==================== recv_all
$ cat config.mk
export PLATFORM = sky130hd
export DESIGN_NAME = recv_all
export DESIGN_NICKNAME = d
export VERILOG_FILES = /design/src/rtl/recv_all.sv
export SDC_FILE = /design/constraint.sdc
export NUM_CORES = 1
export LEC_CHECK = 0
export CORE_UTILIZATION = 47
export CTS_CLUSTER_SIZE = 30
export DETAILED_ROUTE_END_ITERATION = 10
export PLACE_DENSITY = 0.81
export SLEW_MARGIN = 5
export SYNTH_ARGS = -nofsm -noshare
export SYNTH_HDL_FRONTEND = slang
export SYNTH_SLANG_ARGS = --single-unit
$ cat constraint.sdc
create_clock -name clk -period 1.8 [get_ports clk]
set_input_delay 0.36 -clock clk [delete_from_list [all_inputs] [get_ports clk]]
set_output_delay 0.36 -clock clk [all_outputs]
set_load 0.05 [all_outputs]
$ cat src/rtl/recv_all.sv
// recv_all: interboard receiver; six 6-bit words over a 4-phase req/ack handshake form one game-control message.
// Optional: define RECV_TIMEOUT_EN to abort a partial message after TIMEOUT_CYCLES of inter-word gap.
module recv_all #(
  parameter int SYNC_STAGES    = 2,
  parameter int TIMEOUT_CYCLES = 1024
) (
  input  logic       clk,
  input  logic       rst,
  input  logic       interboard_rst,
  input  logic       Request_in,
  input  logic [5:0] inter_data_in,
  output logic       Ack_out,
  output logic       msg_valid,
  output logic [3:0] msg_type,
  output logic [4:0] block_x,
  output logic [2:0] block_y,
  output logic [5:0] card,
  output logic [2:0] sel_len,
  output logic       move_dir,
  output logic       msg_err
);

  typedef enum logic [1:0] {
    WAIT_REQ_UP,
    ACK_HIGH,
    WORD_DONE
  } state_t;

  state_t                 state;
  logic [SYNC_STAGES-1:0] sync;
  logic                   req_s;
  logic                   clr;
  logic [2:0]             word_idx;

  logic [3:0] sh_type;
  logic [4:0] sh_x;
  logic [2:0] sh_y;
  logic [5:0] sh_card;
  logic [2:0] sh_len;
  logic       sh_dir;

  assign clr   = rst | interboard_rst;
  assign req_s = sync[SYNC_STAGES-1];

  always_ff @(posedge clk) begin
    if (clr) begin
      sync <= '0;
    end else begin
      sync <= {sync[SYNC_STAGES-2:0], Request_in};
    end
  end

`ifdef RECV_TIMEOUT_EN
  localparam int GW = $clog2(TIMEOUT_CYCLES + 1);
  logic [GW-1:0] gap;
`else
  assign msg_err = 1'b0;
`endif

  always_ff @(posedge clk) begin
    if (clr) begin
      state     <= WAIT_REQ_UP;
      word_idx  <= '0;
      Ack_out   <= 1'b0;
      msg_valid <= 1'b0;
      msg_type  <= '0;
      block_x   <= '0;
      block_y   <= '0;
      card      <= '0;
      sel_len   <= '0;
      move_dir  <= 1'b0;
      sh_type   <= '0;
      sh_x      <= '0;
      sh_y      <= '0;
      sh_card   <= '0;
      sh_len    <= '0;
      sh_dir    <= 1'b0;
`ifdef RECV_TIMEOUT_EN
      gap       <= '0;
      msg_err   <= 1'b0;
`endif
    end else begin
      msg_valid <= 1'b0;
`ifdef RECV_TIMEOUT_EN
      msg_err   <= 1'b0;
`endif
      unique case (state)
        WAIT_REQ_UP: begin
          if (req_s) begin
            // data is held stable by the sender well before req_s rises
            unique case (word_idx)
              3'd0:    sh_type <= inter_data_in[3:0];
              3'd1:    sh_x    <= inter_data_in[4:0];
              3'd2:    sh_y    <= inter_data_in[2:0];
              3'd3:    sh_card <= inter_data_in;
              3'd4:    sh_len  <= inter_data_in[2:0];
              default: sh_dir  <= inter_data_in[0];
            endcase
            Ack_out <= 1'b1;
            state   <= ACK_HIGH;
          end
`ifdef RECV_TIMEOUT_EN
          else if (word_idx != 3'd0) begin
            if (gap == GW'(TIMEOUT_CYCLES - 1)) begin
              word_idx <= '0;
              gap      <= '0;
              msg_err  <= 1'b1;
            end else begin
              gap <= gap + 1'b1;
            end
          end
`endif
        end
        ACK_HIGH: begin
          if (!req_s) begin
            state <= WORD_DONE;
          end
        end
        WORD_DONE: begin
          Ack_out <= 1'b0;
          state   <= WAIT_REQ_UP;
`ifdef RECV_TIMEOUT_EN
          gap     <= '0;
`endif
          if (word_idx == 3'd5) begin
            word_idx  <= '0;
            msg_valid <= 1'b1;
            msg_type  <= sh_type;
            block_x   <= sh_x;
            block_y   <= sh_y;
            card      <= sh_card;
            sel_len   <= sh_len;
            move_dir  <= sh_dir;
          end else begin
            word_idx <= word_idx + 3'd1;
          end
        end
        default: state <= WAIT_REQ_UP;
      endcase
    end
  end

endmodule

recv_all, clock wires, drivers and flops:
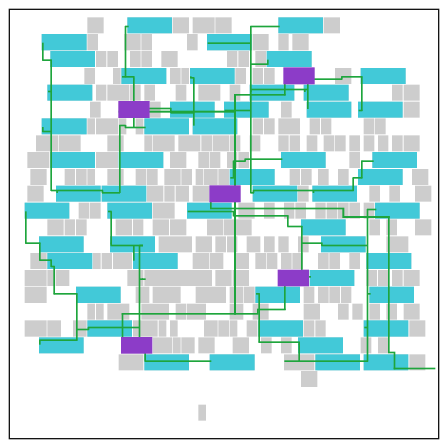
clock wires: marked green, length 561 µm. clock-net drivers: marked purple, count 5. flip-flops: marked cyan, count 53.
Position of the flops: spread over the die. There are 6 routed clock nets.
Clk. pwr: 0.821 mW
Insertion Delay late pin: 310 ps
clock share of power: 39.8%
Worst Clk Skew: 6.52 ps

==> state kept, by name, indices dropped and copies added, names as in the netlist <==
| name | cells |
|---|---|
| Ack_out | 1 |
| block_x | 5 |
| block_y | 3 |
| card | 6 |
| move_dir | 1 |
| msg_type | 4 |
| msg_valid | 1 |
| sel_len | 3 |
| sh_card | 6 |
| sh_dir | 1 |
| sh_len | 3 |
| sh_type | 4 |
| sh_x | 5 |
| sh_y | 3 |
| state | 2 |
| sync | 2 |
| word_idx | 3 |
==> per-layer routing <==
layer | GRT usage [%] | vias up | routed length, µm
li1 | - | 916 | -
met1 | 28.1 | 807 | 2130
met2 | 33.5 | 43 | 2160
met3 | 5.85 | 6 | 242
met4 | 6.80 | 0 | 60
met5 | 0 | - | 0
==> power breakdown <==
group | internal, mW | total [mW] | switching (mW)
Clock | 0.453 | 0.821 | 0.368
Sequential | 1.17 | 1.17 | 0.00141
Combinational | 0.0277 | 0.0666 | 0.0389
==> logic make-up after synthesis <==
family / Yosys count / share of synthesized area (%)
compound gates: 78 / 18.9
mux: 8 / 3.84
xor+xnor: 1 / 0.414
fa+ha+maj: 1 / 0.591
other cells: 1 / 0.177
simple gates: 76 / 20.5
flops: 53 / 50.1
buf+inv: 24 / 5.44
==> summary.txt <==
Flow results are below.

- The longest clock path from root to sink contains 2 buffers.
- The first-pass GRT wire length is between 8000 and 9000 µm, for reference.
- The report puts the cell count of the worst reg-to-reg path at 6.
- The routed design has 4590 µm of wire.
- In this run the critical register-to-register path is launched from word_idx[2]$_SDFFE_PP0P_.
- For this design the top-level I/O count stands at 35.
- Ranked by total area, the top cell class in this layout is flip-flops and latches.
- The delay of the slowest cell on the worst path is about 400 ps, for reference.
- The fmax is about 630 MHz, for reference.
- The most common logic cell in the final layout is sky130_fd_sc_hd__dfxtp_1.
- The tapcell count is between 50 and 60, for reference.
- The data required time of the worst path is slightly below 2000 ps, for reference.
- The run finished with clean final reports.
- Per the Yosys statistics, synthesis produced between 200 and 250 cells.
- For this design the ratio of total power to cell area is slightly above 800 mW/mm².
- Total global-route track usage over all layers is between 20% and 30%.
- The first TritonRoute pass finished after 4 iterations.
- The data arrival time of the worst path is 1790 ps, for reference.
- The via count of the first global-routing pass was ~1700.
- Per the final layout report, the fraction of cells sized above drive strength 1 comes to 19.0%.
- The worst-case setup slack after placement is approximately 140 ps, for reference.
- The endpoint class of the critical path is a flip-flop, for reference.
- The most numerous cell in the Yosys netlist is sky130_fd_sc_hd__dfxtp_1, for reference.
- Post-CTS timing repair inserted 0 buffers for setup.
- The post-route setup TNS is 0 ps, for reference.
- After synthesis, the netlist uses 34 different library cells.
- The proportion of synthesized flip-flops having asynchronous set or reset is 0%, for reference.
- After synthesis the netlist holds a flip-flop and latch count of around 53.
- The die is just under 70 µm tall.
- Counting flops with a built-in enable in the synthesized netlist gives 0.
- On the reported timing paths, the clock transition at the registers reads 80 ps.

==================== mac_seq_ctrl_flat
===== src/rtl/mac_seq_ctrl_pkg.sv =====
// Shared types and default widths for the MAC dot-product sequencer.
package mac_seq_pkg;

    localparam int A_W   = 8;
    localparam int B_W   = 8;
    localparam int SUM_W = 22;
    localparam int LEN_W = 8;

    typedef enum logic [1:0] {
        IDLE = 2'd0,
        RUN  = 2'd1,
        DONE = 2'd2
    } state_t;

endpackage


===== src/rtl/mac_seq_ctrl_if.sv =====
// Operand stream, MAC datapath bus and result handshake of the sequencer.
// The slave modport is the sequencer; the master modport is its surroundings
// (operand fetch, the shared MAC and the result consumer).
interface mac_seq_ctrl_if
    import mac_seq_pkg::*;
#(
    parameter int A_width   = A_W,
    parameter int B_width   = B_W,
    parameter int SUM_width = SUM_W
);
    logic                 in_valid;
    logic [A_width-1:0]   in_a;
    logic [B_width-1:0]   in_b;
    logic                 in_ready;
    logic [A_width-1:0]   mac_a;
    logic [B_width-1:0]   mac_b;
    logic [SUM_width-1:0] mac_c;
    logic                 mac_tc;
    logic [SUM_width-1:0] mac_sum;
    logic                 res_valid;
    logic [SUM_width-1:0] res_data;
    logic                 res_ready;

    modport slave (
        input  in_valid, in_a, in_b, mac_sum, res_ready,
        output in_ready, mac_a, mac_b, mac_c, mac_tc, res_valid, res_data
    );

    modport master (
        output in_valid, in_a, in_b, mac_sum, res_ready,
        input  in_ready, mac_a, mac_b, mac_c, mac_tc, res_valid, res_data
    );
endinterface


===== src/rtl/mac_seq_ctrl.sv =====
// Sequencer driving an external combinational A*B+C unit to compute
// length-N dot products. The running sum is fed back on the C input.
// Optional macro MAC_SEQ_BIAS_EN adds a job_bias port that seeds the
// accumulator instead of zero.
module mac_seq_ctrl
    import mac_seq_pkg::*;
#(
    parameter int A_width   = A_W,
    parameter int B_width   = B_W,
    parameter int SUM_width = SUM_W,
    parameter int LEN_width = LEN_W
) (
    input  logic                 clk,
    input  logic                 rst_n,
    input  logic                 start,
    input  logic [LEN_width-1:0] job_len,
    input  logic                 job_tc,
    input  logic                 abort,
`ifdef MAC_SEQ_BIAS_EN
    input  logic [SUM_width-1:0] job_bias,
`endif
    mac_seq_ctrl_if.slave        bus,
    output logic                 busy
);

    state_t               state, state_nx;
    logic [SUM_width-1:0] acc;
    logic [SUM_width-1:0] acc_init;
    logic [LEN_width-1:0] cnt;
    logic [LEN_width-1:0] len_q;
    logic                 tc_q;
    logic                 beat;
    logic                 last_beat;
    logic [A_width-1:0]   a_gated;
    logic [B_width-1:0]   b_gated;

`ifdef MAC_SEQ_BIAS_EN
    assign acc_init = job_bias;
`else
    assign acc_init = '0;
`endif

    // Beat qualification: an operand pair is consumed only while running
    always_comb begin
        beat      = (state == RUN) && bus.in_valid;
        last_beat = beat && (cnt == len_q - LEN_width'(1));
    end

    // State register
    always_ff @(posedge clk or negedge rst_n) begin
        if (!rst_n) state <= IDLE;
        else        state <= state_nx;
    end

    // Next-state logic; abort overrides every other transition
    always_comb begin
        state_nx = state;
        case (state)
            IDLE: if (start) state_nx = (job_len != '0) ? RUN : DONE;
            RUN:  if (last_beat) state_nx = DONE;
            DONE: if (bus.res_ready) state_nx = IDLE;
            default: state_nx = IDLE;
        endcase
        if (abort) state_nx = IDLE;
    end

    // Accumulator, beat counter and latched job parameters
    always_ff @(posedge clk or negedge rst_n) begin
        if (!rst_n) begin
            acc   <= '0;
            cnt   <= '0;
            len_q <= '0;
            tc_q  <= 1'b0;
        end else if (abort) begin
            acc <= '0;
            cnt <= '0;
        end else if (state == IDLE && start) begin
            acc   <= acc_init;
            cnt   <= '0;
            len_q <= job_len;
            tc_q  <= job_tc;
        end else if (beat) begin
            acc <= bus.mac_sum;
            cnt <= cnt + LEN_width'(1);
        end
    end

    // Datapath drive: operands gated to zero unless a beat is in progress
    always_comb begin
        a_gated = beat ? bus.in_a : '0;
        b_gated = beat ? bus.in_b : '0;
    end

    assign bus.mac_a     = a_gated;
    assign bus.mac_b     = b_gated;
    assign bus.mac_c     = acc;
    assign bus.mac_tc    = tc_q;
    assign bus.in_ready  = (state == RUN);
    assign bus.res_valid = (state == DONE);
    assign bus.res_data  = (state == DONE) ? acc : '0;
    assign busy          = (state != IDLE);

endmodule


===== src/flat_wrapper.sv =====
// flat-port wrapper written by rule: the top's interface ports become plain ports
module mac_seq_ctrl_flat import mac_seq_pkg::*;
#(
    parameter int A_width   = A_W,
    parameter int B_width   = B_W,
    parameter int SUM_width = SUM_W,
    parameter int LEN_width = LEN_W
)
  (clk, rst_n, start, job_len, job_tc, abort, busy, bus_in_valid, bus_in_a, bus_in_b, bus_mac_sum, bus_res_ready, bus_in_ready, bus_mac_a, bus_mac_b, bus_mac_c, bus_mac_tc, bus_res_valid, bus_res_data);
  mac_seq_ctrl_if #(.A_width(A_width), .B_width(B_width), .SUM_width(SUM_width)) bus_i ();
  input  logic clk;
  input  logic rst_n;
  input  logic start;
  input  logic [LEN_width-1:0] job_len;
  input  logic job_tc;
  input  logic abort;
  output logic busy;
  input wire logic [$bits(bus_i.in_valid)-1:0] bus_in_valid;
  input wire logic [$bits(bus_i.in_a)-1:0] bus_in_a;
  input wire logic [$bits(bus_i.in_b)-1:0] bus_in_b;
  input wire logic [$bits(bus_i.mac_sum)-1:0] bus_mac_sum;
  input wire logic [$bits(bus_i.res_ready)-1:0] bus_res_ready;
  output wire logic [$bits(bus_i.in_ready)-1:0] bus_in_ready;
  output wire logic [$bits(bus_i.mac_a)-1:0] bus_mac_a;
  output wire logic [$bits(bus_i.mac_b)-1:0] bus_mac_b;
  output wire logic [$bits(bus_i.mac_c)-1:0] bus_mac_c;
  output wire logic [$bits(bus_i.mac_tc)-1:0] bus_mac_tc;
  output wire logic [$bits(bus_i.res_valid)-1:0] bus_res_valid;
  output wire logic [$bits(bus_i.res_data)-1:0] bus_res_data;
  assign bus_i.in_valid = bus_in_valid;
  assign bus_i.in_a = bus_in_a;
  assign bus_i.in_b = bus_in_b;
  assign bus_i.mac_sum = bus_mac_sum;
  assign bus_i.res_ready = bus_res_ready;
  assign bus_in_ready = bus_i.in_ready;
  assign bus_mac_a = bus_i.mac_a;
  assign bus_mac_b = bus_i.mac_b;
  assign bus_mac_c = bus_i.mac_c;
  assign bus_mac_tc = bus_i.mac_tc;
  assign bus_res_valid = bus_i.res_valid;
  assign bus_res_data = bus_i.res_data;
  mac_seq_ctrl #(.A_width(A_width), .B_width(B_width), .SUM_width(SUM_width), .LEN_width(LEN_width)) u_core (.clk(clk), .rst_n(rst_n), .start(start), .job_len(job_len), .job_tc(job_tc), .abort(abort), .bus(bus_i), .busy(busy));
endmodule

===== config.mk =====
export PLATFORM = sky130hd
export DESIGN_NAME = mac_seq_ctrl_flat
export DESIGN_NICKNAME = d
export VERILOG_FILES = /design/src/rtl/mac_seq_ctrl_pkg.sv /design/src/rtl/mac_seq_ctrl_if.sv /design/src/rtl/mac_seq_ctrl.sv /design/src/flat_wrapper.sv
export SDC_FILE = /design/constraint.sdc
export NUM_CORES = 1
export LEC_CHECK = 0
export CAP_MARGIN = 40
export CORE_MARGIN = 1
export CORE_UTILIZATION = 44
export CTS_BUF_LIST = sky130_fd_sc_hd__clkbuf_4
export DETAILED_ROUTE_END_ITERATION = 7
export HOLD_SLACK_MARGIN = 0.08
export MAX_ROUTING_LAYER = met4
export PLACE_DENSITY = 0.88
export SYNTH_ARGS = -nofsm -noshare
export SYNTH_HDL_FRONTEND = slang
export SYNTH_SLANG_ARGS = --single-unit

===== constraint.sdc =====
create_clock -name clk -period 5.6 [get_ports clk]
set_clock_uncertainty 0.15 [all_clocks]
set_input_delay 1.12 -clock clk [delete_from_list [all_inputs] [get_ports clk]]
set_output_delay 1.12 -clock clk [all_outputs]
set_load 0.005 [all_outputs]

mac_seq_ctrl_flat, clock wires, drivers and flops:
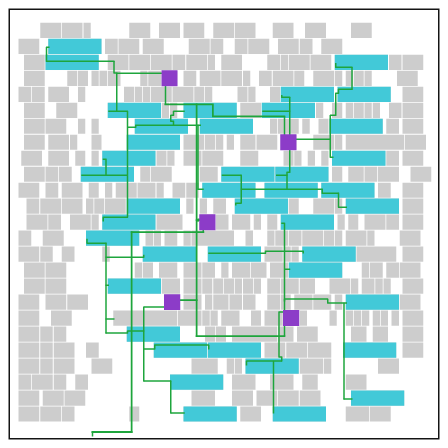
clock-net drivers: marked purple, count 5. clock wires: marked green, length 499 µm. flip-flops: marked cyan, count 41.
There are 6 routed clock nets.
Clk. pwr: 0.186 mW
clock share of power: 26.1%
Insertion Delay late pin: 360 ps

mac_seq_ctrl_flat, port wiring:
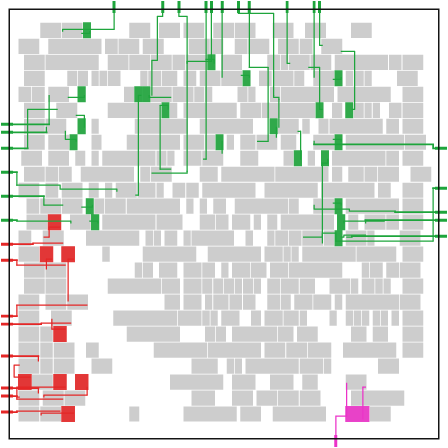
`bus_mac_sum`: marked green, bits 22, direction input, edge 11 top, 6 left, 5 right, end cells 22, buffers 22, wire 488 µm. `bus_mac_a`: marked red, bits 8, direction output, edge left, end cells 8, buffers 8, wire 121 µm. `job_tc`: marked magenta, bits 1, direction input, edge bottom, end cells 1, buffers 1, wire 16.8 µm.
IO Pins: 117
number of buffers added on ports: 116

==> summary.txt <==
Flow results are below.

- The region available for standard cell placement spans about 0.0048 mm².
- Logged for this run, the post-placement worst setup slack is around 1400 ps.
- Looking at the gate-level netlist, the highest instance count belongs to sky130_fd_sc_hd__nand2_1.
- After Yosys synthesis, full adders, half adders and majority gates account for roughly 1.1% of the synthesized area.
- The worst supply voltage drop on vdd is ~0.15 mV, for reference.
- The worst-case hold path end point is u_core.bus.mac_tc$_DFFE_PN0P_, for reference.
- The area fraction of the dominant cell type after synthesis is between 40% and 50%, for reference.
- From the final report, the count of setup violators was given as 0.
- The number of cells in the yosys synthesis report is roughly 250, for reference.
- After Yosys synthesis, AND-OR and OR-AND compound gates account for under 10% of the synthesized area.
- CTS placed an instance of sky130_fd_sc_hd__clkbuf_4 at the clock tree root.
- The routed design shows a wire length per standard cell of about 14 µm.
- The fmax is 238 MHz, for reference.
- The flow ran to the end, and the final reports show no timing, DRC or antenna violations.
- The main logic family after synthesis is simple AND/OR/NAND/NOR gates, for reference.
- For the worst setup path, the data required time is around 4300 ps.
- Setup repair after global routing left no endpoint under its margin.
- The report lists the power per cell area as just over 200 mW/mm².
- The number of cells produced by synthesis is approximately 250, for reference.
- The most common flop cell mapped by yosys is sky130_fd_sc_hd__dfrtp_1, for reference.
- The most common logic cells in the final layout are sky130_fd_sc_hd__clkdlybuf4s50_1 (115), sky130_fd_sc_hd__nand2_1 (56), sky130_fd_sc_hd__dfrtp_1 (41), sky130_fd_sc_hd__and2_1 (38), sky130_fd_sc_hd__a21oi_1 (24).
- The longest clock path from root to sink contains 2 buffers.
- In the CTS report, the clock slew at the register clock pins of the worst setup and hold paths is listed as about 120 ps.
- The number of antenna violations at the first check in global routing came to 0.
- The count of endpoints failing hold in the final timing report is 0, for reference.
- Per report_power, the sequential group accounts for 48.0% of the total.
- Total power for the finished layout comes to between 0.7 and 0.8 mW.
- Sorting the Yosys area breakdown by cell type puts at the top sky130_fd_sc_hd__dfrtp_1.
- In this run the static leakage power is approximately 1.4 nW.
- The max-slew violation total from the final report is 0, for reference.
- In this run switching power makes up 27.9% of total power.
- Final hold analysis gives a worst-case slack of approximately 380 ps.
- The startpoint identified for the worst register-to-register timing path is u_core.state[1]$_DFFE_PN0P_.
- The number of detailed-route iterations in the first pass is 4, for reference.
- Measured against the total synthesized area, the mux share comes to around 3.6%.
- The worst max-slew margin expressed relative to the limit is between 40% and 50%, for reference.
- The final critical-path setup slack is 1400 ps, for reference.
- The tally of nets with antenna violations remaining after routing is 0, for reference.
- The length in cells of the worst reg-to-reg path is 6, for reference.
- The min-delay analysis places its worst path in the category reg2reg.
==> state kept, by name (all words and copies together) (netlist names) <==
signal	cells
u_core.bus.mac_c	22
u_core.state	2
u_core.len_q	8
u_core.cnt	8
u_core.bus.mac_tc	1
==> critical path: stages <==
cell and delay (ps):
sky130_fd_sc_hd__clkdlybuf4s50_1 490, sky130_fd_sc_hd__nor3b_4 580, sky130_fd_sc_hd__and2_1 220, sky130_fd_sc_hd__clkdlybuf4s50_1 510
==> metal layers <==
metal / vias up / wire length [µm] / track usage (%)
li1: 1050 / - / -
met1: 1026 / 2470 / 27.7
met2: 96 / 3050 / 42.5
met3: 8 / 350 / 3.73
met4: 0 / 81 / 8.06
met5: - / 0 / -
==> layout make-up <==
class | instances | area [µm²] | share of cell area [%]
repair buffers | 120 | 1220 | 34.5
multi-input cells | 190 | 1110 | 31.3
flip-flops and latches | 41 | 1030 | 29.1
well taps | 67 | 83.8 | 2.38
clock buffers | 5 | 37.5 | 1.06
clock inverters | 2 | 35.0 | 0.993
inverters | 6 | 22.5 | 0.638

==================== race_wave_encoder
race_wave_encoder, port wiring:
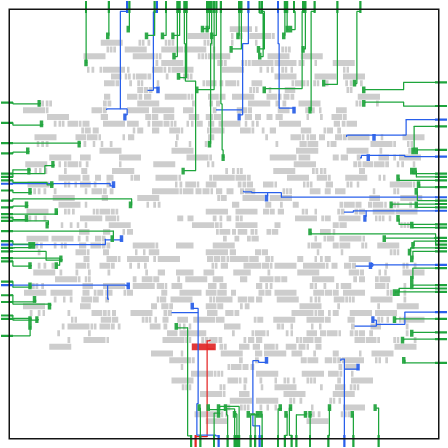
race_wave_encoder, cell placement:
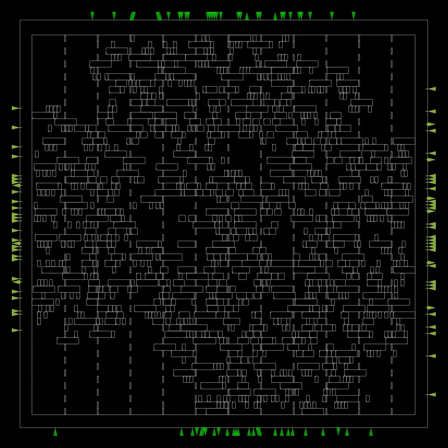
`config.mk`:
```
export PLATFORM = sky130hd
export DESIGN_NAME = race_wave_encoder
export DESIGN_NICKNAME = d
export VERILOG_FILES = /design/src/rtl/race_pkg.sv /design/src/rtl/race_line_cell.sv /design/src/rtl/race_wave_encoder.sv
export SDC_FILE = /design/constraint.sdc
export NUM_CORES = 1
export LEC_CHECK = 0
export CAP_MARGIN = 20
export CORE_MARGIN = 5
export CORE_UTILIZATION = 30
export CTS_CLUSTER_SIZE = 24
export DETAILED_ROUTE_END_ITERATION = 6
export DONT_BUFFER_PORTS = 1
export PLACE_DENSITY_LB_ADDON = 0.15
export SLEW_MARGIN = 0
export SYNTH_ARGS = -nofsm -noshare
export SYNTH_HDL_FRONTEND = slang
export SYNTH_HIERARCHICAL = 1
export SYNTH_SLANG_ARGS = --single-unit
```
`constraint.sdc`:
```
create_clock -name clk -period 2.77 [get_ports clk]
set_clock_uncertainty 0.1 [all_clocks]
set_input_delay 0.554 -clock clk [delete_from_list [all_inputs] [get_ports clk]]
set_output_delay 0.554 -clock clk [all_outputs]
set_load 0.01 [all_outputs]
```
`src/rtl/race_pkg.sv`:
```
// Shared defaults and types for the race-logic wave encoder.
// The optional null-value encoding is enabled with the RACE_ENC_NULL_EN macro.
package race_pkg;

    localparam int RACE_N   = 16;
    localparam int RACE_W   = 6;
    localparam int RACE_GAP = 4;

    // Count carries W value bits plus a terminal flag bit.
    localparam int RACE_CNT_W = RACE_W + 1;

    typedef enum logic [1:0] {
        IDLE    = 2'd0,
        RUN     = 2'd1,
        RECOVER = 2'd2
    } race_state_t;

endpackage

```
`src/rtl/race_line_cell.sv`:
```
// One temporal-coded output line: a sticky-low register that falls once val <= count
// during RUN and returns high whenever the wave is not running.
module race_line_cell #(
    parameter int W     = 6,
    parameter int CNT_W = 7
) (
    input  logic             clk,
    input  logic             rst_n,
    input  logic [W-1:0]     val,
    input  logic [CNT_W-1:0] count,
    input  logic             run,
    input  logic             null_val,
    output logic             wave
);

    logic low_q;

    // val and count describe the cycle about to start, so the registered line
    // is already correct in the first cycle of the wave.
    always_ff @(posedge clk or negedge rst_n) begin
        if (!rst_n) begin
            low_q <= 1'b0;
        end else begin
            low_q <= run && !null_val && (low_q || (CNT_W'(val) <= count));
        end
    end

    assign wave = ~low_q;

endmodule

```
`src/rtl/race_wave_encoder.sv`:
```
// Converts N binary values into one temporal wave (IDLE -> RUN -> RECOVER -> IDLE).
// Define RACE_ENC_NULL_EN to treat the all-ones value as null (line never falls).
module race_wave_encoder
    import race_pkg::*;
#(
    parameter int N   = RACE_N,
    parameter int W   = RACE_W,
    parameter int GAP = RACE_GAP
) (
    input  logic         clk,
    input  logic         rst_n,
    input  logic         in_valid,
    output logic         in_ready,
    input  logic [N*W-1:0] in_values,
    output logic [N-1:0] wave_out,
    output logic         wave_busy,
    output logic         wave_done
);

    localparam int CNT_W = W + 1;
    localparam logic [CNT_W-1:0] RUN_LAST = CNT_W'((1 << W) - 1);
    localparam logic [CNT_W-1:0] GAP_LAST = CNT_W'(GAP - 1);

    race_state_t      state;
    logic [CNT_W-1:0] count;
    logic [W-1:0]     val_q   [N];
    logic [W-1:0]     val_nxt [N];
    logic [CNT_W-1:0] count_nxt;
    logic             accept;
    logic             run_nxt;

    // Handshake: a wave is accepted on any rising edge where in_valid and in_ready are
    // both high; in_ready is high only in IDLE, and in_valid at other times is ignored.
    always_comb begin
        accept    = (state == IDLE) && in_valid;
        run_nxt   = accept || ((state == RUN) && (count != RUN_LAST));
        count_nxt = accept ? '0 : count + 1'b1;
        for (int i = 0; i < N; i++) begin
            val_nxt[i] = accept ? in_values[i*W +: W] : val_q[i];
        end
    end

    always_ff @(posedge clk or negedge rst_n) begin
        if (!rst_n) begin
            state     <= IDLE;
            count     <= '0;
            in_ready  <= 1'b1;
            wave_busy <= 1'b0;
            wave_done <= 1'b0;
            for (int i = 0; i < N; i++) val_q[i] <= '0;
        end else begin
            wave_done <= 1'b0;
            case (state)
                IDLE: begin
                    if (in_valid) begin
                        for (int i = 0; i < N; i++) val_q[i] <= val_nxt[i];
                        count     <= '0;
                        state     <= RUN;
                        in_ready  <= 1'b0;
                        wave_busy <= 1'b1;
                    end
                end
                RUN: begin
                    if (count == RUN_LAST) begin
                        count     <= '0;
                        state     <= RECOVER;
                        wave_done <= 1'b1;
                    end else begin
                        count <= count + 1'b1;
                    end
                end
                RECOVER: begin
                    if (count == GAP_LAST) begin
                        count     <= '0;
                        state     <= IDLE;
                        in_ready  <= 1'b1;
                        wave_busy <= 1'b0;
                    end else begin
                        count <= count + 1'b1;
                    end
                end
                default: begin
                    state <= IDLE;
                end
            endcase
        end
    end

    for (genvar i = 0; i < N; i++) begin : g_line
        logic null_val;
`ifdef RACE_ENC_NULL_EN
        assign null_val = (val_nxt[i] == {W{1'b1}});
`else
        assign null_val = 1'b0;
`endif
        race_line_cell #(
            .W     (W),
            .CNT_W (CNT_W)
        ) u_cell (
            .clk      (clk),
            .rst_n    (rst_n),
            .val      (val_nxt[i]),
            .count    (count_nxt),
            .run      (run_nxt),
            .null_val (null_val),
            .wave     (wave_out[i])
        );
    end

endmodule

```
==> summary.txt <==
Flow results are below.

- The run finished, with violations left.
- The checks that failed: negative hold slack.
- The data required time of the worst path is ~3000 ps, for reference.
- In this run the tightest slew margin relative to its limit is between 50% and 60%.
- The number of cells in the yosys synthesis report is 986, for reference.
- The worst hold slack after final layout is -265 ps, for reference.
- The via count of the first global-routing pass is 6270, for reference.
- The count of endpoints failing hold in the final timing report is roughly 120, for reference.
- For reference, simple AND, OR, NAND and NOR cells occupy between 20 and 30% of the area reported after synthesis.
- The global router's overall resource usage is 14.3%, for reference.
- The area of the placeable core is ~0.026 mm², for reference.
- The proportion of synthesized flip-flops having asynchronous set or reset is 100%, for reference.
- Setup slack on the worst path after placement came out at about 230 ps.
- OpenSTA lists the critical path startpoint as state[1]$_DFFE_PN0P_.
- The register share after synthesis is between 30 and 40%, for reference.
- The startpoint-to-endpoint class of the critical path is reg2reg, for reference.
- The length in cells of the worst reg-to-reg path is 10, for reference.
- The share of the core area taken by cells at floorplan is just over 30%.
- The synthesis run shows the most used standard cells to be sky130_fd_sc_hd__nand2_1 (398), sky130_fd_sc_hd__dfrtp_1 (123), sky130_fd_sc_hd__inv_1 (115).
- The leading cell type in the layout, fill and taps excluded is sky130_fd_sc_hd__nand2_1, for reference.
- The count of non-filler cells in the finished layout is about 1400, for reference.
- The die covers around 0.030 mm².
- The H-tree was split into 4 levels.
- The tool warning count for the run is 33.
## Picture notes: 'port wiring' of race_wave_encoder
`wave_out`: marked blue, bits 16, direction output, edge 6 right, 4 top, 3 bottom, 3 left, end cells 16, buffers 0, wire 762 µm. `in_values`: marked green, bits 96, direction input, edge 27 top, 26 right, 25 left, 18 bottom, end cells 96, buffers 0, wire 1760 µm. `in_ready`: marked red, bits 1, direction output, edge bottom, end cells 1, buffers 0, wire 47.8 µm.
IO Pins: 118
number of buffers added on ports: 0

## Picture notes: 'cell placement' of race_wave_encoder
layout filler cell count: 2750
site row count: 59
num sequential: 124

[critical path: stages (launching register included)]
cell                        delay, ps
sky130_fd_sc_hd__dfrtp_1          400
sky130_fd_sc_hd__inv_1             90
sky130_fd_sc_hd__ha_1             250
sky130_fd_sc_hd__and2_4           350
sky130_fd_sc_hd__buf_12           280
sky130_fd_sc_hd__nand2_1          130
sky130_fd_sc_hd__nand2_1           80
sky130_fd_sc_hd__ha_1             230
sky130_fd_sc_hd__a211oi_1         230
sky130_fd_sc_hd__o31ai_1          110
sky130_fd_sc_hd__o2bb2ai_1        120
[routing by layer]
metal | track usage [%] | up-vias | wire length [µm]
met4 | 4.27 | 0 | 219
met1 | 18.7 | 2768 | 9650
met2 | 23.7 | 86 | 9460
met5 | 0 | - | 0
li1 | - | 3244 | -
met3 | 3.43 | 11 | 1020
[sequential cells by signal, summed over array words and instances, names as in the netlist]
register             count
count                    7
wave_done                1
in_ready                 1
state                    2
g_line.u_cell/low_q     16
wave_busy                1
val_q                   96
[timing repair]
action                    in CTS  in global routing
hold endpoints to repair     124                124
setup buffers                  0                  0
resized                        0                  0

==================== gshare_predictor_flat
gshare_predictor_flat, pin map:
Pins as bars across the die edge, other pins in gray.
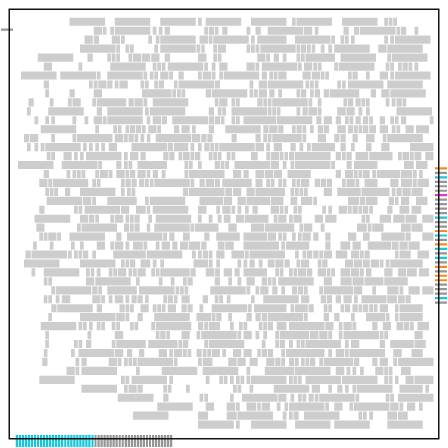
gshare_predictor_flat, clock wires, drivers and flops:
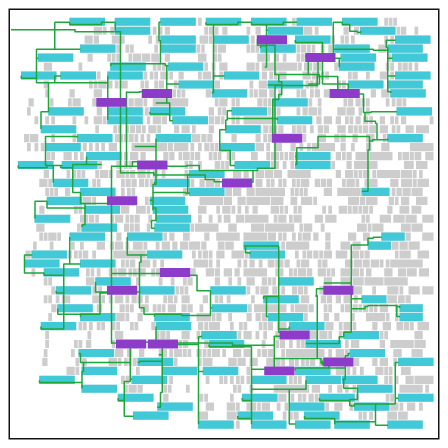
<file path="src/rtl/gshare_predictor_if.sv">
`default_nettype none
// ============================================================================
//  Module   : gshare_predictor_if
//  Brief    : Predict/resolve bundle between Ins-Fetch and the gshare predictor.
//             Stats ports exist only when BP_STATS_EN is defined.
//  Revision : 1.0  initial release
// ============================================================================
interface gshare_predictor_if #(
    parameter int PC_W   = 32,
    parameter int HIST_W = 6
);
    logic              en;
    logic [PC_W-1:0]   if_pc_i;
    logic              if_req_i;
    logic              if_br_o;
    logic [HIST_W-1:0] if_hist_o;
    logic              if_en_i;
    logic              if_abr_i;
    logic [PC_W-1:0]   if_tpc_i;
    logic [HIST_W-1:0] if_thist_i;
    logic              if_mis_i;
`ifdef BP_STATS_EN
    logic [31:0]       stat_br_o;
    logic [31:0]       stat_mis_o;
`endif

    modport master (
        output en, if_pc_i, if_req_i, if_en_i, if_abr_i, if_tpc_i, if_thist_i, if_mis_i,
        input  if_br_o, if_hist_o
`ifdef BP_STATS_EN
        , input stat_br_o, stat_mis_o
`endif
    );

    modport slave (
        input  en, if_pc_i, if_req_i, if_en_i, if_abr_i, if_tpc_i, if_thist_i, if_mis_i,
        output if_br_o, if_hist_o
`ifdef BP_STATS_EN
        , output stat_br_o, stat_mis_o
`endif
    );
endinterface
`default_nettype wire

</file>
<file path="src/rtl/gshare_predictor.sv">
`default_nettype none
// ============================================================================
//  Module   : gshare_predictor
//  Brief    : Gshare branch predictor: PC xor GHR indexes saturating counters.
//             Optional macro BP_STATS_EN adds resolve/mispredict counters.
//  Revision : 1.0  initial release
// ============================================================================
module gshare_predictor #(
    parameter int PC_W   = 32,
    parameter int IDX_W  = 6,
    parameter int CNT_W  = 2,
    parameter int HIST_W = 6
) (
    input  wire logic          clk,
    input  wire logic          rst,
    gshare_predictor_if.slave  bp
);

    localparam int               c_entries  = 1 << IDX_W;
    localparam logic [CNT_W-1:0] c_cnt_init = CNT_W'(1 << (CNT_W - 1));
    localparam logic [CNT_W-1:0] c_cnt_max  = {CNT_W{1'b1}};

    logic [CNT_W-1:0]  r_cnt [c_entries];
    logic [HIST_W-1:0] r_ghr;

    logic [IDX_W-1:0]  w_pidx;
    logic [IDX_W-1:0]  w_tidx;
    logic [CNT_W-1:0]  w_tcnt;
    logic [CNT_W-1:0]  w_tcnt_next;
    logic              w_unused;

    assign w_pidx       = bp.if_pc_i[IDX_W+1:2]  ^ IDX_W'(r_ghr);
    assign w_tidx       = bp.if_tpc_i[IDX_W+1:2] ^ IDX_W'(bp.if_thist_i);
    assign w_tcnt       = r_cnt[w_tidx];

    // Prediction reads the table before this cycle's training lands (no bypass).
    assign bp.if_br_o   = r_cnt[w_pidx][CNT_W-1];
    assign bp.if_hist_o = r_ghr;

    // Only the index slices of the PCs are meaningful; the rest is aliasing.
    assign w_unused     = ^{bp.if_pc_i, bp.if_tpc_i, bp.if_thist_i};

    always_comb begin
        w_tcnt_next = w_tcnt;
        if (bp.if_abr_i) begin
            if (w_tcnt != c_cnt_max) w_tcnt_next = w_tcnt + 1'b1;
        end else begin
            if (w_tcnt != '0)        w_tcnt_next = w_tcnt - 1'b1;
        end
    end

    always_ff @(posedge clk) begin
        if (rst) begin
            for (int i = 0; i < c_entries; i++) r_cnt[i] <= c_cnt_init;
            r_ghr <= '0;
        end else if (bp.en) begin
            if (bp.if_en_i) r_cnt[w_tidx] <= w_tcnt_next;
            // Repair beats the speculative shift; the flushed fetch never counts.
            if (bp.if_en_i && bp.if_mis_i)
                r_ghr <= HIST_W'({bp.if_thist_i, bp.if_abr_i});
            else if (bp.if_req_i)
                r_ghr <= HIST_W'({r_ghr, bp.if_br_o});
        end
    end

`ifdef BP_STATS_EN
    logic [31:0] r_stat_br;
    logic [31:0] r_stat_mis;

    always_ff @(posedge clk) begin
        if (rst) begin
            r_stat_br  <= '0;
            r_stat_mis <= '0;
        end else if (bp.en && bp.if_en_i) begin
            if (r_stat_br != 32'hFFFF_FFFF) r_stat_br <= r_stat_br + 32'd1;
            if (bp.if_mis_i && (r_stat_mis != 32'hFFFF_FFFF))
                r_stat_mis <= r_stat_mis + 32'd1;
        end
    end

    assign bp.stat_br_o  = r_stat_br;
    assign bp.stat_mis_o = r_stat_mis;
`endif

endmodule
`default_nettype wire

</file>
<file path="src/flat_wrapper.sv">
// flat-port wrapper written by rule: the top's interface ports become plain ports
module gshare_predictor_flat 
#(
    parameter int PC_W   = 32,
    parameter int IDX_W  = 6,
    parameter int CNT_W  = 2,
    parameter int HIST_W = 6
)
  (clk, rst, bp_en, bp_if_pc_i, bp_if_req_i, bp_if_en_i, bp_if_abr_i, bp_if_tpc_i, bp_if_thist_i, bp_if_mis_i, bp_if_br_o, bp_if_hist_o);
  gshare_predictor_if #(.PC_W(PC_W), .HIST_W(HIST_W)) bp_i ();
  input  wire logic clk;
  input  wire logic rst;
  input wire logic [$bits(bp_i.en)-1:0] bp_en;
  input wire logic [$bits(bp_i.if_pc_i)-1:0] bp_if_pc_i;
  input wire logic [$bits(bp_i.if_req_i)-1:0] bp_if_req_i;
  input wire logic [$bits(bp_i.if_en_i)-1:0] bp_if_en_i;
  input wire logic [$bits(bp_i.if_abr_i)-1:0] bp_if_abr_i;
  input wire logic [$bits(bp_i.if_tpc_i)-1:0] bp_if_tpc_i;
  input wire logic [$bits(bp_i.if_thist_i)-1:0] bp_if_thist_i;
  input wire logic [$bits(bp_i.if_mis_i)-1:0] bp_if_mis_i;
  output wire logic [$bits(bp_i.if_br_o)-1:0] bp_if_br_o;
  output wire logic [$bits(bp_i.if_hist_o)-1:0] bp_if_hist_o;
  assign bp_i.en = bp_en;
  assign bp_i.if_pc_i = bp_if_pc_i;
  assign bp_i.if_req_i = bp_if_req_i;
  assign bp_i.if_en_i = bp_if_en_i;
  assign bp_i.if_abr_i = bp_if_abr_i;
  assign bp_i.if_tpc_i = bp_if_tpc_i;
  assign bp_i.if_thist_i = bp_if_thist_i;
  assign bp_i.if_mis_i = bp_if_mis_i;
  assign bp_if_br_o = bp_i.if_br_o;
  assign bp_if_hist_o = bp_i.if_hist_o;
  gshare_predictor #(.PC_W(PC_W), .IDX_W(IDX_W), .CNT_W(CNT_W), .HIST_W(HIST_W)) u_core (.clk(clk), .rst(rst), .bp(bp_i));
endmodule
</file>
<file path="config.mk">
export PLATFORM = sky130hd
export DESIGN_NAME = gshare_predictor_flat
export DESIGN_NICKNAME = d
export VERILOG_FILES = /design/src/rtl/gshare_predictor_if.sv /design/src/rtl/gshare_predictor.sv /design/src/flat_wrapper.sv
export SDC_FILE = /design/constraint.sdc
export NUM_CORES = 1
export LEC_CHECK = 0
export ABC_AREA = 1
export ABC_CLOCK_PERIOD_IN_PS = 2450
export CORE_UTILIZATION = 50
export DETAILED_ROUTE_END_ITERATION = 8
export GPL_ROUTABILITY_DRIVEN = 1
export HOLD_SLACK_MARGIN = 0.12
export PLACE_DENSITY_LB_ADDON = 0.15
export SLEW_MARGIN = 20
export SYNTH_ARGS = -nofsm -noshare
export SYNTH_HDL_FRONTEND = slang
export SYNTH_SLANG_ARGS = --single-unit
</file>
<file path="constraint.sdc">
create_clock -name clk -period 2.45 [get_ports clk]
set_input_delay 0.245 -clock clk [delete_from_list [all_inputs] [get_ports clk]]
set_output_delay 0.245 -clock clk [all_outputs]
set_load 0.01 [all_outputs]
</file>
==> summary.txt <==
Flow results are below.

- The worst setup path is of the reg2out kind.
- The number of ordinary inverters in the final layout is about 190, for reference.
- By area the synthesized netlist is led by sky130_fd_sc_hd__edfxtp_1 (47%), sky130_fd_sc_hd__nand2_1 (13%), sky130_fd_sc_hd__inv_1 (8.2%).
- The global router's overall resource usage is 30.7%, for reference.
- The clock tree from TritonCTS is yes, for reference.
- The count of endpoints failing hold in the final timing report is 0, for reference.
- The number of distinct library cells after synthesis is 28, for reference.
- The library cells used most frequently in the layout, excluding fill and tap cells, are sky130_fd_sc_hd__nand2_1 (282), sky130_fd_sc_hd__inv_1 (177), sky130_fd_sc_hd__edfxtp_1 (128), sky130_fd_sc_hd__nand3_1 (111), sky130_fd_sc_hd__buf_4 (106).
- The proportion of synthesized flip-flops having asynchronous set or reset is 0%, for reference.
- Walking the critical path from launch to capture passes 12 cell instances.
- The slew at the pin closest to its max-slew limit is between 800 and 900 ps, for reference.
- The setup slack of the worst register-to-register path is about 280 ps, for reference.
- In this design, the stage delay of the slowest critical-path cell is roughly 380 ps.
- The total number of vias is around 7600, for reference.
- The number of cells in the yosys synthesis report is 1031, for reference.
- The max-slew check reports its worst relative slack as 40.1%.
- After detailed routing, the number of remaining DRC violations is 0.
- The tally of nets with antenna violations remaining after routing is 0, for reference.
- After the flow finishes, the layout carries non-filler instances totaling roughly 1400.
- Across the placement rows, the number of tap cells is ~220.
- The portion of the layout cell area used by non-clock buffers is 15.4%, for reference.
- The tally of clock buffers in the finished layout is 20, for reference.
- The layout overhead on the synthesized area is 26.7%, for reference.
- The flow ran to the end, and the final reports show no timing, DRC or antenna violations.
- The launch point of the worst min-delay path is recorded as bp_if_thist_i[0].
- The H-tree was split into 4 levels.
- Dividing the detail-routed via count by the number of cells gives between 5 and 6.
- The total standard cell area after synthesis is 0.00820 mm², for reference.
- The final weighted congestion recorded by global placement is between 0.8 and 0.9.
- The routed wire length is approximately 25000 µm, for reference.
- The most critical hold endpoint after final layout shows a slack of slightly below 400 ps.
- In the post-route analysis, the smallest setup slack over all paths is 107 ps.
- Pins over their slew limit in the final report were tallied at 0.
- The clock buffer and inverter area fraction after layout is under 10%, for reference.
- The largest cell class by area is flip-flops and latches, for reference.
- In the post-synthesis netlist, the cell with the most instances is sky130_fd_sc_hd__nand2_1.
## Picture notes: 'pin map' of gshare_predictor_flat
`bp_if_thist_i`: marked orange, pins 6, direction input, edge right. `bp_if_pc_i`: marked cyan, pins 32, direction input, edge 26 bottom, 6 right. `bp_if_req_i`: marked magenta, pins 1, direction input, edge right.
die outline height: 130 µm
number of buffers added on ports: 31
DIE WIDTH: 130 µm

## Picture notes: 'clock wires, drivers and flops' of gshare_predictor_flat
flip-flops: marked cyan, count 134. clock-net drivers: marked purple, count 17. clock wires: marked green, length 1880 µm.
Position of the flops: spread over the die. There are 18 routed clock nets.
Clk. pwr: 2.72 mW
Worst Clk Skew: 13.1 ps
clock share of power: 38.4%
Insertion Delay late pin: 430 ps

[what timing repair did]
| item | 4_1_cts | 5_1_grt |
|---|---|---|
| setup endpoints to repair | 72 | 25 |
| gates resized | 19 | 19 |
| gates cloned | 5 | 2 |
| hold buffers | 0 | 0 |
| setup buffers | 2 | 0 |
| pin swaps | 6 | 4 |
[power breakdown]
| group | total, mW | internal (mW) | switching [mW] |
|---|---|---|---|
| registers | 2.58 | 2.56 | 0.0277 |
| logic | 1.77 | 0.680 | 1.09 |
| clock network | 2.72 | 1.70 | 1.02 |
[logic make-up after synthesis]
group	count (synthesis)	synth area share (%)
simple gates	496	25.3
buf+inv	244	13.5
compound gates	146	11.6
flops	134	48.3
xor+xnor	11	1.36
[registers in the layout (all words and copies together), names as in the netlist]
signal,count
u_core.bp.if_hist_o,6
u_core.r_cnt,128
[routing by layer]
metal / vias up / GRT usage (%) / wire, µm
met3: 64 / 6.15 / 2480
met5: - / 0 / 0
met2: 368 / 50.8 / 11900
met1: 3583 / 39.5 / 10100
li1: 3616 / - / -
met4: 0 / 12.4 / 845

==================== score_keeper
$ cat src/rtl/score_keeper.sv
// score_keeper: level-weighted scoring for Tetris line-clear events.
// Keeps saturating game score, total lines, level and session high score.
`default_nettype none

module score_keeper #(
  parameter int LINES_PER_LEVEL = 10,
  parameter int MAX_LEVEL       = 9,
  parameter int SCORE_MAX       = 999,
  parameter int PTS_1           = 1,
  parameter int PTS_2           = 3,
  parameter int PTS_3           = 5,
  parameter int PTS_4           = 8
) (
  input  logic       clk,
  input  logic       rstn,
  input  logic       clr_valid,
  input  logic [2:0] clr_lines,
  output logic       clr_ready,
  input  logic       new_game,
  input  logic       game_over,
  output logic [9:0] game_score,
  output logic [3:0] level,
  output logic [9:0] lines_total,
  output logic [9:0] high_score,
  output logic       score_pulse
);

  localparam logic [1:0]  ST_IDLE   = 2'd0;
  localparam logic [1:0]  ST_ACCUM  = 2'd1;
  localparam logic [1:0]  ST_UPDATE = 2'd2;

  localparam logic [10:0] SCORE_CAP = 11'(SCORE_MAX);
  localparam logic [10:0] LINES_CAP = 11'd1023;
  localparam logic [6:0]  LPL       = 7'(LINES_PER_LEVEL);
  localparam logic [3:0]  LVL_CAP   = 4'(MAX_LEVEL);

  logic [1:0]  state;
  logic [9:0]  base;
  logic [4:0]  reps;
  logic [2:0]  lines_q;
  logic [5:0]  lines_in_level;
  logic        game_over_q;

  logic [9:0]  base_sel;
  logic        legal;
  logic        accept;
  logic [10:0] score_sum;
  logic [10:0] total_sum;
  logic [6:0]  lil_sum;
  logic        hs_eval;

  always_comb begin
    base_sel = '0;
    legal    = 1'b1;
    case (clr_lines)
      3'd1:    base_sel = 10'(PTS_1);
      3'd2:    base_sel = 10'(PTS_2);
      3'd3:    base_sel = 10'(PTS_3);
      3'd4:    base_sel = 10'(PTS_4);
      default: legal    = 1'b0;
    endcase
  end

  assign clr_ready = (state == ST_IDLE) && !game_over;
  // new_game wins over a simultaneous event, whatever clr_ready says
  assign accept    = clr_valid && clr_ready && !new_game;

  assign score_sum = {1'b0, game_score} + {1'b0, base};
  assign total_sum = {1'b0, lines_total} + {8'd0, lines_q};
  assign lil_sum   = {1'b0, lines_in_level} + {4'd0, lines_q};

  // Re-evaluating during UPDATE catches the final score of an event that was in flight at game over
  assign hs_eval = (game_over && !game_over_q) || (state == ST_UPDATE && game_over);

  always_ff @(posedge clk or negedge rstn) begin
    if (!rstn) begin
      state          <= ST_IDLE;
      base           <= '0;
      reps           <= '0;
      lines_q        <= '0;
      lines_in_level <= '0;
      game_over_q    <= 1'b0;
      game_score     <= '0;
      level          <= '0;
      lines_total    <= '0;
      high_score     <= '0;
      score_pulse    <= 1'b0;
    end else begin
      game_over_q <= game_over;
      score_pulse <= 1'b0;

      if (hs_eval && (game_score > high_score)) begin
        high_score <= game_score;
      end

      if (new_game) begin
        state          <= ST_IDLE;
        game_score     <= '0;
        level          <= '0;
        lines_total    <= '0;
        lines_in_level <= '0;
      end else begin
        case (state)
          ST_IDLE: begin
            if (accept && legal) begin
              base    <= base_sel;
              reps    <= {1'b0, level} + 5'd1;
              lines_q <= clr_lines;
              state   <= ST_ACCUM;
            end
          end
          ST_ACCUM: begin
            game_score <= (score_sum > SCORE_CAP) ? SCORE_CAP[9:0] : score_sum[9:0];
            reps       <= reps - 5'd1;
            if (reps == 5'd1) begin
              state       <= ST_UPDATE;
              score_pulse <= 1'b1;
            end
          end
          ST_UPDATE: begin
            lines_total <= (total_sum > LINES_CAP) ? LINES_CAP[9:0] : total_sum[9:0];
            if (lil_sum >= LPL) begin
              lines_in_level <= 6'(lil_sum - LPL);
              level          <= (level >= LVL_CAP) ? LVL_CAP : level + 4'd1;
            end else begin
              lines_in_level <= lil_sum[5:0];
            end
            state <= ST_IDLE;
          end
          default: state <= ST_IDLE;
        endcase
      end
    end
  end

endmodule

`default_nettype wire

$ cat config.mk
export PLATFORM = sky130hd
export DESIGN_NAME = score_keeper
export DESIGN_NICKNAME = d
export VERILOG_FILES = /design/src/rtl/score_keeper.sv
export SDC_FILE = /design/constraint.sdc
export NUM_CORES = 1
export LEC_CHECK = 0
export CORE_ASPECT_RATIO = 2
export CORE_MARGIN = 5
export CORE_UTILIZATION = 40
export DETAILED_ROUTE_END_ITERATION = 12
export GPL_ROUTABILITY_DRIVEN = 0
export SLEW_MARGIN = 5
export SYNTH_ARGS = -nofsm -noshare
export SYNTH_HDL_FRONTEND = slang
export SYNTH_SLANG_ARGS = --single-unit
$ cat constraint.sdc
create_clock -name clk -period 3.6 [get_ports clk]
set_input_delay 0.54 -clock clk [delete_from_list [all_inputs] [get_ports clk]]
set_output_delay 0.54 -clock clk [all_outputs]
set_load 0.005 [all_outputs]
score_keeper, clock wires, drivers and flops:
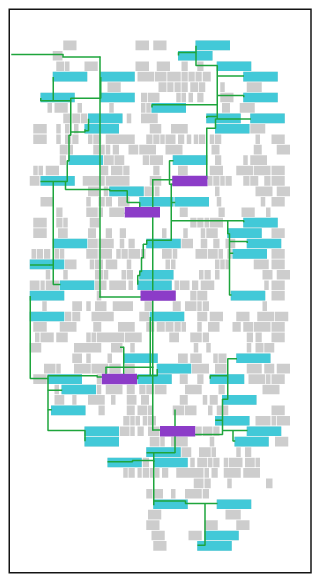
flip-flops: marked cyan, count 56. clock wires: marked green, length 752 µm. clock-net drivers: marked purple, count 5.
There are 6 routed clock nets.
Clk. pwr: 0.502 mW
Insertion Delay late pin: 300 ps

==> summary.txt <==
Flow results are below.

- The flow ran to the end, and the final reports show no timing, DRC or antenna violations.
- Sorting the synthesized cells by area gives the leading types as sky130_fd_sc_hd__dfrtp_1 (38%), sky130_fd_sc_hd__ha_1 (8.7%), sky130_fd_sc_hd__nor2_1 (5.0%).
- The height of the chip is 147 µm, for reference.
- STA classifies the critical path startpoint as a flip-flop.
- The number of distinct library cells after synthesis is around 63, for reference.
- The tally of nets with antenna violations remaining after routing is 0, for reference.
- The fraction of synthesized cell area in xor and xnor cells is under 10%, for reference.
- The buffer_ports step reported a buffer count of between 40 and 50.
- The count of hold-fix buffers inserted at cts is 0, for reference.
- Combinational cells consume a total of roughly 0.33 mW.
- The synthesized netlist devotes between 10% and 20% of its cell area to adder and majority cells.
- The number of design rule violations left after detail routing is 0, for reference.
- The leftover overflow at the end of global routing is 0, for reference.
- The effective utilization at floorplan is between 40% and 50%, for reference.
- The clock transition at the registers of the reported paths is roughly 80 ps, for reference.
- The flow measured a signed area growth from synthesis to layout of 18.1%.
- During I/O placement, the number of pins put on the boundary was around 44.
- The length in cells of the worst reg-to-reg path is 9, for reference.
- The most repeated library cell on the critical path is sky130_fd_sc_hd__ha_1, for reference.
- The post-route setup TNS is 0 ps, for reference.
- Of the total power, registers draw between 40% and 50%.
- The maximum buffer depth of the clock tree is 2, for reference.
- The most numerous cell in the Yosys netlist is sky130_fd_sc_hd__dfrtp_1, for reference.
- The tool warning count for the run is 29.
- IR analysis of the VDD net gives a maximum drop of roughly 0.22 mV.
- The worst register-to-register path begins at lines_q[0]$_DFFE_PN0P_.
- The longest incremental delay of any stage on the critical path is reported as ~450 ps.
- For met3 alone, demand over resource in global routing was under 10%.
- The setup slack of the worst register-to-register path is approximately 850 ps, for reference.
- Setup repair after global routing left no endpoint under its margin.
- In this run the cell area of the synthesized design comes to ~0.0037 mm².
- The fmax is 363 MHz, for reference.
- The fraction of power consumed by combinational cells is about a fifth, for reference.
- The chip area line in the Yosys stat output reads between 0.003 and 0.004 mm².
- The clock period minus worst slack is 2750 ps, for reference.
- In the layout the commonest cells are sky130_fd_sc_hd__dfrtp_1 (56), sky130_fd_sc_hd__nor2_1 (50), sky130_fd_sc_hd__clkdlybuf4s50_1 (42), sky130_fd_sc_hd__nand2_1 (35), sky130_fd_sc_hd__a21oi_1 (31).
- In this run, post-CTS repair resized a total of 0 instances.
- The most common flop cell mapped by yosys is sky130_fd_sc_hd__dfrtp_1, for reference.
- The registers reported with the highest flop counts are game_score (10), high_score (10), lines_total (10).
- The endpoint identified for the worst register-to-register timing path is lines_in_level[2]$_DFFE_PN0P_.
- The number of cells produced by synthesis is ~420, for reference.
- The share of synthesized area in the top cell type comes to a little under two fifths.
layer usage:
layer / routed length [µm] / up-vias / part of all wire, %
li1: - / 1577 / -
met1: 3300 / 1545 / 36
met2: 5260 / 62 / 58
met3: 238 / 21 / 2.6
met4: 333 / 0 / 3.6
met5: 0 / - / 0
critical path, delay by kind of cell (launching register included):
| family | cells | cell delay [ps] |
|---|---|---|
| fa+ha+maj | 3 | 890 |
| simple gates | 2 | 580 |
| flops | 1 | 400 |
| mux | 1 | 310 |
| xor+xnor | 1 | 220 |
| compound gates | 1 | 200 |
| buf+inv | 1 | 60 |
layout make-up:
type / instances / area, µm²
multi-input combinational: 316 / 2160
inverter: 29 / 109
clock buffer: 5 / 125
fill: 937 / 4850
sequential: 56 / 1400
clock inverter: 3 / 26.3
timing repair buffer: 47 / 455
tap: 104 / 130
stage by stage:
stage | total power, mW | std cells | setup WS, ps
after floorplan | 0.917 | 417 | 1010
after global placement | 1.06 | 552 | 887
after detailed placement | 1.07 | 552 | 831
after CTS | 1.58 | 560 | 841
after global routing | 1.64 | 560 | 707
final | 1.55 | 560 | 845

==================== display_sel_ctrl
display_sel_ctrl, clock wires, drivers and flops:
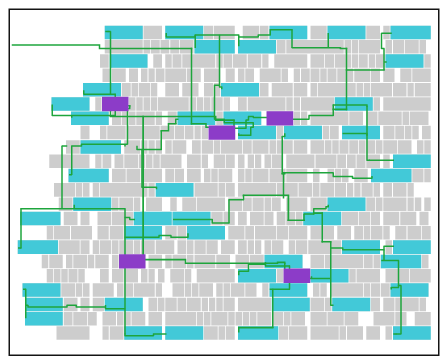
$ cat src/rtl/display_sel_ctrl.sv
// Display group selector: debounced mode button toggles between the time group
// and a blinking alternate group that times out back to the time group.
module display_sel_ctrl #(
   parameter int TICK_DIV       = 100000,
   parameter int DEBOUNCE_TICKS = 20,
   parameter int HOLD_TICKS     = 5000,
   parameter int BLINK_TICKS    = 500
) (
   input  logic clk,
   input  logic reset_n,
   input  logic btn_raw,
   input  logic lock,
   output logic selector,
   output logic blank,
   output logic sel_changed,
   output logic state
);

   localparam int TW = $clog2(TICK_DIV);
   localparam int DW = $clog2(DEBOUNCE_TICKS + 1);
   localparam int HW = $clog2(HOLD_TICKS + 1);
   localparam int BW = $clog2(BLINK_TICKS + 1);

   typedef enum logic {
      SHOW0 = 1'b0,
      SHOW1 = 1'b1
   } state_t;

   logic [TW-1:0] tick_cnt_q, tick_cnt_d;
   logic          tick_s;
   logic          sync1_q, sync2_q;
   logic          deb_q, deb_d, deb_prev_q;
   logic [DW-1:0] stab_q, stab_d;
   logic          press_s;
   state_t        state_q, state_d;
   logic [HW-1:0] hold_q, hold_d;
   logic [BW-1:0] blink_q, blink_d;
   logic          blank_q, blank_d;
   logic          sel_changed_q, sel_changed_d;

   // Free-running tick divider
   always_comb begin
      tick_s = (tick_cnt_q == TW'(TICK_DIV - 1));
      if (tick_s) begin
         tick_cnt_d = {TW{1'b0}};
      end else begin
         tick_cnt_d = tick_cnt_q + TW'(1);
      end
   end

   // Stability counter restarts whenever the input agrees with the accepted level
   always_comb begin
      deb_d  = deb_q;
      stab_d = stab_q;
      if (sync2_q == deb_q) begin
         stab_d = {DW{1'b0}};
      end else if (stab_q == DW'(DEBOUNCE_TICKS)) begin
         deb_d  = sync2_q;
         stab_d = {DW{1'b0}};
      end else if (tick_s) begin
         stab_d = stab_q + DW'(1);
      end else begin
         stab_d = stab_q;
      end
   end

   assign press_s = deb_q & ~deb_prev_q;

   // Group FSM; every exit from SHOW1 clears blank together with the selector
   always_comb begin
      state_d = state_q;
      hold_d  = hold_q;
      blink_d = blink_q;
      blank_d = blank_q;
      case (state_q)
         SHOW0: begin
            blank_d = 1'b0;
            hold_d  = {HW{1'b0}};
            blink_d = {BW{1'b0}};
            if (press_s && !lock) begin
               state_d = SHOW1;
               hold_d  = HW'(HOLD_TICKS);
               blink_d = BW'(BLINK_TICKS);
            end else begin
               state_d = SHOW0;
            end
         end
         SHOW1: begin
            if (lock || press_s) begin
               state_d = SHOW0;
               blank_d = 1'b0;
               hold_d  = {HW{1'b0}};
               blink_d = {BW{1'b0}};
            end else if (tick_s) begin
               if (hold_q == HW'(1)) begin
                  state_d = SHOW0;
                  blank_d = 1'b0;
                  hold_d  = {HW{1'b0}};
                  blink_d = {BW{1'b0}};
               end else begin
                  hold_d = hold_q - HW'(1);
                  if (blink_q == BW'(1)) begin
                     blank_d = ~blank_q;
                     blink_d = BW'(BLINK_TICKS);
                  end else begin
                     blink_d = blink_q - BW'(1);
                  end
               end
            end else begin
               state_d = SHOW1;
            end
         end
         default: begin
            state_d = SHOW0;
            blank_d = 1'b0;
            hold_d  = {HW{1'b0}};
            blink_d = {BW{1'b0}};
         end
      endcase
      sel_changed_d = (state_d != state_q);
   end

   // State registers with synchronous active-low reset
   always_ff @(posedge clk) begin
      if (!reset_n) begin
         tick_cnt_q    <= {TW{1'b0}};
         sync1_q       <= 1'b0;
         sync2_q       <= 1'b0;
         deb_q         <= 1'b0;
         deb_prev_q    <= 1'b0;
         stab_q        <= {DW{1'b0}};
         state_q       <= SHOW0;
         hold_q        <= {HW{1'b0}};
         blink_q       <= {BW{1'b0}};
         blank_q       <= 1'b0;
         sel_changed_q <= 1'b0;
      end else begin
         tick_cnt_q    <= tick_cnt_d;
         sync1_q       <= btn_raw;
         sync2_q       <= sync1_q;
         deb_q         <= deb_d;
         deb_prev_q    <= deb_q;
         stab_q        <= stab_d;
         state_q       <= state_d;
         hold_q        <= hold_d;
         blink_q       <= blink_d;
         blank_q       <= blank_d;
         sel_changed_q <= sel_changed_d;
      end
   end

   assign selector    = (state_q == SHOW1);
   assign state       = state_q;
   assign blank       = blank_q;
   assign sel_changed = sel_changed_q;

endmodule

$ cat config.mk
export PLATFORM = sky130hd
export DESIGN_NAME = display_sel_ctrl
export DESIGN_NICKNAME = d
export VERILOG_FILES = /design/src/rtl/display_sel_ctrl.sv
export SDC_FILE = /design/constraint.sdc
export NUM_CORES = 1
export LEC_CHECK = 0
export ABC_AREA = 1
export CORE_ASPECT_RATIO = 0.8
export CORE_UTILIZATION = 55
export DETAILED_ROUTE_END_ITERATION = 8
export PLACE_DENSITY = 0.86
export RECOVER_POWER = 25
export SKIP_LAST_GASP = 1
export SLEW_MARGIN = 30
export SYNTH_ARGS = -nofsm -noshare
export SYNTH_HDL_FRONTEND = slang
export SYNTH_SLANG_ARGS = --single-unit
$ cat constraint.sdc
create_clock -name clk -period 1.31 [get_ports clk]
set_input_delay 0.393 -clock clk [delete_from_list [all_inputs] [get_ports clk]]
set_output_delay 0.393 -clock clk [all_outputs]
set_load 0.01 [all_outputs]
==> summary.txt <==
Flow results are below.

- The flow ran to the end, but the final reports show violations.
- The checks that failed: negative setup slack.
- The timing endpoint of the critical path is blink_q[5]$_SDFFE_PN0P_, for reference.
- The floorplan step defined a core boundary enclosing 0.00471 mm².
- The routed design could run at a clock period as short as slightly above 2000 ps.
- The worst max-slew margin expressed relative to the limit is 52.2%, for reference.
- The share of the core area taken by cells at floorplan is between 50% and 60%.
- The number of endpoints failing setup at the final stage is between 40 and 50, for reference.
- In the final layout, multi-input gates take up about 47% of the cell area.
- The final critical-path setup slack is -706 ps, for reference.
- Walking the worst path, the cells encountered are inv_2, nor2_2, nor2_2, nand2_1, inv_2, nand2_8, buf_8, o21ai_0, nor2_1.
- The end-of-flow core utilization is 85.8%, for reference.
- Once detail routing completed, the nets flagged for antenna violations numbered 0.
- The worst-case hold path end point is sync2_q$_SDFF_PN0_, for reference.
- The total leakage power is between 1.5 and 2 nW, for reference.
- The critical path launch point type is a flip-flop, for reference.
- The worst register-to-register path depth is 9.
About 'clock wires, drivers and flops' of display_sel_ctrl:
clock wires: marked green, length 688 µm. flip-flops: marked cyan, count 51. clock-net drivers: marked purple, count 5.
Position of the flops: spread over the die.
Clk. pwr: 1.22 mW
Insertion Delay late pin: 340 ps
clock share of power: 42.0%

-- cell families after synthesis --
kind of cell    share of synthesized area (%)
buf+inv                                  10.2
simple gates                             36.6
xor+xnor                                 3.16
compound gates                           10.0
flops                                    36.9
fa+ha+maj                                3.16
-- power groups by stage --
stage | clock (mW) | combinational (mW) | sequential, mW
floorplan | 0 | 0.0451 | 1.61
global placement | 0 | 0.0785 | 1.61
detailed placement | 0 | 0.0822 | 1.61
CTS | 1.15 | 0.0872 | 1.57
global route | 1.22 | 0.119 | 1.57
finish | 1.22 | 0.110 | 1.57
-- worst min-delay path, cell delays in order, from the launching register on --
cell and delay, ps:
sky130_fd_sc_hd__dfxtp_1 330, sky130_fd_sc_hd__nand2_1 80, sky130_fd_sc_hd__inv_1 40
-- registers in the layout, indices dropped and copies added, names as in the netlist --
| signal | flops |
|---|---|
| tick_cnt_q | 17 |
| deb_prev_q | 1 |
| deb_q | 1 |
| stab_q | 5 |
| sync1_q | 1 |
| hold_q | 13 |
| blink_q | 9 |
| selector | 1 |
| blank | 1 |
| sync2_q | 1 |
| sel_changed | 1 |

==================== mm_modexp_sched_flat
mm_modexp_sched_flat, port wiring:
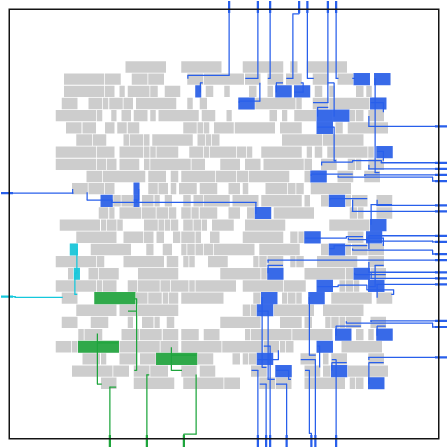
--- config.mk ---
export PLATFORM = sky130hd
export DESIGN_NAME = mm_modexp_sched_flat
export DESIGN_NICKNAME = d
export VERILOG_FILES = /design/src/rtl/mm_modexp_sched_pkg.sv /design/src/rtl/mm_modexp_sched_if.sv /design/src/rtl/mm_modexp_sched_op_issuer.sv /design/src/rtl/mm_modexp_sched.sv /design/src/flat_wrapper.sv
export SDC_FILE = /design/constraint.sdc
export NUM_CORES = 1
export LEC_CHECK = 0
export CORE_MARGIN = 10
export CORE_UTILIZATION = 57
export DETAILED_ROUTE_END_ITERATION = 12
export GPL_ROUTABILITY_DRIVEN = 0
export PLACE_DENSITY_LB_ADDON = 0.12
export SETUP_SLACK_MARGIN = 0.5
export SYNTH_ARGS = -nofsm -noshare
export SYNTH_HDL_FRONTEND = slang
export SYNTH_HIERARCHICAL = 1
export SYNTH_SLANG_ARGS = --single-unit
--- constraint.sdc ---
create_clock -name clock_i -period 5.1 [get_ports clock_i]
set_input_delay 0.765 -clock clock_i [delete_from_list [all_inputs] [get_ports clock_i]]
set_output_delay 0.765 -clock clock_i [all_outputs]
set_load 0.01 [all_outputs]
--- src/rtl/mm_modexp_sched_pkg.sv ---
// Shared types for the modular-exponentiation sequencer:
// BRAM slot map, FSM state encoding and Montgomery op codes.
package mm_modexp_sched_pkg;

    typedef enum logic [2:0] {
        SLOT_BASE = 3'd0,
        SLOT_X    = 3'd1,
        SLOT_ACC  = 3'd2,
        SLOT_R2   = 3'd3,
        SLOT_ONE  = 3'd4,
        SLOT_Y    = 3'd5
    } slot_t;

    typedef enum logic [2:0] {
        ST_IDLE,
        ST_SCAN,
        ST_ISSUE,
        ST_WAIT,
        ST_NEXT,
        ST_DONE
    } sched_state_t;

    typedef enum logic [2:0] {
        OP_TO_X,
        OP_TO_ACC,
        OP_SQ,
        OP_MUL,
        OP_FROM
    } mm_op_t;

    typedef struct packed {
        slot_t a;
        slot_t b;
        slot_t res;
    } slot_triple_t;

    // Operand/result routing for each Montgomery op.
    function automatic slot_triple_t op_slots(mm_op_t op);
        slot_triple_t t;
        t.a   = SLOT_BASE;
        t.b   = SLOT_R2;
        t.res = SLOT_X;
        unique case (op)
            OP_TO_X: begin
                t.a   = SLOT_BASE;
                t.b   = SLOT_R2;
                t.res = SLOT_X;
            end
            OP_TO_ACC: begin
                t.a   = SLOT_ONE;
                t.b   = SLOT_R2;
                t.res = SLOT_ACC;
            end
            OP_SQ: begin
                t.a   = SLOT_ACC;
                t.b   = SLOT_ACC;
                t.res = SLOT_ACC;
            end
            OP_MUL: begin
                t.a   = SLOT_ACC;
                t.b   = SLOT_X;
                t.res = SLOT_ACC;
            end
            OP_FROM: begin
                t.a   = SLOT_ACC;
                t.b   = SLOT_ONE;
                t.res = SLOT_Y;
            end
            default: begin
                t.a   = SLOT_BASE;
                t.b   = SLOT_R2;
                t.res = SLOT_X;
            end
        endcase
        return t;
    endfunction

endpackage

--- src/rtl/mm_modexp_sched_if.sv ---
// Start/done handshake and slot selects between the
// sequencer (master) and the Montgomery multiplier top (slave).
interface mm_modexp_sched_if;
    import mm_modexp_sched_pkg::*;

    logic  mm_start;
    slot_t mm_a_sel;
    slot_t mm_b_sel;
    slot_t mm_res_sel;
    logic  mm_done;

    modport master (
        output mm_start,
        output mm_a_sel,
        output mm_b_sel,
        output mm_res_sel,
        input  mm_done
    );

    modport slave (
        input  mm_start,
        input  mm_a_sel,
        input  mm_b_sel,
        input  mm_res_sel,
        output mm_done
    );

endinterface

--- src/rtl/mm_modexp_sched_op_issuer.sv ---
// Single-op launcher: ISSUE pulse, WAIT for done, NEXT slot.
// Selects are registered at launch and held until the op retires.
module mm_op_issuer
    import mm_modexp_sched_pkg::*;
(
    input  logic         clock_i,
    input  logic         reset_i,
    input  logic         op_valid,
    input  slot_triple_t op_sel,
    output logic         op_done,
    mm_modexp_sched_if.master mm
);

    sched_state_t state_q;
    sched_state_t state_d;
    slot_triple_t sel_q;
    logic         start_q;
    logic         start_d;
    logic         load;

    always_ff @(posedge clock_i or posedge reset_i) begin
        if (reset_i) begin
            state_q   <= ST_IDLE;
            start_q   <= 1'b0;
            sel_q.a   <= SLOT_BASE;
            sel_q.b   <= SLOT_BASE;
            sel_q.res <= SLOT_BASE;
        end else begin
            state_q <= state_d;
            start_q <= start_d;
            if (load) begin
                sel_q <= op_sel;
            end
        end
    end

    // A new op is only accepted while idle or in the NEXT slot.
    always_comb begin
        state_d = state_q;
        start_d = 1'b0;
        load    = 1'b0;
        op_done = 1'b0;
        unique case (state_q)
            ST_IDLE: begin
                if (op_valid) begin
                    load    = 1'b1;
                    start_d = 1'b1;
                    state_d = ST_ISSUE;
                end
            end
            ST_ISSUE: begin
                state_d = ST_WAIT;
            end
            ST_WAIT: begin
                if (mm.mm_done) begin
                    state_d = ST_NEXT;
                end
            end
            ST_NEXT: begin
                op_done = 1'b1;
                if (op_valid) begin
                    load    = 1'b1;
                    start_d = 1'b1;
                    state_d = ST_ISSUE;
                end else begin
                    state_d = ST_IDLE;
                end
            end
            default: begin
                state_d = ST_IDLE;
            end
        endcase
    end

    assign mm.mm_start   = start_q;
    assign mm.mm_a_sel   = sel_q.a;
    assign mm.mm_b_sel   = sel_q.b;
    assign mm.mm_res_sel = sel_q.res;

endmodule

--- src/rtl/mm_modexp_sched.sv ---
// Left-to-right square-and-multiply sequencer for Y = B^E mod P.
// Scans off leading exponent zeros, then routes Montgomery ops slot by slot.
module mm_modexp_sched
    import mm_modexp_sched_pkg::*;
#(
    parameter int E_BITS = 32,
    parameter int OPS_W  = $clog2(2 * E_BITS + 4)
) (
    input  logic              clock_i,
    input  logic              reset_i,
    input  logic              start_i,
    input  logic [E_BITS-1:0] exp_i,
    output logic              busy_o,
    output logic              done_o,
    output logic [OPS_W-1:0]  mm_ops_o,
    mm_modexp_sched_if.master mm
);

    localparam int K_W = $clog2(E_BITS + 1);

    sched_state_t      state_q;
    sched_state_t      state_d;
    logic [E_BITS-1:0] exp_q;
    logic [E_BITS-1:0] exp_d;
    logic [E_BITS-1:0] exp_shl;
    logic [K_W-1:0]    k_q;
    logic [K_W-1:0]    k_d;
    mm_op_t            op_q;
    mm_op_t            op_d;
    logic [OPS_W-1:0]  ops_q;
    logic [OPS_W-1:0]  ops_d;
    logic              op_valid;
    logic              op_done;
    slot_triple_t      op_sel;

    assign exp_shl = {exp_q[E_BITS-2:0], 1'b0};

    always_ff @(posedge clock_i or posedge reset_i) begin
        if (reset_i) begin
            state_q <= ST_IDLE;
            exp_q   <= '0;
            k_q     <= '0;
            op_q    <= OP_TO_X;
            ops_q   <= '0;
        end else begin
            state_q <= state_d;
            exp_q   <= exp_d;
            k_q     <= k_d;
            op_q    <= op_d;
            ops_q   <= ops_d;
        end
    end

    // ST_ISSUE here covers the whole op loop; the issuer
    // sequences ISSUE/WAIT/NEXT and flags NEXT via op_done.
    always_comb begin
        state_d  = state_q;
        exp_d    = exp_q;
        k_d      = k_q;
        op_d     = op_q;
        ops_d    = ops_q;
        op_valid = 1'b0;
        unique case (state_q)
            ST_IDLE: begin
                if (start_i) begin
                    exp_d = exp_i;
                    k_d   = K_W'(E_BITS);
                    ops_d = '0;
                    if (exp_i[E_BITS-1]) begin
                        op_valid = 1'b1;
                        op_d     = OP_TO_X;
                        state_d  = ST_ISSUE;
                    end else begin
                        state_d = ST_SCAN;
                    end
                end
            end
            ST_SCAN: begin
                exp_d = exp_shl;
                k_d   = k_q - K_W'(1);
                if (exp_q[E_BITS-2] || k_q == K_W'(1)) begin
                    op_valid = 1'b1;
                    op_d     = OP_TO_X;
                    state_d  = ST_ISSUE;
                end
            end
            ST_ISSUE: begin
                if (op_done) begin
                    unique case (op_q)
                        OP_TO_X: begin
                            op_valid = 1'b1;
                            op_d     = OP_TO_ACC;
                        end
                        OP_TO_ACC: begin
                            op_valid = 1'b1;
                            if (k_q != '0) begin
                                op_d = OP_SQ;
                            end else begin
                                op_d = OP_FROM;
                            end
                        end
                        OP_SQ, OP_MUL: begin
                            op_valid = 1'b1;
                            if (op_q == OP_SQ && exp_q[E_BITS-1]) begin
                                op_d = OP_MUL;
                            end else begin
                                exp_d = exp_shl;
                                k_d   = k_q - K_W'(1);
                                if (k_q != K_W'(1)) begin
                                    op_d = OP_SQ;
                                end else begin
                                    op_d = OP_FROM;
                                end
                            end
                        end
                        OP_FROM: begin
                            state_d = ST_DONE;
                        end
                        default: begin
                            state_d = ST_DONE;
                        end
                    endcase
                end
            end
            ST_DONE: begin
                state_d = ST_IDLE;
            end
            default: begin
                state_d = ST_IDLE;
            end
        endcase
        if (op_valid) begin
            ops_d = ops_d + OPS_W'(1);
        end
    end

    assign op_sel = op_slots(op_d);

    mm_op_issuer u_issuer (
        .clock_i  (clock_i),
        .reset_i  (reset_i),
        .op_valid (op_valid),
        .op_sel   (op_sel),
        .op_done  (op_done),
        .mm       (mm)
    );

    assign busy_o   = (state_q == ST_SCAN) || (state_q == ST_ISSUE);
    assign done_o   = (state_q == ST_DONE);
    assign mm_ops_o = ops_q;

endmodule
--- src/flat_wrapper.sv ---
// flat-port wrapper written by rule: the top's interface ports become plain ports
module mm_modexp_sched_flat import mm_modexp_sched_pkg::*;
#(
    parameter int E_BITS = 32,
    parameter int OPS_W  = $clog2(2 * E_BITS + 4)
)
  (clock_i, reset_i, start_i, exp_i, busy_o, done_o, mm_ops_o, mm_mm_start, mm_mm_a_sel, mm_mm_b_sel, mm_mm_res_sel, mm_mm_done);
  mm_modexp_sched_if mm_i ();
  input  logic clock_i;
  input  logic reset_i;
  input  logic start_i;
  input  logic [E_BITS-1:0] exp_i;
  output logic busy_o;
  output logic done_o;
  output logic [OPS_W-1:0] mm_ops_o;
  output wire logic [$bits(mm_i.mm_start)-1:0] mm_mm_start;
  output wire logic [$bits(mm_i.mm_a_sel)-1:0] mm_mm_a_sel;
  output wire logic [$bits(mm_i.mm_b_sel)-1:0] mm_mm_b_sel;
  output wire logic [$bits(mm_i.mm_res_sel)-1:0] mm_mm_res_sel;
  input wire logic [$bits(mm_i.mm_done)-1:0] mm_mm_done;
  assign mm_mm_start = mm_i.mm_start;
  assign mm_mm_a_sel = mm_i.mm_a_sel;
  assign mm_mm_b_sel = mm_i.mm_b_sel;
  assign mm_mm_res_sel = mm_i.mm_res_sel;
  assign mm_i.mm_done = mm_mm_done;
  mm_modexp_sched #(.E_BITS(E_BITS), .OPS_W(OPS_W)) u_core (.clock_i(clock_i), .reset_i(reset_i), .start_i(start_i), .exp_i(exp_i), .busy_o(busy_o), .done_o(done_o), .mm_ops_o(mm_ops_o), .mm(mm_i));
endmodule
==> summary.txt <==
Flow results are below.

- The main logic family after synthesis is simple AND/OR/NAND/NOR gates, for reference.
- Yosys reports that the leading cell type by area covers about 49% of the netlist area.
- The portion of the clock cycle consumed by the worst path in the final layout is approximately two thirds, for reference.
- The run finished with clean final reports.
- Setup repair after global routing left no endpoint under its margin.
- The report lists the number of standard-cell rows as 27.
- Per the detail_route log, met2 wirelength is just over 3000 µm.
- Per the detail_route report, vias per standard cell equal ~5.5.
- After layout, the inverter instance count without clock inverters stands at 11.
- The clock buffer and inverter area fraction after layout is under 10%, for reference.
- The worst-case hold path end point is u_core/u_issuer/mm.mm_a_sel[0]$_DFFE_PP0P_, for reference.
- In the final run the clock tree shows a worst skew of 6.94 ps.
- The number of design rule violations left after detail routing is 0, for reference.
- Detailed-route iteration 0 reported a violation count of about 61.
- The top cell type in the final layout, fill and taps aside, is sky130_fd_sc_hd__dfrtp_1.
- The sequential portion of the cell area is 39.9%, for reference.
- The instance area at placement is approximately 0.0038 mm², for reference.
- The first-pass GRT wire length is roughly 11000 µm, for reference.
- The tally of nets with antenna violations remaining after routing is 0, for reference.
- Dividing total power by cell area gives a power density of ~510 mW/mm².
- Per the GRT log, the top usage layer is met2.
- The report shows a maximum critical-path fanout of 11.
- The post-synth net total is roughly 350, for reference.
- Summing the areas of all compound-gate instances in the mapped netlist gives about 13% of the synthesized area.
- Per the layout report, the design carries between 50 and 60 non-clock buffers.
- For this run, combinational gates with multiple inputs come to 223.
- Looking at hold timing, the worst path starts from u_core/u_issuer/mm.mm_a_sel[0]$_DFFE_PP0P_.
- For this block, wires on met1 add up to approximately 3000 µm.
- In the synthesis report, Yosys lists the chip area as between 0.003 and 0.004 mm².
- The fmax is 293 MHz, for reference.
- Measured along the x axis, the die boundary spans 95.7 µm.
## Picture notes: 'port wiring' of mm_modexp_sched_flat
`exp_i`: marked blue, bits 32, direction input, edge 17 right, 7 top, 7 bottom, 1 left, end cells 35, buffers 32, wire 904 µm. `mm_mm_done`: marked cyan, bits 1, direction input, edge left, end cells 2, buffers 1, wire 22.6 µm. `mm_mm_res_sel`: marked green, bits 3, direction output, edge bottom, end cells 3, buffers 3, wire 91.6 µm.
number of buffers added on ports: 54
IO Pins: 55

per-stage QoR:
stage	setup WS, ps	utilization, %	cells
after floorplan	2870	-	313
after global placement	1440	69.4	426
after detailed placement	1370	69.4	426
after CTS	1700	72.5	441
after global routing	1380	72.5	441
final	1690	72.5	441
power by group:
part           switching, mW  total [mW]  internal, mW
registers              0.144       0.838         0.694
logic                  0.431       0.835         0.404
clock network          0.190       0.388         0.199
total                  0.765        2.06          1.30
flip-flops by register name (all words and copies together), names as in the netlist:
name                           cells
u_core/k_q                         6
u_core/u_issuer/mm.mm_res_sel      3
u_core/state_q                     3
u_core/mm_ops_o                    7
u_core/u_issuer/mm.mm_a_sel        3
u_core/u_issuer/state_q            3
u_core/op_q                        3
u_core/u_issuer/mm.mm_b_sel        3
u_core/u_issuer/mm.mm_start        1
u_core/exp_q                      32
worst reg2reg max path, cell delays in order, from the launching register on:
cell,delay [ps]
sky130_fd_sc_hd__dfrtp_1,610
sky130_fd_sc_hd__nor4b_2,900
sky130_fd_sc_hd__nand2_1,210
sky130_fd_sc_hd__o311ai_4,170
sky130_fd_sc_hd__nor3b_2,770
sky130_fd_sc_hd__mux2_2,420

==================== dt_enemy_fz_array
dt_enemy_fz_array, cell placement:
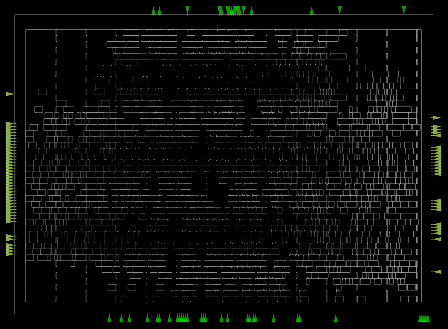
dt_enemy_fz_array, routed metal, one color a layer:
Scale bar: 50 µm.
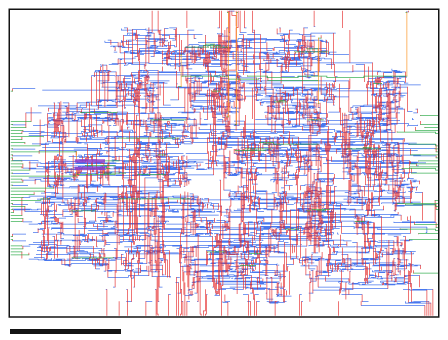
dt_enemy_fz_array, port wiring:
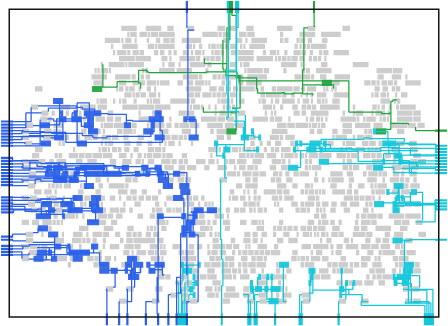
===== config.mk =====
export PLATFORM = sky130hd
export DESIGN_NAME = dt_enemy_fz_array
export DESIGN_NICKNAME = d
export VERILOG_FILES = /design/src/rtl/dt_fz_pkg.sv /design/src/rtl/dt_fz_chan.sv /design/src/rtl/dt_enemy_fz_array.sv
export SDC_FILE = /design/constraint.sdc
export NUM_CORES = 1
export LEC_CHECK = 0
export CORE_ASPECT_RATIO = 0.7
export CORE_MARGIN = 5
export CORE_UTILIZATION = 39
export DETAILED_ROUTE_END_ITERATION = 8
export HOLD_SLACK_MARGIN = 0.12
export PLACE_DENSITY = 0.59
export SYNTH_ARGS = -nofsm -noshare
export SYNTH_HDL_FRONTEND = slang
export SYNTH_HIERARCHICAL = 1
export SYNTH_SLANG_ARGS = --single-unit
export TNS_END_PERCENT = 30

===== constraint.sdc =====
create_clock -name clk -period 5.45 [get_ports clk]
set_clock_uncertainty 0.15 [all_clocks]
set_input_delay 1.635 -clock clk [delete_from_list [all_inputs] [get_ports clk]]
set_output_delay 1.635 -clock clk [all_outputs]
set_load 0.01 [all_outputs]

===== src/rtl/dt_fz_pkg.sv =====
// Shared types and constants for the enemy freeze array.
// Holds the channel state enum, coordinate widths and parameter defaults.
package dt_fz_pkg;

  typedef enum logic [1:0] {
    IDLE   = 2'd0,
    FROZEN = 2'd1,
    COOL   = 2'd2
  } fz_state_t;

  localparam int X_W = 10;
  localparam int Y_W = 9;

  localparam int N_ENEMY_DEF    = 4;
  localparam int HIT_W_DEF      = 62;
  localparam int FOOT_OFS_X_DEF = 24;
  localparam int FOOT_OFS_Y_DEF = 41;
  localparam int Y_TOL_DEF      = 2;
  localparam int TICK_DIV_DEF   = 6000000;
  localparam int FZ_TICKS_DEF   = 15;
  localparam int COOL_TICKS_DEF = 4;

  function automatic int cnt_width(
    input int fz,
    input int cool
  );
    int m;
    m = fz;
    if (cool > m) m = cool;
    if (m < 2) m = 2;
    return $clog2(m);
  endfunction

endpackage


===== src/rtl/dt_fz_chan.sv =====
// One enemy channel: stomp-band hit compare, IDLE/FROZEN/COOL FSM, tick counter.
// Ports: clk, rst_n (sync, active-low), tick, player/enemy coords, alive;
// outputs frozen, fz_start, thaw. FZ_REFREEZE_EN lets a hit restart a freeze.
module dt_fz_chan
  import dt_fz_pkg::*;
#(
  parameter int HIT_W      = HIT_W_DEF,
  parameter int FOOT_OFS_X = FOOT_OFS_X_DEF,
  parameter int FOOT_OFS_Y = FOOT_OFS_Y_DEF,
  parameter int Y_TOL      = Y_TOL_DEF,
  parameter int FZ_TICKS   = FZ_TICKS_DEF,
  parameter int COOL_TICKS = COOL_TICKS_DEF
) (
  input  logic           clk,
  input  logic           rst_n,
  input  logic           tick,
  input  logic [X_W-1:0] x_blue,
  input  logic [Y_W-1:0] y_blue,
  input  logic [X_W-1:0] x_slim,
  input  logic [Y_W-1:0] y_slim,
  input  logic           alive,
  output logic           frozen,
  output logic           fz_start,
  output logic           thaw
);

  localparam int XE    = X_W + 1;
  localparam int YE    = Y_W + 1;
  localparam int CNT_W = cnt_width(FZ_TICKS, COOL_TICKS);

  localparam logic [CNT_W-1:0] FZ_LAST =
    CNT_W'(FZ_TICKS - 1);
  localparam logic [CNT_W-1:0] CL_LAST =
    CNT_W'((COOL_TICKS > 0) ? COOL_TICKS - 1 : 0);
  localparam fz_state_t THAW_TO =
    (COOL_TICKS > 0) ? COOL : IDLE;

  // One extra bit on every sum so nothing wraps at the screen edge.
  logic [XE-1:0] foot_x;
  logic [XE-1:0] ex_lo;
  logic [XE-1:0] ex_hi;
  logic [YE-1:0] foot_y;
  logic [YE-1:0] foot_y_tol;
  logic [YE-1:0] ey_lo;
  logic [YE-1:0] ey_tol;
  logic          hit;

  assign foot_x     = {1'b0, x_blue} + XE'(FOOT_OFS_X);
  assign ex_lo      = {1'b0, x_slim};
  assign ex_hi      = {1'b0, x_slim} + XE'(HIT_W);
  assign foot_y     = {1'b0, y_blue} + YE'(FOOT_OFS_Y);
  assign foot_y_tol = foot_y + YE'(Y_TOL);
  assign ey_lo      = {1'b0, y_slim};
  assign ey_tol     = {1'b0, y_slim} + YE'(Y_TOL);

  assign hit = alive
             && (ex_lo < foot_x)
             && (foot_x < ex_hi)
             && (foot_y_tol > ey_lo)
             && (foot_y < ey_tol);

  fz_state_t        state_q, state_d;
  logic [CNT_W-1:0] cnt_q, cnt_d;
  logic             fz_start_q, fz_start_d;
  logic             thaw_q, thaw_d;

  always_ff @(posedge clk) begin
    if (!rst_n) begin
      state_q    <= IDLE;
      cnt_q      <= '0;
      fz_start_q <= 1'b0;
      thaw_q     <= 1'b0;
    end else begin
      state_q    <= state_d;
      cnt_q      <= cnt_d;
      fz_start_q <= fz_start_d;
      thaw_q     <= thaw_d;
    end
  end

  always_comb begin
    state_d    = state_q;
    cnt_d      = cnt_q;
    fz_start_d = 1'b0;
    thaw_d     = 1'b0;
    if (!alive) begin
      // Despawn overrides everything; a live freeze still reports its end.
      state_d = IDLE;
      cnt_d   = '0;
      thaw_d  = (state_q == FROZEN);
    end else begin
      unique case (state_q)
        IDLE: begin
          if (hit) begin
            state_d    = FROZEN;
            cnt_d      = '0;
            fz_start_d = 1'b1;
          end
        end
        FROZEN: begin
`ifdef FZ_REFREEZE_EN
          if (hit) begin
            cnt_d      = '0;
            fz_start_d = 1'b1;
          end else
`endif
          if (tick) begin
            if (cnt_q == FZ_LAST) begin
              state_d = THAW_TO;
              cnt_d   = '0;
              thaw_d  = 1'b1;
            end else begin
              cnt_d = cnt_q + CNT_W'(1);
            end
          end
        end
        COOL: begin
          if (tick) begin
            if (cnt_q == CL_LAST) begin
              state_d = IDLE;
              cnt_d   = '0;
            end else begin
              cnt_d = cnt_q + CNT_W'(1);
            end
          end
        end
        default: begin
          state_d = IDLE;
          cnt_d   = '0;
        end
      endcase
    end
  end

  assign frozen   = (state_q == FROZEN);
  assign fz_start = fz_start_q;
  assign thaw     = thaw_q;

endmodule


===== src/rtl/dt_enemy_fz_array.sv =====
// Array of N_ENEMY freeze channels sharing one freeze-tick prescaler.
// Ports: clk, rst_n (sync, active-low), player/enemy coords, alive -> frozen,
// fz_start, thaw, any_frozen. Macro FZ_REFREEZE_EN: hit while frozen restarts.
module dt_enemy_fz_array
  import dt_fz_pkg::*;
#(
  parameter int N_ENEMY    = N_ENEMY_DEF,
  parameter int HIT_W      = HIT_W_DEF,
  parameter int FOOT_OFS_X = FOOT_OFS_X_DEF,
  parameter int FOOT_OFS_Y = FOOT_OFS_Y_DEF,
  parameter int Y_TOL      = Y_TOL_DEF,
  parameter int TICK_DIV   = TICK_DIV_DEF,
  parameter int FZ_TICKS   = FZ_TICKS_DEF,
  parameter int COOL_TICKS = COOL_TICKS_DEF
) (
  input  logic                     clk,
  input  logic                     rst_n,
  input  logic [X_W-1:0]           x_blue,
  input  logic [Y_W-1:0]           y_blue,
  input  logic [X_W*N_ENEMY-1:0]   x_slim,
  input  logic [Y_W*N_ENEMY-1:0]   y_slim,
  input  logic [N_ENEMY-1:0]       alive,
  output logic [N_ENEMY-1:0]       frozen,
  output logic [N_ENEMY-1:0]       fz_start,
  output logic [N_ENEMY-1:0]       thaw,
  output logic                     any_frozen
);

  localparam int PS_W = $clog2(TICK_DIV);
  localparam logic [PS_W-1:0] PS_LAST = PS_W'(TICK_DIV - 1);

  logic [PS_W-1:0] ps_q, ps_d;
  logic            tick;

  assign tick = (ps_q == PS_LAST);
  assign ps_d = tick ? '0 : ps_q + PS_W'(1);

  always_ff @(posedge clk) begin
    if (!rst_n) ps_q <= '0;
    else        ps_q <= ps_d;
  end

  for (genvar i = 0; i < N_ENEMY; i++) begin : g_chan
    dt_fz_chan #(
      .HIT_W      (HIT_W),
      .FOOT_OFS_X (FOOT_OFS_X),
      .FOOT_OFS_Y (FOOT_OFS_Y),
      .Y_TOL      (Y_TOL),
      .FZ_TICKS   (FZ_TICKS),
      .COOL_TICKS (COOL_TICKS)
    ) u_chan (
      .clk      (clk),
      .rst_n    (rst_n),
      .tick     (tick),
      .x_blue   (x_blue),
      .y_blue   (y_blue),
      .x_slim   (x_slim[X_W*i +: X_W]),
      .y_slim   (y_slim[Y_W*i +: Y_W]),
      .alive    (alive[i]),
      .frozen   (frozen[i]),
      .fz_start (fz_start[i]),
      .thaw     (thaw[i])
    );
  end

  assign any_frozen = |frozen;

endmodule


==> summary.txt <==
Flow results are below.

- The flow ran to the end, and the final reports show no timing, DRC or antenna violations.
- The part of the power in registers is 25.1%, for reference.
- The max-capacitance violation count is 0, for reference.
- Detailed placement finished with a half-perimeter wire length of around 21000 µm.
- Routed signal wires occupy layers up through met5.
- The post-synth register bit count is ~55.
- Synthesis produced a netlist whose cell count is 1163.
- The data arrival time of the worst path is around 5300 ps, for reference.
- The critical path launch point type is an input port, for reference.
- In the final report, the number of hold violations comes to 0.
- The clock buffer and inverter area fraction after layout is approximately 1.3%, for reference.
- In the synthesized netlist the async set-or-reset flop fraction comes to 0%.
- The count of library flops with an enable pin is 0, for reference.
- The startpoint-to-endpoint class of the critical path is in2reg, for reference.
- The buffer cell driving the clock tree root is sky130_fd_sc_hd__clkbuf_16, for reference.
- STA reports the tightest min-delay check as being of type reg2reg.
- The weighted congestion reported at the end of routability-driven placement is ~0.86, for reference.
- The multi-input logic cell count is 979, for reference.
- The main logic family after synthesis is adder cells, for reference.
- The wire length on met1 is 13800 µm, for reference.
- In the floorplan report the effective utilization is 39.8%.
- The detailed router reports a met2 wire length of 9840 µm.
- Per STA, the worst path accumulates the most delay in the family AND-OR/OR-AND gates.
- Combinational cells account for approximately 54% of the total power.
- Per the layout area report, the register area comes to ~0.0011 mm².
- The net total in the final layout is 1639, for reference.
- For the pin with the worst max-slew slack, the measured transition is approximately 900 ps.
- The buffers plus inverters on the worst setup path is 3, for reference.
- The register with the most flip-flops in the layout has 23 of them.
- The die area is 0.0264 mm², for reference.
- The register ranked first by flip-flop count is ps_q, for reference.
Notes on 'cell placement' of dt_enemy_fz_array above:
flip-flop and latch share of the layout cell area: 9.68%
layout filler cell count: 2246
floorplan core area: 0.0227 mm²
well-tap cell count: 312
site row count: 46

Notes on 'routed metal, one color a layer' of dt_enemy_fz_array above:
M3: marked green, wire length 1040 µm. M2: marked red, wire length 9840 µm. M5: marked purple, wire length 23.9 µm. M4: marked orange, wire length 179 µm. M1: marked blue, wire length 13800 µm.
wire length reported by the detailed router: 24900 µm
Overall Global Routing Usage: 18.9%
drt wl/cell: 15.0 µm
via count: 8678

Notes on 'port wiring' of dt_enemy_fz_array above:
`x_slim`: marked blue, bits 40, direction input, edge 31 left, 8 bottom, 1 top, end cells 114, buffers 40, wire 1910 µm. `frozen`: marked green, bits 4, direction output, edge 3 top, 1 right, end cells 4, buffers 4, wire 435 µm. `y_slim`: marked cyan, bits 36, direction input, edge 18 bottom, 15 right, 3 top, end cells 72, buffers 36, wire 1540 µm.
number of buffers added on ports: 113
IO Pins: 114

[final timing paths]
path	start	endpoint	slack, ps	cells past startpoint
worst max-delay path	y_blue[0]	g_chan[0].u_chan/cnt_q[3]$_SDFFE_PN0P_	200	17
worst min-delay path	ps_q[0]$_SDFF_PP0_	ps_q[0]$_SDFF_PP0_	300	1
worst max register to register	ps_q[0]$_SDFF_PP0_	g_chan[3].u_chan/cnt_q[1]$_SDFFE_PN0P_	2600	12
worst min register to register	ps_q[0]$_SDFF_PP0_	ps_q[0]$_SDFF_PP0_	300	1
[power by group through the flow]
stage | Combinational, mW | Clock, mW | Sequential, mW
2_1_floorplan | 0.525 | 0 | 0.418
3_3_place_gp | 0.858 | 0 | 0.418
3_5_place_dp | 0.869 | 0 | 0.418
4_1_cts | 0.876 | 0.346 | 0.408
5_1_grt | 1.00 | 0.361 | 0.409
6_report | 0.884 | 0.333 | 0.408
[per-stage QoR]
stage,setup TNS (ps),hold slack (ps),std cells
detailed placement,-1470,294,1653
global placement,-1130,279,1653
CTS,0,305,1661
finish,0,301,1662
global route,-122,321,1662
floorplan,0,268,1163

==================== quad_decoder
quad_decoder, port wiring:
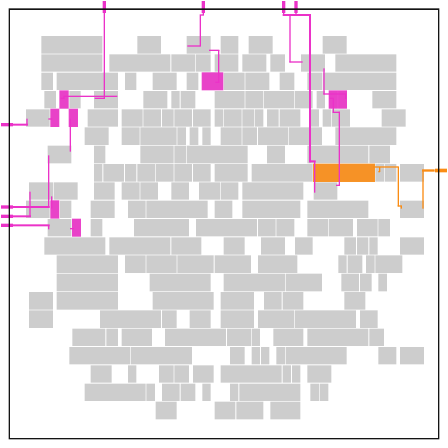
quad_decoder, pin map:
Pins as bars across the die edge, other pins in gray.
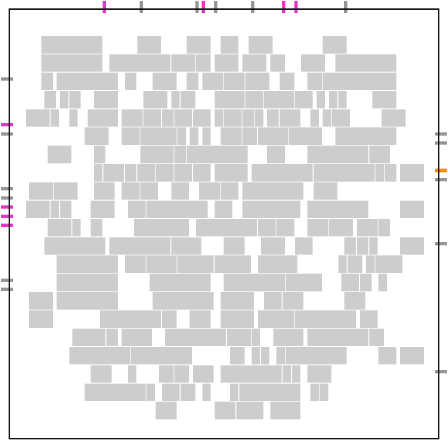
--- src/rtl/quad_decoder.sv ---
// quad_decoder: quadrature rotary-encoder front end.
//   Each encoder phase passes through a synchroniser. The synchronised pair
//   is debounced jointly and then decoded into a signed position count.
//   The count is either 2x (legacy) or 4x decoded, and it wraps or saturates.
//
// Ports:
//   clk         system clock, rising edge
//   reset       asynchronous active-low reset (release synchronous to clk)
//   a, b        raw encoder phases (asynchronous)
//   load        load value from load_value on this edge (beats a count)
//   load_value  value to load
//   clr_err     clear the sticky error flag
//   value       position count
//   step        one-cycle pulse per counted transition
//   dir         direction of last counted transition (1 = up)
//   err         sticky illegal (double-bit) transition flag
module quad_decoder #(
  parameter int unsigned WIDTH       = 8,
  parameter int unsigned SYNC_STAGES = 2,
  parameter int unsigned DEBOUNCE    = 4,
  parameter int unsigned MODE        = 0,
  parameter int unsigned SATURATE    = 0,
  parameter int unsigned STEP        = 1
) (
  input  logic             clk,
  input  logic             reset,
  input  logic             a,
  input  logic             b,
  input  logic             load,
  input  logic [WIDTH-1:0] load_value,
  input  logic             clr_err,
  output logic [WIDTH-1:0] value,
  output logic             step,
  output logic             dir,
  output logic             err
);

  localparam int unsigned CW = $clog2(DEBOUNCE + 1);
  localparam int unsigned FW = $clog2(SYNC_STAGES + 1);
  localparam logic [CW-1:0]  CNT_MAX = CW'(DEBOUNCE);
  localparam logic [FW-1:0]  FILL_MAX = FW'(SYNC_STAGES);
  localparam logic [WIDTH:0] STEP_W = (WIDTH + 1)'(STEP);

  // Priming phase: FILL waits until the synchroniser holds real pin data,
  // ARM waits for the first debounced acceptance, RUN decodes.
  typedef enum logic [1:0] {PH_FILL, PH_ARM, PH_RUN} phase_t;

  logic [SYNC_STAGES-1:0] sync_a, sync_b;
  logic [1:0]             s, s_prev, f;
  logic [CW-1:0]          cnt;
  logic [FW-1:0]          fill_cnt;
  phase_t                 phase;
  logic                   accept;

  // Registered transition presented to the decoder one cycle after f moves.
  logic                   dec_vld;
  logic [1:0]             d_old, d_new;

  logic                   up, dn, illegal;
  logic [WIDTH:0]         sum_up, diff_dn;
  logic [WIDTH-1:0]       val_up, val_dn;

  assign s = {sync_a[SYNC_STAGES-1], sync_b[SYNC_STAGES-1]};

  // s has been stable and different from f for DEBOUNCE counted cycles.
  assign accept = (s != f) && (s == s_prev) && (cnt == CNT_MAX);

  always_comb begin
    up      = 1'b0;
    dn      = 1'b0;
    illegal = 1'b0;
    if (dec_vld) begin
      if ((d_old ^ d_new) == 2'b11) begin
        illegal = 1'b1;
      end else if (MODE == 0) begin
        up = ({d_old, d_new} == 4'b0010) || ({d_old, d_new} == 4'b1101);
        dn = ({d_old, d_new} == 4'b0001) || ({d_old, d_new} == 4'b1110);
      end else begin
        up = {d_old, d_new} inside {4'b0010, 4'b1011, 4'b1101, 4'b0100};
        dn = {d_old, d_new} inside {4'b0001, 4'b0111, 4'b1110, 4'b1000};
      end
    end
  end

  // One extra bit carries the overflow / borrow used for clamping.
  always_comb begin
    sum_up  = {1'b0, value} + STEP_W;
    diff_dn = {1'b0, value} - STEP_W;
    val_up  = ((SATURATE != 0) && sum_up[WIDTH])  ? '1 : sum_up[WIDTH-1:0];
    val_dn  = ((SATURATE != 0) && diff_dn[WIDTH]) ? '0 : diff_dn[WIDTH-1:0];
  end

  always_ff @(posedge clk or negedge reset) begin
    if (!reset) begin
      sync_a   <= '0;
      sync_b   <= '0;
      s_prev   <= '0;
      f        <= '0;
      cnt      <= '0;
      fill_cnt <= '0;
      phase    <= PH_FILL;
      dec_vld  <= 1'b0;
      d_old    <= '0;
      d_new    <= '0;
      value    <= '0;
      step     <= 1'b0;
      dir      <= 1'b0;
      err      <= 1'b0;
    end else begin
      sync_a  <= {sync_a[SYNC_STAGES-2:0], a};
      sync_b  <= {sync_b[SYNC_STAGES-2:0], b};
      s_prev  <= s;
      dec_vld <= 1'b0;

      // Debounce: a change of s restarts the count; stability lets it run.
      if (s == f) begin
        cnt <= '0;
      end else if (s != s_prev) begin
        cnt <= CW'(1);
      end else if (cnt == CNT_MAX) begin
        f       <= s;
        cnt     <= '0;
        dec_vld <= (phase == PH_RUN);
        d_old   <= f;
        d_new   <= s;
      end else begin
        cnt <= cnt + CW'(1);
      end

      // The synchroniser resets to 00, so the "pins at 00" shortcut is taken
      // on the first cycle its last stage carries sampled pin data.
      case (phase)
        PH_FILL: begin
          if (fill_cnt == FILL_MAX) begin
            phase <= (s == 2'b00) ? PH_RUN : PH_ARM;
          end else begin
            fill_cnt <= fill_cnt + FW'(1);
          end
        end
        PH_ARM: begin
          if (accept) begin
            phase <= PH_RUN;
          end
        end
        default: ;
      endcase

      step <= up | dn;
      if (up | dn) begin
        dir <= up;
      end

      if (load) begin
        value <= load_value;
      end else if (up) begin
        value <= val_up;
      end else if (dn) begin
        value <= val_dn;
      end

      if (illegal) begin
        err <= 1'b1;
      end else if (clr_err) begin
        err <= 1'b0;
      end
    end
  end

endmodule

--- config.mk ---
export PLATFORM = sky130hd
export DESIGN_NAME = quad_decoder
export DESIGN_NICKNAME = d
export VERILOG_FILES = /design/src/rtl/quad_decoder.sv
export SDC_FILE = /design/constraint.sdc
export NUM_CORES = 1
export LEC_CHECK = 0
export ABC_CLOCK_PERIOD_IN_PS = 2300
export CAP_MARGIN = 0
export CORE_MARGIN = 2
export CORE_UTILIZATION = 48
export CTS_BUF_LIST = sky130_fd_sc_hd__clkbuf_8 sky130_fd_sc_hd__clkbuf_16
export CTS_CLUSTER_SIZE = 40
export DETAILED_ROUTE_END_ITERATION = 16
export PLACE_DENSITY_LB_ADDON = 0.25
export SLEW_MARGIN = 20
export SYNTH_ARGS = -nofsm -noshare
export SYNTH_HDL_FRONTEND = slang
export SYNTH_SLANG_ARGS = --single-unit
--- constraint.sdc ---
create_clock -name clk -period 2.3 [get_ports clk]
set_input_delay 0.23 -clock clk [delete_from_list [all_inputs] [get_ports clk]]
set_output_delay 0.23 -clock clk [all_outputs]
set_load 0.005 [all_outputs]
==> summary.txt <==
Flow results are below.

- The flow ran to the end, but the final reports show violations.
- The final reports fail on negative setup slack.
- The area fraction of the dominant cell type after synthesis is between 40 and 50%, for reference.
- Per the post-synthesis stats, the area per cell is approximately 10 µm².
- The cell class contributing the biggest share of worst-path delay is AND-OR/OR-AND gates, for reference.
- The via density per instance is 5.29, for reference.
- TritonCTS built the clock tree.
- The number of endpoints failing setup at the final stage is 3, for reference.
- The first-pass GRT wire length is 6730 µm, for reference.
- Yosys mapped the design onto ~43 distinct sky130hd cell types.
- The final weighted congestion recorded by global placement is about 0.8.
- Adding up every negative setup slack in the final design gives -196 ps.
- The flow reports an fmax of approximately 420 MHz.
- sky130_fd_sc_hd__dfrtp_1 is the most common cell in the netlist.
- The row count is 21, for reference.
- For the worst reg-to-reg path, the endpoint reported by OpenROAD is value[6]$_DFFE_PN0P_.
- The beginning of the critical path is d_new[0]$_DFFE_PN0P_, for reference.
- Pins over their slew limit in the final report were tallied at 0.
- The total leakage power is 0.983 nW, for reference.
- In the Yosys report, the sequential cells make up between 40% and 50% of the chip area.
- The yosys synthesis chip area is between 0.0015 and 0.002 mm², for reference.
- The area of the placeable core is roughly 0.0034 mm², for reference.
- After layout, the design draws a total of between 1 and 1.5 mW.
- The final timing report gives a worst setup slack of -79.8 ps.
- The clock sink count is 29, for reference.
- The number of diodes is 0, for reference.
- The number of placed instances, taps included, is 240.
- The worst-case setup slack after placement is -40.4 ps, for reference.
- The post-route netlist has between 20% and 30% of its cells at a drive strength greater than 1.
About 'port wiring' of quad_decoder:
`err`: marked orange, bits 1, direction output, edge right, end cells 1, buffers 1, wire 18.3 µm. `load_value`: marked magenta, bits 8, direction input, edge 4 left, 4 top, end cells 8, buffers 8, wire 136 µm.
IO Pins: 25
number of buffers added on ports: 24

About 'pin map' of quad_decoder:
`load_value`: marked magenta, pins 8, direction input, edge 4 left, 4 top. `err`: marked orange, pins 1, direction output, edge right.
All pins by edge: 10 left, 9 top, 6 right.
DIE WIDTH: 63.7 µm
die outline height: 63.7 µm

## report_power, final
group | leakage [nW] | total [mW] | internal, mW | switching, mW
clock | 0.0574 | 0.550 | 0.352 | 0.199
sequential | 0.360 | 0.571 | 0.538 | 0.0323
combinational | 0.566 | 0.276 | 0.152 | 0.124
## layer usage
layer	global-route usage [%]	up-vias	part of all wire (%)
li1	-	662	-
met1	27.7	631	45
met2	35.5	29	49
met3	6.43	7	3.6
met4	5.71	0	1.6
met5	0	-	0
## flip-flops by register name, indices dropped and copies added, names as in the netlist
name	flops
step	1
dir	1
fill_cnt	2
cnt	3
value	8
sync_b	2
phase	2
d_new	2
d_old	2
s_prev	2
err	1
sync_a	2
dec_vld	1
## area by class of cell
cell class	count	area (µm²)	area share, %
multi-input cells	120	966	42.7
flip-flops and latches	29	726	32.1
repair buffers	41	368	16.3
clock buffers	6	82.6	3.65
well taps	46	57.6	2.54
clock inverters	2	37.5	1.66
inverters	7	26.3	1.16
## timing repair
action,4_1_cts,5_1_grt
endpoints found under the setup margin,3,4
buffers inserted,2,1
pin swaps,4,2
endpoints found under the hold margin,0,0
hold buffers,0,0
resized,7,2

==================== uart_tx
===== src/rtl/uart_pkg.sv =====
// Shared UART types and helpers, used by uart_tx and the future uart_rx.
package uart_pkg;

  typedef enum logic [1:0] {
    PAR_NONE = 2'd0,
    PAR_ODD  = 2'd1,
    PAR_EVEN = 2'd2
  } parity_e;

  typedef enum logic [2:0] {
    IDLE   = 3'd0,
    START  = 3'd1,
    DATA   = 3'd2,
    PARITY = 3'd3,
    STOP   = 3'd4
  } tx_state_e;

  // Clocks per bit, rounded to the nearest integer.
  function automatic int unsigned calc_div(input int unsigned clk_hz, input int unsigned baud);
    return (clk_hz + baud / 2) / baud;
  endfunction

endpackage


===== src/rtl/uart_baud_gen.sv =====
// Bit-period divider: counts 0..DIV-1 while enabled and pulses bit_tick on the last count.
module uart_baud_gen #(
  parameter int unsigned DIV = 434
) (
  input  logic clk,
  input  logic rst_n,
  input  logic clear,
  input  logic en,
  output logic bit_tick
);

  localparam int unsigned W = (DIV > 2) ? $clog2(DIV) : 1;
  localparam logic [W-1:0] LAST = W'(DIV - 1);

  logic [W-1:0] cnt_q;
  logic [W-1:0] cnt_d;

  // clear wins over en so a new frame always starts its first bit at count 0.
  always_comb begin
    cnt_d = cnt_q;
    if (clear) begin
      cnt_d = '0;
    end else if (en) begin
      cnt_d = (cnt_q == LAST) ? '0 : cnt_q + W'(1);
    end
  end

  always_ff @(posedge clk or negedge rst_n) begin
    if (!rst_n) begin
      cnt_q <= '0;
    end else begin
      cnt_q <= cnt_d;
    end
  end

  assign bit_tick = en && !clear && (cnt_q == LAST);

endmodule


===== src/rtl/uart_tx.sv =====
// UART transmitter: one byte per accepted TxD_start, LSB first, optional parity, 1 or 2 stop bits.
module uart_tx
  import uart_pkg::*;
#(
  parameter int unsigned CLK_HZ    = 50_000_000,
  parameter int unsigned BAUD      = 115_200,
  parameter int unsigned PARITY    = 0,
  parameter int unsigned STOP_BITS = 1
) (
  input  logic       clk,
  input  logic       rst_n,
  input  logic       TxD_start,
  input  logic [7:0] TxD_data,
  output logic       TxD,
  output logic       TxD_busy
);

  localparam int unsigned DIV      = calc_div(CLK_HZ, BAUD);
  localparam parity_e     PAR_MODE = parity_e'(PARITY[1:0]);
  localparam logic        LAST_STOP = (STOP_BITS == 2);

  if (DIV < 2) begin : g_bad_div
    $error("uart_tx: DIV=%0d derived from CLK_HZ/BAUD must be >= 2", DIV);
  end
  if (PARITY > 2) begin : g_bad_parity
    $error("uart_tx: PARITY=%0d must be 0, 1 or 2", PARITY);
  end
  if (STOP_BITS != 1 && STOP_BITS != 2) begin : g_bad_stop
    $error("uart_tx: STOP_BITS=%0d must be 1 or 2", STOP_BITS);
  end

  tx_state_e  state_q, state_d;
  logic [7:0] shift_q, shift_d;
  logic [2:0] bit_cnt_q, bit_cnt_d;
  logic       stop_cnt_q, stop_cnt_d;
  logic       parity_q, parity_d;
  logic       txd_q, txd_d;
  logic       busy_q, busy_d;
  logic       accept;
  logic       bit_tick;

  assign accept = TxD_start && !busy_q;

  uart_baud_gen #(
    .DIV(DIV)
  ) u_baud_gen (
    .clk     (clk),
    .rst_n   (rst_n),
    .clear   (accept),
    .en      (state_q != IDLE),
    .bit_tick(bit_tick)
  );

  // txd_d is the level of the bit being entered, so the line is a pure register output.
  always_comb begin
    state_d    = state_q;
    shift_d    = shift_q;
    bit_cnt_d  = bit_cnt_q;
    stop_cnt_d = stop_cnt_q;
    parity_d   = parity_q;
    txd_d      = txd_q;
    busy_d     = busy_q;

    case (state_q)
      IDLE: begin
        if (accept) begin
          shift_d    = TxD_data;
          parity_d   = (PAR_MODE == PAR_ODD) ? ~^TxD_data : ^TxD_data;
          bit_cnt_d  = '0;
          stop_cnt_d = 1'b0;
          txd_d      = 1'b0;
          busy_d     = 1'b1;
          state_d    = START;
        end
      end
      START: begin
        if (bit_tick) begin
          txd_d   = shift_q[0];
          state_d = DATA;
        end
      end
      DATA: begin
        if (bit_tick) begin
          if (bit_cnt_q == 3'd7) begin
            if (PAR_MODE != PAR_NONE) begin
              txd_d   = parity_q;
              state_d = uart_pkg::PARITY;
            end else begin
              txd_d   = 1'b1;
              state_d = STOP;
            end
          end else begin
            shift_d   = {1'b0, shift_q[7:1]};
            txd_d     = shift_q[1];
            bit_cnt_d = bit_cnt_q + 3'd1;
          end
        end
      end
      uart_pkg::PARITY: begin
        if (bit_tick) begin
          txd_d   = 1'b1;
          state_d = STOP;
        end
      end
      STOP: begin
        if (bit_tick) begin
          if (stop_cnt_q == LAST_STOP) begin
            busy_d  = 1'b0;
            state_d = IDLE;
          end else begin
            stop_cnt_d = 1'b1;
          end
        end
      end
      default: begin
        txd_d   = 1'b1;
        busy_d  = 1'b0;
        state_d = IDLE;
      end
    endcase
  end

  always_ff @(posedge clk or negedge rst_n) begin
    if (!rst_n) begin
      state_q    <= IDLE;
      shift_q    <= '0;
      bit_cnt_q  <= '0;
      stop_cnt_q <= 1'b0;
      parity_q   <= 1'b0;
      txd_q      <= 1'b1;
      busy_q     <= 1'b0;
    end else begin
      state_q    <= state_d;
      shift_q    <= shift_d;
      bit_cnt_q  <= bit_cnt_d;
      stop_cnt_q <= stop_cnt_d;
      parity_q   <= parity_d;
      txd_q      <= txd_d;
      busy_q     <= busy_d;
    end
  end

  assign TxD      = txd_q;
  assign TxD_busy = busy_q;

endmodule


===== config.mk =====
export PLATFORM = sky130hd
export DESIGN_NAME = uart_tx
export DESIGN_NICKNAME = d
export VERILOG_FILES = /design/src/rtl/uart_pkg.sv /design/src/rtl/uart_baud_gen.sv /design/src/rtl/uart_tx.sv
export SDC_FILE = /design/constraint.sdc
export NUM_CORES = 1
export LEC_CHECK = 0
export CORE_ASPECT_RATIO = 0.6
export CORE_UTILIZATION = 56
export DETAILED_ROUTE_END_ITERATION = 16
export PLACE_DENSITY = 0.88
export SYNTH_ARGS = -nofsm -noshare
export SYNTH_HDL_FRONTEND = slang
export SYNTH_SLANG_ARGS = --single-unit

===== constraint.sdc =====
create_clock -name clk -period 2.7 [get_ports clk]
set_clock_uncertainty 0.2 [all_clocks]
set_input_delay 0.27 -clock clk [delete_from_list [all_inputs] [get_ports clk]]
set_output_delay 0.27 -clock clk [all_outputs]
set_load 0.02 [all_outputs]

uart_tx, port wiring:
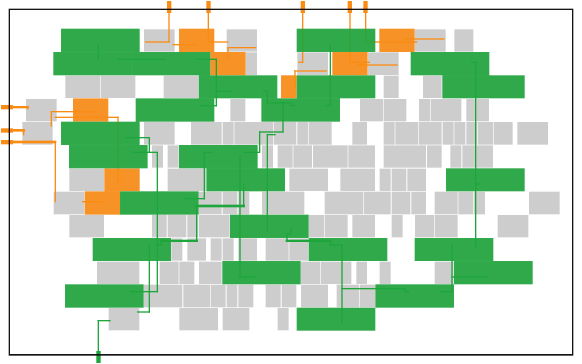
`TxD_data`: marked orange, bits 8, direction input, edge 5 top, 3 left, end cells 8, buffers 8, wire 97.8 µm. `rst_n`: marked green, bits 1, direction input, edge bottom, end cells 25, buffers 2, wire 197 µm.
IO Pins: 13
number of buffers added on ports: 12

==> summary.txt <==
Flow results are below.

- The count of nets left with antenna violations once routing finished came out at 0.
- Summing all multi-input logic gate instances after layout gives between 600 and 700 µm².
- After synthesis, the cell types taking the most area are sky130_fd_sc_hd__dfrtp_1 (44%), sky130_fd_sc_hd__mux2_2 (11%), sky130_fd_sc_hd__ha_1 (3.7%).
- The placement summary gives the final routability congestion estimate as a little over 0.8.
- The tapcell count is 30, for reference.
- The register with the most flip-flops in the layout has 9 of them.
- Summed over all failing endpoints, the final setup total negative slack is 0 ps.
- The synthesized netlist occupies a cell area of approximately 0.0014 mm².
- The count of hold-fix buffers inserted at cts is 0, for reference.
- In this run the critical path is formed by nor3_1, nand2_1, o21ai_1, buf_4, mux2_2.
- The power density normalized to cell area is between 500 and 600 mW/mm², for reference.
- Of the total synthesized cell area, the portion taken by AND, OR, NAND and NOR gates is around 17%.
- TritonCTS built the clock tree.
- The main logic family after synthesis is simple AND/OR/NAND/NOR gates, for reference.
- The proportion of synthesized flip-flops having asynchronous set or reset is 100%, for reference.
- The largest cell class by area is multi-input combinational cells, for reference.
- The data arrival time of the worst path is about 2200 ps, for reference.
- The run finished with clean final reports.
- The via count of the first global-routing pass is between 900 and 1000.
- The placed instances occupy a cell area of 0.00150 mm².
- The effective utilization at floorplan is between 60 and 70%, for reference.
- The layout cell share with drive strength beyond 1 is ~17%, for reference.
- The largest registers in the layout are u_baud_gen.cnt_q (9), shift_q (8).
- In the detailed route, the total length drawn on met2 is 1270 µm.
- The number of placed instances, taps included, is 169.
- Looking at the clock tree report, the root buffer type is sky130_fd_sc_hd__clkbuf_8.
- The fraction of synthesized cell area in xor and xnor cells is less than 1%, for reference.
- The leading cell type in the layout, fill and taps excluded is sky130_fd_sc_hd__dfrtp_1, for reference.
- The net total in the final layout is 159, for reference.
- Summed over all layers, the routed wires come to 2710 µm.
- The first global-routing pass estimated approximately 4600 µm of wire.
- The layout report gives the register share of total cell area as 40.5%.
- The detailed router put a total of between 1000 and 1500 µm of wire on met1.
- The pin closest to its max-slew limit shows a slew of 648 ps.
- Of the available clock period, the critical path in the final layout requires roughly 80%.
- TritonRoute reported its final design rule violation total as 0.
- The via density per instance is roughly 6.2, for reference.
- The yosys synthesis chip area is approximately 0.0014 mm², for reference.
- The post-CTS setup repair buffer count is 0, for reference.
- The layout overhead on the synthesized area is 13.2%, for reference.
- The total number of vias is ~1100, for reference.
uart_tx, cell placement:
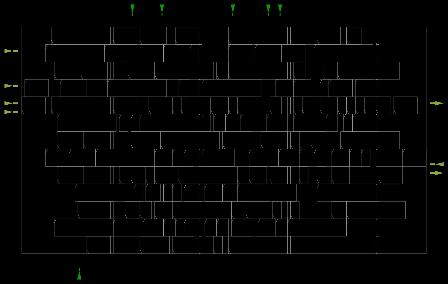
layout filler cell count: 152
num sequential: 25

==> report_power, final <==
part	internal (mW)	leakage, nW	switching (mW)	total [mW]
sequential	0.429	0.311	0.0643	0.493
combinational	0.0845	0.337	0.0755	0.160
clock	0.103	0.0255	0.119	0.222
==> cell families after synthesis <==
kind of cell	Yosys count
AOI/OAI and AO/OA	29
muxes	16
xor gates and xnor gates	1
adders and majority gates	4
DFF	25
and+or+nand+nor	43
buffers and inverters	13
==> worst paths after layout <==
path                                        start                               to  slack (ps)  cells past startpoint
max                        state_q[0]$_DFFE_PN0P_           shift_q[3]$_DFFE_PN0P_         490                      5
min                                         rst_n  u_baud_gen.cnt_q[2]$_DFFE_PN0P_         150                      1
max reg2reg                state_q[0]$_DFFE_PN0P_           shift_q[3]$_DFFE_PN0P_         490                      5
min reg2reg                shift_q[5]$_DFFE_PN0P_           shift_q[5]$_DFFE_PN0P_         320                      1
max in group asynchronous                   rst_n           shift_q[0]$_DFFE_PN0P_        1550                      2
min in group clk           shift_q[5]$_DFFE_PN0P_           shift_q[5]$_DFFE_PN0P_         320                      1
==> layer usage <==
layer,up-vias,GRT usage [%]
met5,-,0
met3,4,9.09
li1,506,-
met4,0,8.70
met1,504,31.8
met2,57,39.3

==================== mux_arbiter4
mux_arbiter4, clock wires, drivers and flops:
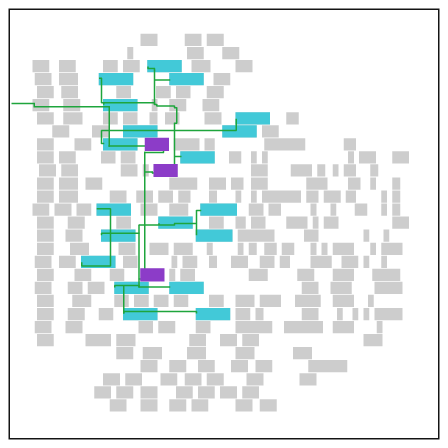
mux_arbiter4, cell placement:
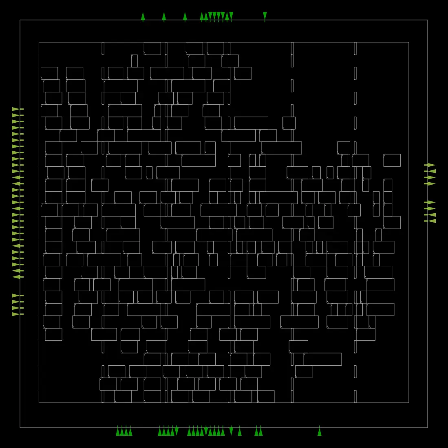
mux_arbiter4, routed metal, one color a layer:
Scale bar: 20 µm.
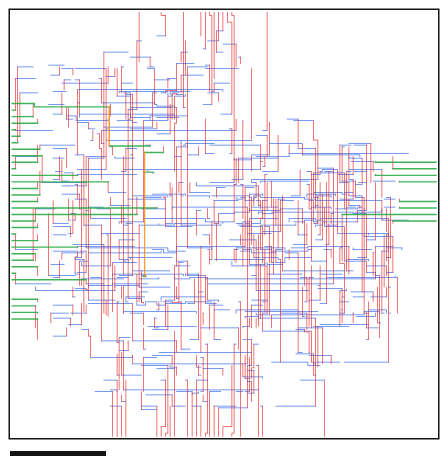
$ cat src/rtl/mux_arbiter4_pkg.sv
// mux_pkg: shared widths, channel count, arbitration modes and FSM encoding for mux_arbiter4.
package mux_pkg;
  localparam int DATA_W = 12;
  localparam int NUM_CH = 4;
  localparam int CLASS_W = 2;
  localparam int ARB_RR = 0;
  localparam int ARB_FIXED = 1;
  typedef enum logic [1:0] {
    IDLE   = 2'b00,
    ACTIVE = 2'b01,
    PAUSE  = 2'b10
  } state_t;
endpackage

$ cat src/rtl/mux_arbiter4_rr_arb4.sv
// rr_arb4: 4-way round-robin / fixed-priority arbiter with registered last-grant pointer.
module rr_arb4
  import mux_pkg::*;
(
  input  logic               clk,
  input  logic               reset,
  input  logic [NUM_CH-1:0]  req_i,
  input  logic               enable_i,
  input  logic               mode_i,
  output logic [NUM_CH-1:0]  grant_o,
  output logic [CLASS_W-1:0] idx_o
);
  logic [CLASS_W-1:0] last_q, last_d, cand;
  logic found;
  always_comb begin
    grant_o = '0;
    idx_o = '0;
    found = 1'b0;
    cand = '0;
    for (int i = 0; i < NUM_CH; i++) begin
      cand = mode_i ? CLASS_W'(i) : last_q + CLASS_W'(i + 1);
      if (enable_i && !found && req_i[cand]) begin
        found = 1'b1;
        grant_o[cand] = 1'b1;
        idx_o = cand;
      end
    end
  end
  assign last_d = found ? idx_o : last_q;
  // Pointer resets to the last channel so the search begins at ch0.
  always_ff @(posedge clk) last_q <= reset ? CLASS_W'(NUM_CH - 1) : last_d;
endmodule

$ cat src/rtl/mux_arbiter4.sv
// mux_arbiter4: merges four show-ahead class FIFOs into one tagged stream, honouring downstream almost-full.
module mux_arbiter4
  import mux_pkg::*;
#(
  parameter int DATA_WIDTH = DATA_W,
  parameter int ARB_MODE = ARB_RR
) (
  input  logic                  clk,
  input  logic                  reset,
  input  logic [DATA_WIDTH-1:0] data_in0,
  input  logic [DATA_WIDTH-1:0] data_in1,
  input  logic [DATA_WIDTH-1:0] data_in2,
  input  logic [DATA_WIDTH-1:0] data_in3,
  input  logic                  empty0,
  input  logic                  empty1,
  input  logic                  empty2,
  input  logic                  empty3,
  input  logic                  pause,
  output logic                  pop_0,
  output logic                  pop_1,
  output logic                  pop_2,
  output logic                  pop_3,
  output logic [DATA_WIDTH-1:0] data_out,
  output logic [CLASS_W-1:0]    class_o,
  output logic                  push,
  output logic                  active
);
  state_t state_q, state_d;
  logic [NUM_CH-1:0] req, grant;
  logic [CLASS_W-1:0] idx, class_q;
  logic [DATA_WIDTH-1:0] sel, data_q;
  logic any_req, en, push_q, active_q;
  assign req = ~{empty3, empty2, empty1, empty0};
  assign any_req = |req;
  // Pause gates the grant in the same cycle; reset gates it so no FIFO is popped while held.
  assign en = !reset && state_q == ACTIVE && !pause;
  rr_arb4 u_arb (
    .clk     (clk),
    .reset   (reset),
    .req_i   (req),
    .enable_i(en),
    .mode_i  (ARB_MODE == ARB_FIXED),
    .grant_o (grant),
    .idx_o   (idx)
  );
  assign {pop_3, pop_2, pop_1, pop_0} = grant;
  always_comb sel = idx == 2'd0 ? data_in0 : idx == 2'd1 ? data_in1 : idx == 2'd2 ? data_in2 : data_in3;
  always_comb begin
    state_d = state_q;
    if (state_q == IDLE) state_d = (any_req && !pause) ? ACTIVE : IDLE;
    else if (pause) state_d = PAUSE;
    else state_d = any_req ? ACTIVE : IDLE;
  end
  always_ff @(posedge clk) begin
    if (reset) begin
      state_q <= IDLE;
      active_q <= 1'b0;
      push_q <= 1'b0;
      data_q <= '0;
      class_q <= '0;
    end else begin
      state_q <= state_d;
      active_q <= state_d == ACTIVE;
      push_q <= |grant;
      if (|grant) begin
        data_q <= sel;
        class_q <= idx;
      end
    end
  end
  assign data_out = data_q;
  assign class_o = class_q;
  assign push = push_q;
  assign active = active_q;
endmodule

$ cat config.mk
export PLATFORM = sky130hd
export DESIGN_NAME = mux_arbiter4
export DESIGN_NICKNAME = d
export VERILOG_FILES = /design/src/rtl/mux_arbiter4_pkg.sv /design/src/rtl/mux_arbiter4_rr_arb4.sv /design/src/rtl/mux_arbiter4.sv
export SDC_FILE = /design/constraint.sdc
export NUM_CORES = 1
export LEC_CHECK = 0
export CAP_MARGIN = 10
export CELL_PAD_IN_SITES_DETAIL_PLACEMENT = 1
export CELL_PAD_IN_SITES_GLOBAL_PLACEMENT = 1
export CORE_MARGIN = 4
export CORE_UTILIZATION = 27
export CTS_CLUSTER_SIZE = 25
export DETAILED_ROUTE_END_ITERATION = 8
export GPL_TIMING_DRIVEN = 0
export PLACE_DENSITY = 0.77
export SLEW_MARGIN = 20
export SYNTH_ARGS = -nofsm -noshare
export SYNTH_HDL_FRONTEND = slang
export SYNTH_SLANG_ARGS = --single-unit
$ cat constraint.sdc
create_clock -name clk -period 3.68 [get_ports clk]
set_input_delay 0.736 -clock clk [delete_from_list [all_inputs] [get_ports clk]]
set_output_delay 0.736 -clock clk [all_outputs]
set_load 0.03 [all_outputs]
==> summary.txt <==
Flow results are below.

- The run finished with clean final reports.
- The internal power of the cells totals between 0.4 and 0.5 mW.
- The length in cells of the worst reg-to-reg path is 11, for reference.
- The synthesis report names the predominant flop master as sky130_fd_sc_hd__dfxtp_1.
- The effective utilization at floorplan is roughly 28%, for reference.
- Per the OpenROAD floorplan log, the width of the die is 89.2 µm.
- The tool flagged a number of max-cap violations equal to 0.
- Per the OpenROAD floorplan log, the area of the core is around 0.0064 mm².
- The largest cell class by area is multi-input combinational cells, for reference.
- The via count of the first global-routing pass was approximately 1700.
- 135 cells are multi-input combinational gates.
- The proportion of synthesized flip-flops having asynchronous set or reset is 0%, for reference.
- The final critical-path setup slack is 257 ps, for reference.
- Registers take between 300 and 400 µm².
- The global routing report lists met3 layer usage as under 10%.
- The setup slack of the worst register-to-register path is between 500 and 600 ps, for reference.
- The area fraction in compound gates after synthesis is between 10% and 20%, for reference.
- Of the total synthesized cell area, the portion taken by full adders, half adders and majority gates is between 4 and 5%.
- The multiplexer area fraction after synthesis is a little over a quarter, for reference.
- The fill cell instance count of the final layout is 732, for reference.
- The clock buffer and inverter area fraction after layout is 1.70%, for reference.
- Total power normalized to cell area comes to 214 mW/mm².
- The post-route setup TNS is 0 ps, for reference.
- The destination of the worst register-to-register timing path is data_out[5]$_SDFFE_PP0P_, for reference.
- The worst-case hold path end point is data_out[6]$_SDFFE_PP0P_, for reference.
- The OpenROAD warning count is 32, for reference.
- After synthesis, the design contains 173 cells according to Yosys.
- CTS added clock buffers totalling 3.
- The number of endpoints failing setup at the final stage is 0, for reference.
- The clock tree has to reach 19 sinks.
- The number of detailed-route iterations in the first pass is 4, for reference.
- The tightest hold path in the finished design has a slack of around 500 ps.
- When the netlist entered floorplanning its net count stood at 235.
Notes on 'clock wires, drivers and flops' of mux_arbiter4 above:
flip-flops: marked cyan, count 19. clock wires: marked green, length 256 µm. clock-net drivers: marked purple, count 3.
There are 4 routed clock nets.
clock share of power: 25.5%
Worst Clk Skew: 3.44 ps
Insertion Delay late pin: 250 ps
Clk. pwr: 0.144 mW

Notes on 'cell placement' of mux_arbiter4 above:
flip-flop and latch share of the layout cell area: 14.5%
num sequential: 19

Notes on 'routed metal, one color a layer' of mux_arbiter4 above:
M3: marked green, wire length 340 µm. M1: marked blue, wire length 2210 µm. M4: marked orange, wire length 34.0 µm. M2: marked red, wire length 2760 µm.
drt wl/cell: 16.3 µm
Overall Global Routing Usage: 13.5%
via count: 1675
wire length reported by the detailed router: 5340 µm

==> sequential cells by signal, summed over array words and instances (netlist names) <==
| register | flops |
|---|---|
| push | 1 |
| u_arb.last_q | 2 |
| data_out | 12 |
| state_q | 2 |
| class_o | 2 |
==> what timing repair did <==
| item | CTS | global route |
|---|---|---|
| setup endpoints to repair | 4 | 4 |
| hold buffers | 0 | 0 |
| resized | 6 | 9 |
| buffers inserted | 1 | 0 |
| cloned | 0 | 0 |
| pin swaps | 1 | 0 |
==> critical path, stage by stage <==
cell,delay (ps)
sky130_fd_sc_hd__clkdlybuf4s50_1,540
sky130_fd_sc_hd__mux4_2,540
sky130_fd_sc_hd__buf_6,170
sky130_fd_sc_hd__nand2_1,120
sky130_fd_sc_hd__nor2_1,100
sky130_fd_sc_hd__a22oi_1,220
sky130_fd_sc_hd__nand2_1,80
sky130_fd_sc_hd__clkbuf_2,180
==> routing by layer <==
layer  part of all wire, %  vias up  routed length, µm
met1                    41      809               2210
met2                    52       43               2760
li1                      -      818                  -
met4                  0.64        0                 34
met5                     0        -                  0
met3                   6.4        5                339


==> screenshots <==
Routed metal, one color a layer.
image #1
Scale bar: 20 µm.
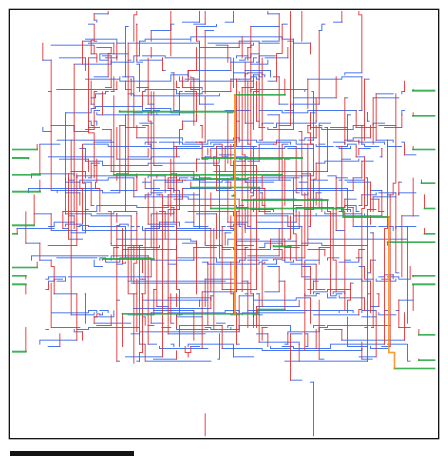
image #2
Scale bar: 20 µm.
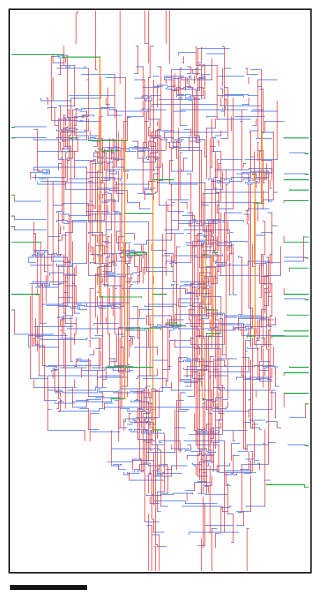
image #3
Scale bar: 20 µm.
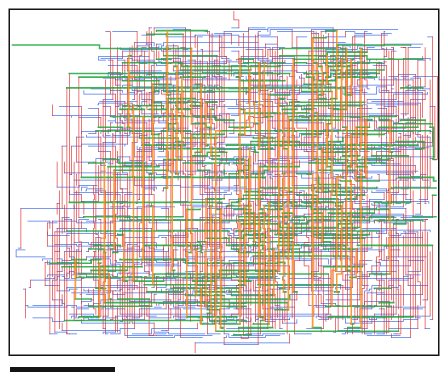
image #4
Scale bar: 20 µm.
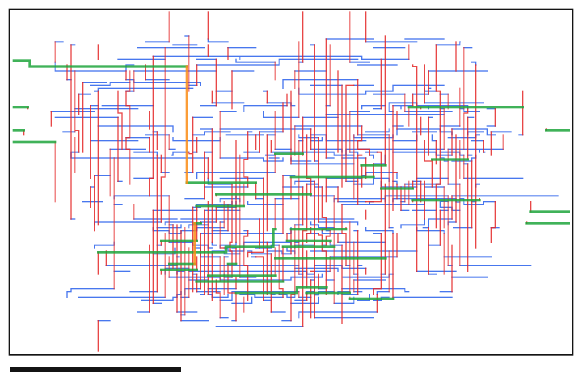
image #5
Scale bar: 20 µm.
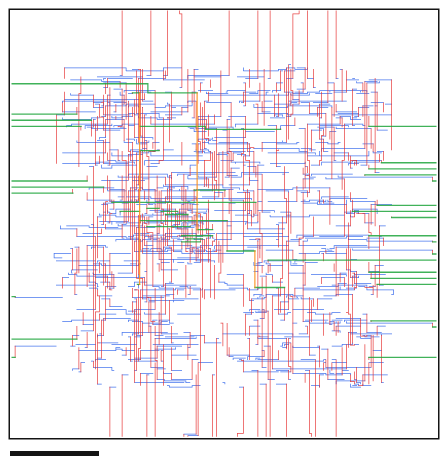
image #6
Scale bar: 50 µm.
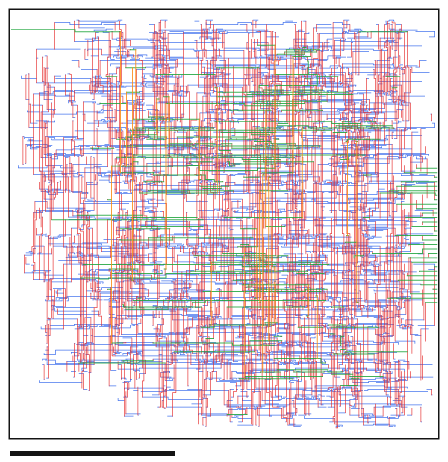
image #3 -> display_sel_ctrl
image #6 -> gshare_predictor_flat
image #2 -> score_keeper
image #1 -> recv_all
image #4 -> uart_tx
image #5 -> mm_modexp_sched_flat
The one with the most wire is image #6.
The one with the largest die is image #6.


==> layout pictures side by side <==
Pin map.
Pins as bars across the die edge, other pins in gray.
shot_01.png
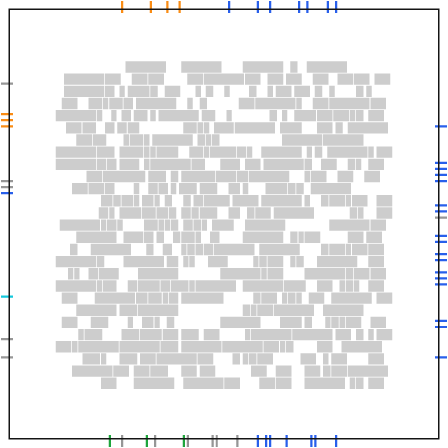
shot_02.png
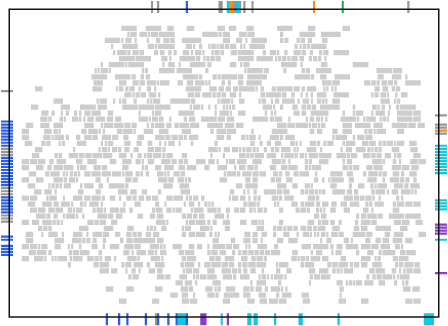
shot_03.png
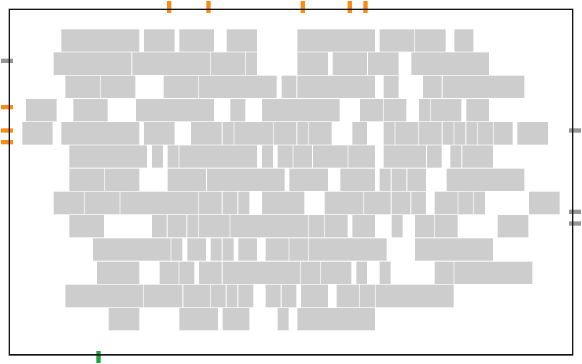
shot_04.png
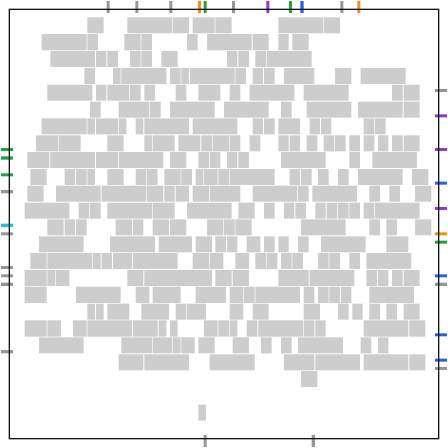
shot_05.png
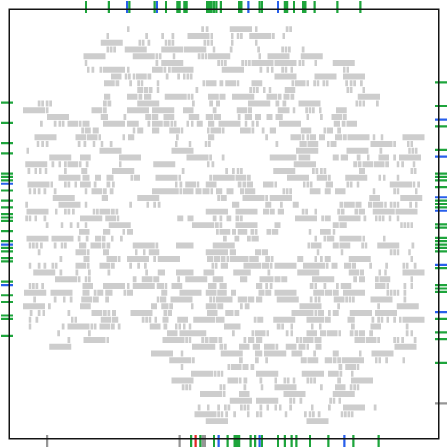
shot_06.png
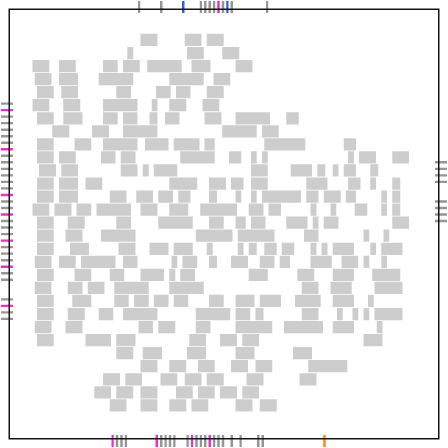
Of these, fewest pins: shot_03.png
- dt_enemy_fz_array = shot_02.png
- uart_tx = shot_03.png
- mux_arbiter4 = shot_06.png
- race_wave_encoder = shot_05.png
- recv_all = shot_04.png
- mm_modexp_sched_flat = shot_01.png

Key to shot_01.png:
`exp_i`: marked blue, pins 32, direction input, edge 17 right, 7 top, 7 bottom, 1 left. `mm_mm_res_sel`: marked green, pins 3, direction output, edge bottom. `mm_mm_done`: marked cyan, pins 1, direction input, edge left. `mm_ops_o`: marked orange, pins 7, direction output, edge 4 top, 3 left.
All pins by edge: 18 right, 16 bottom, 11 top, 10 left.

No activity file was given, so power comes from the tool's default toggle rates.
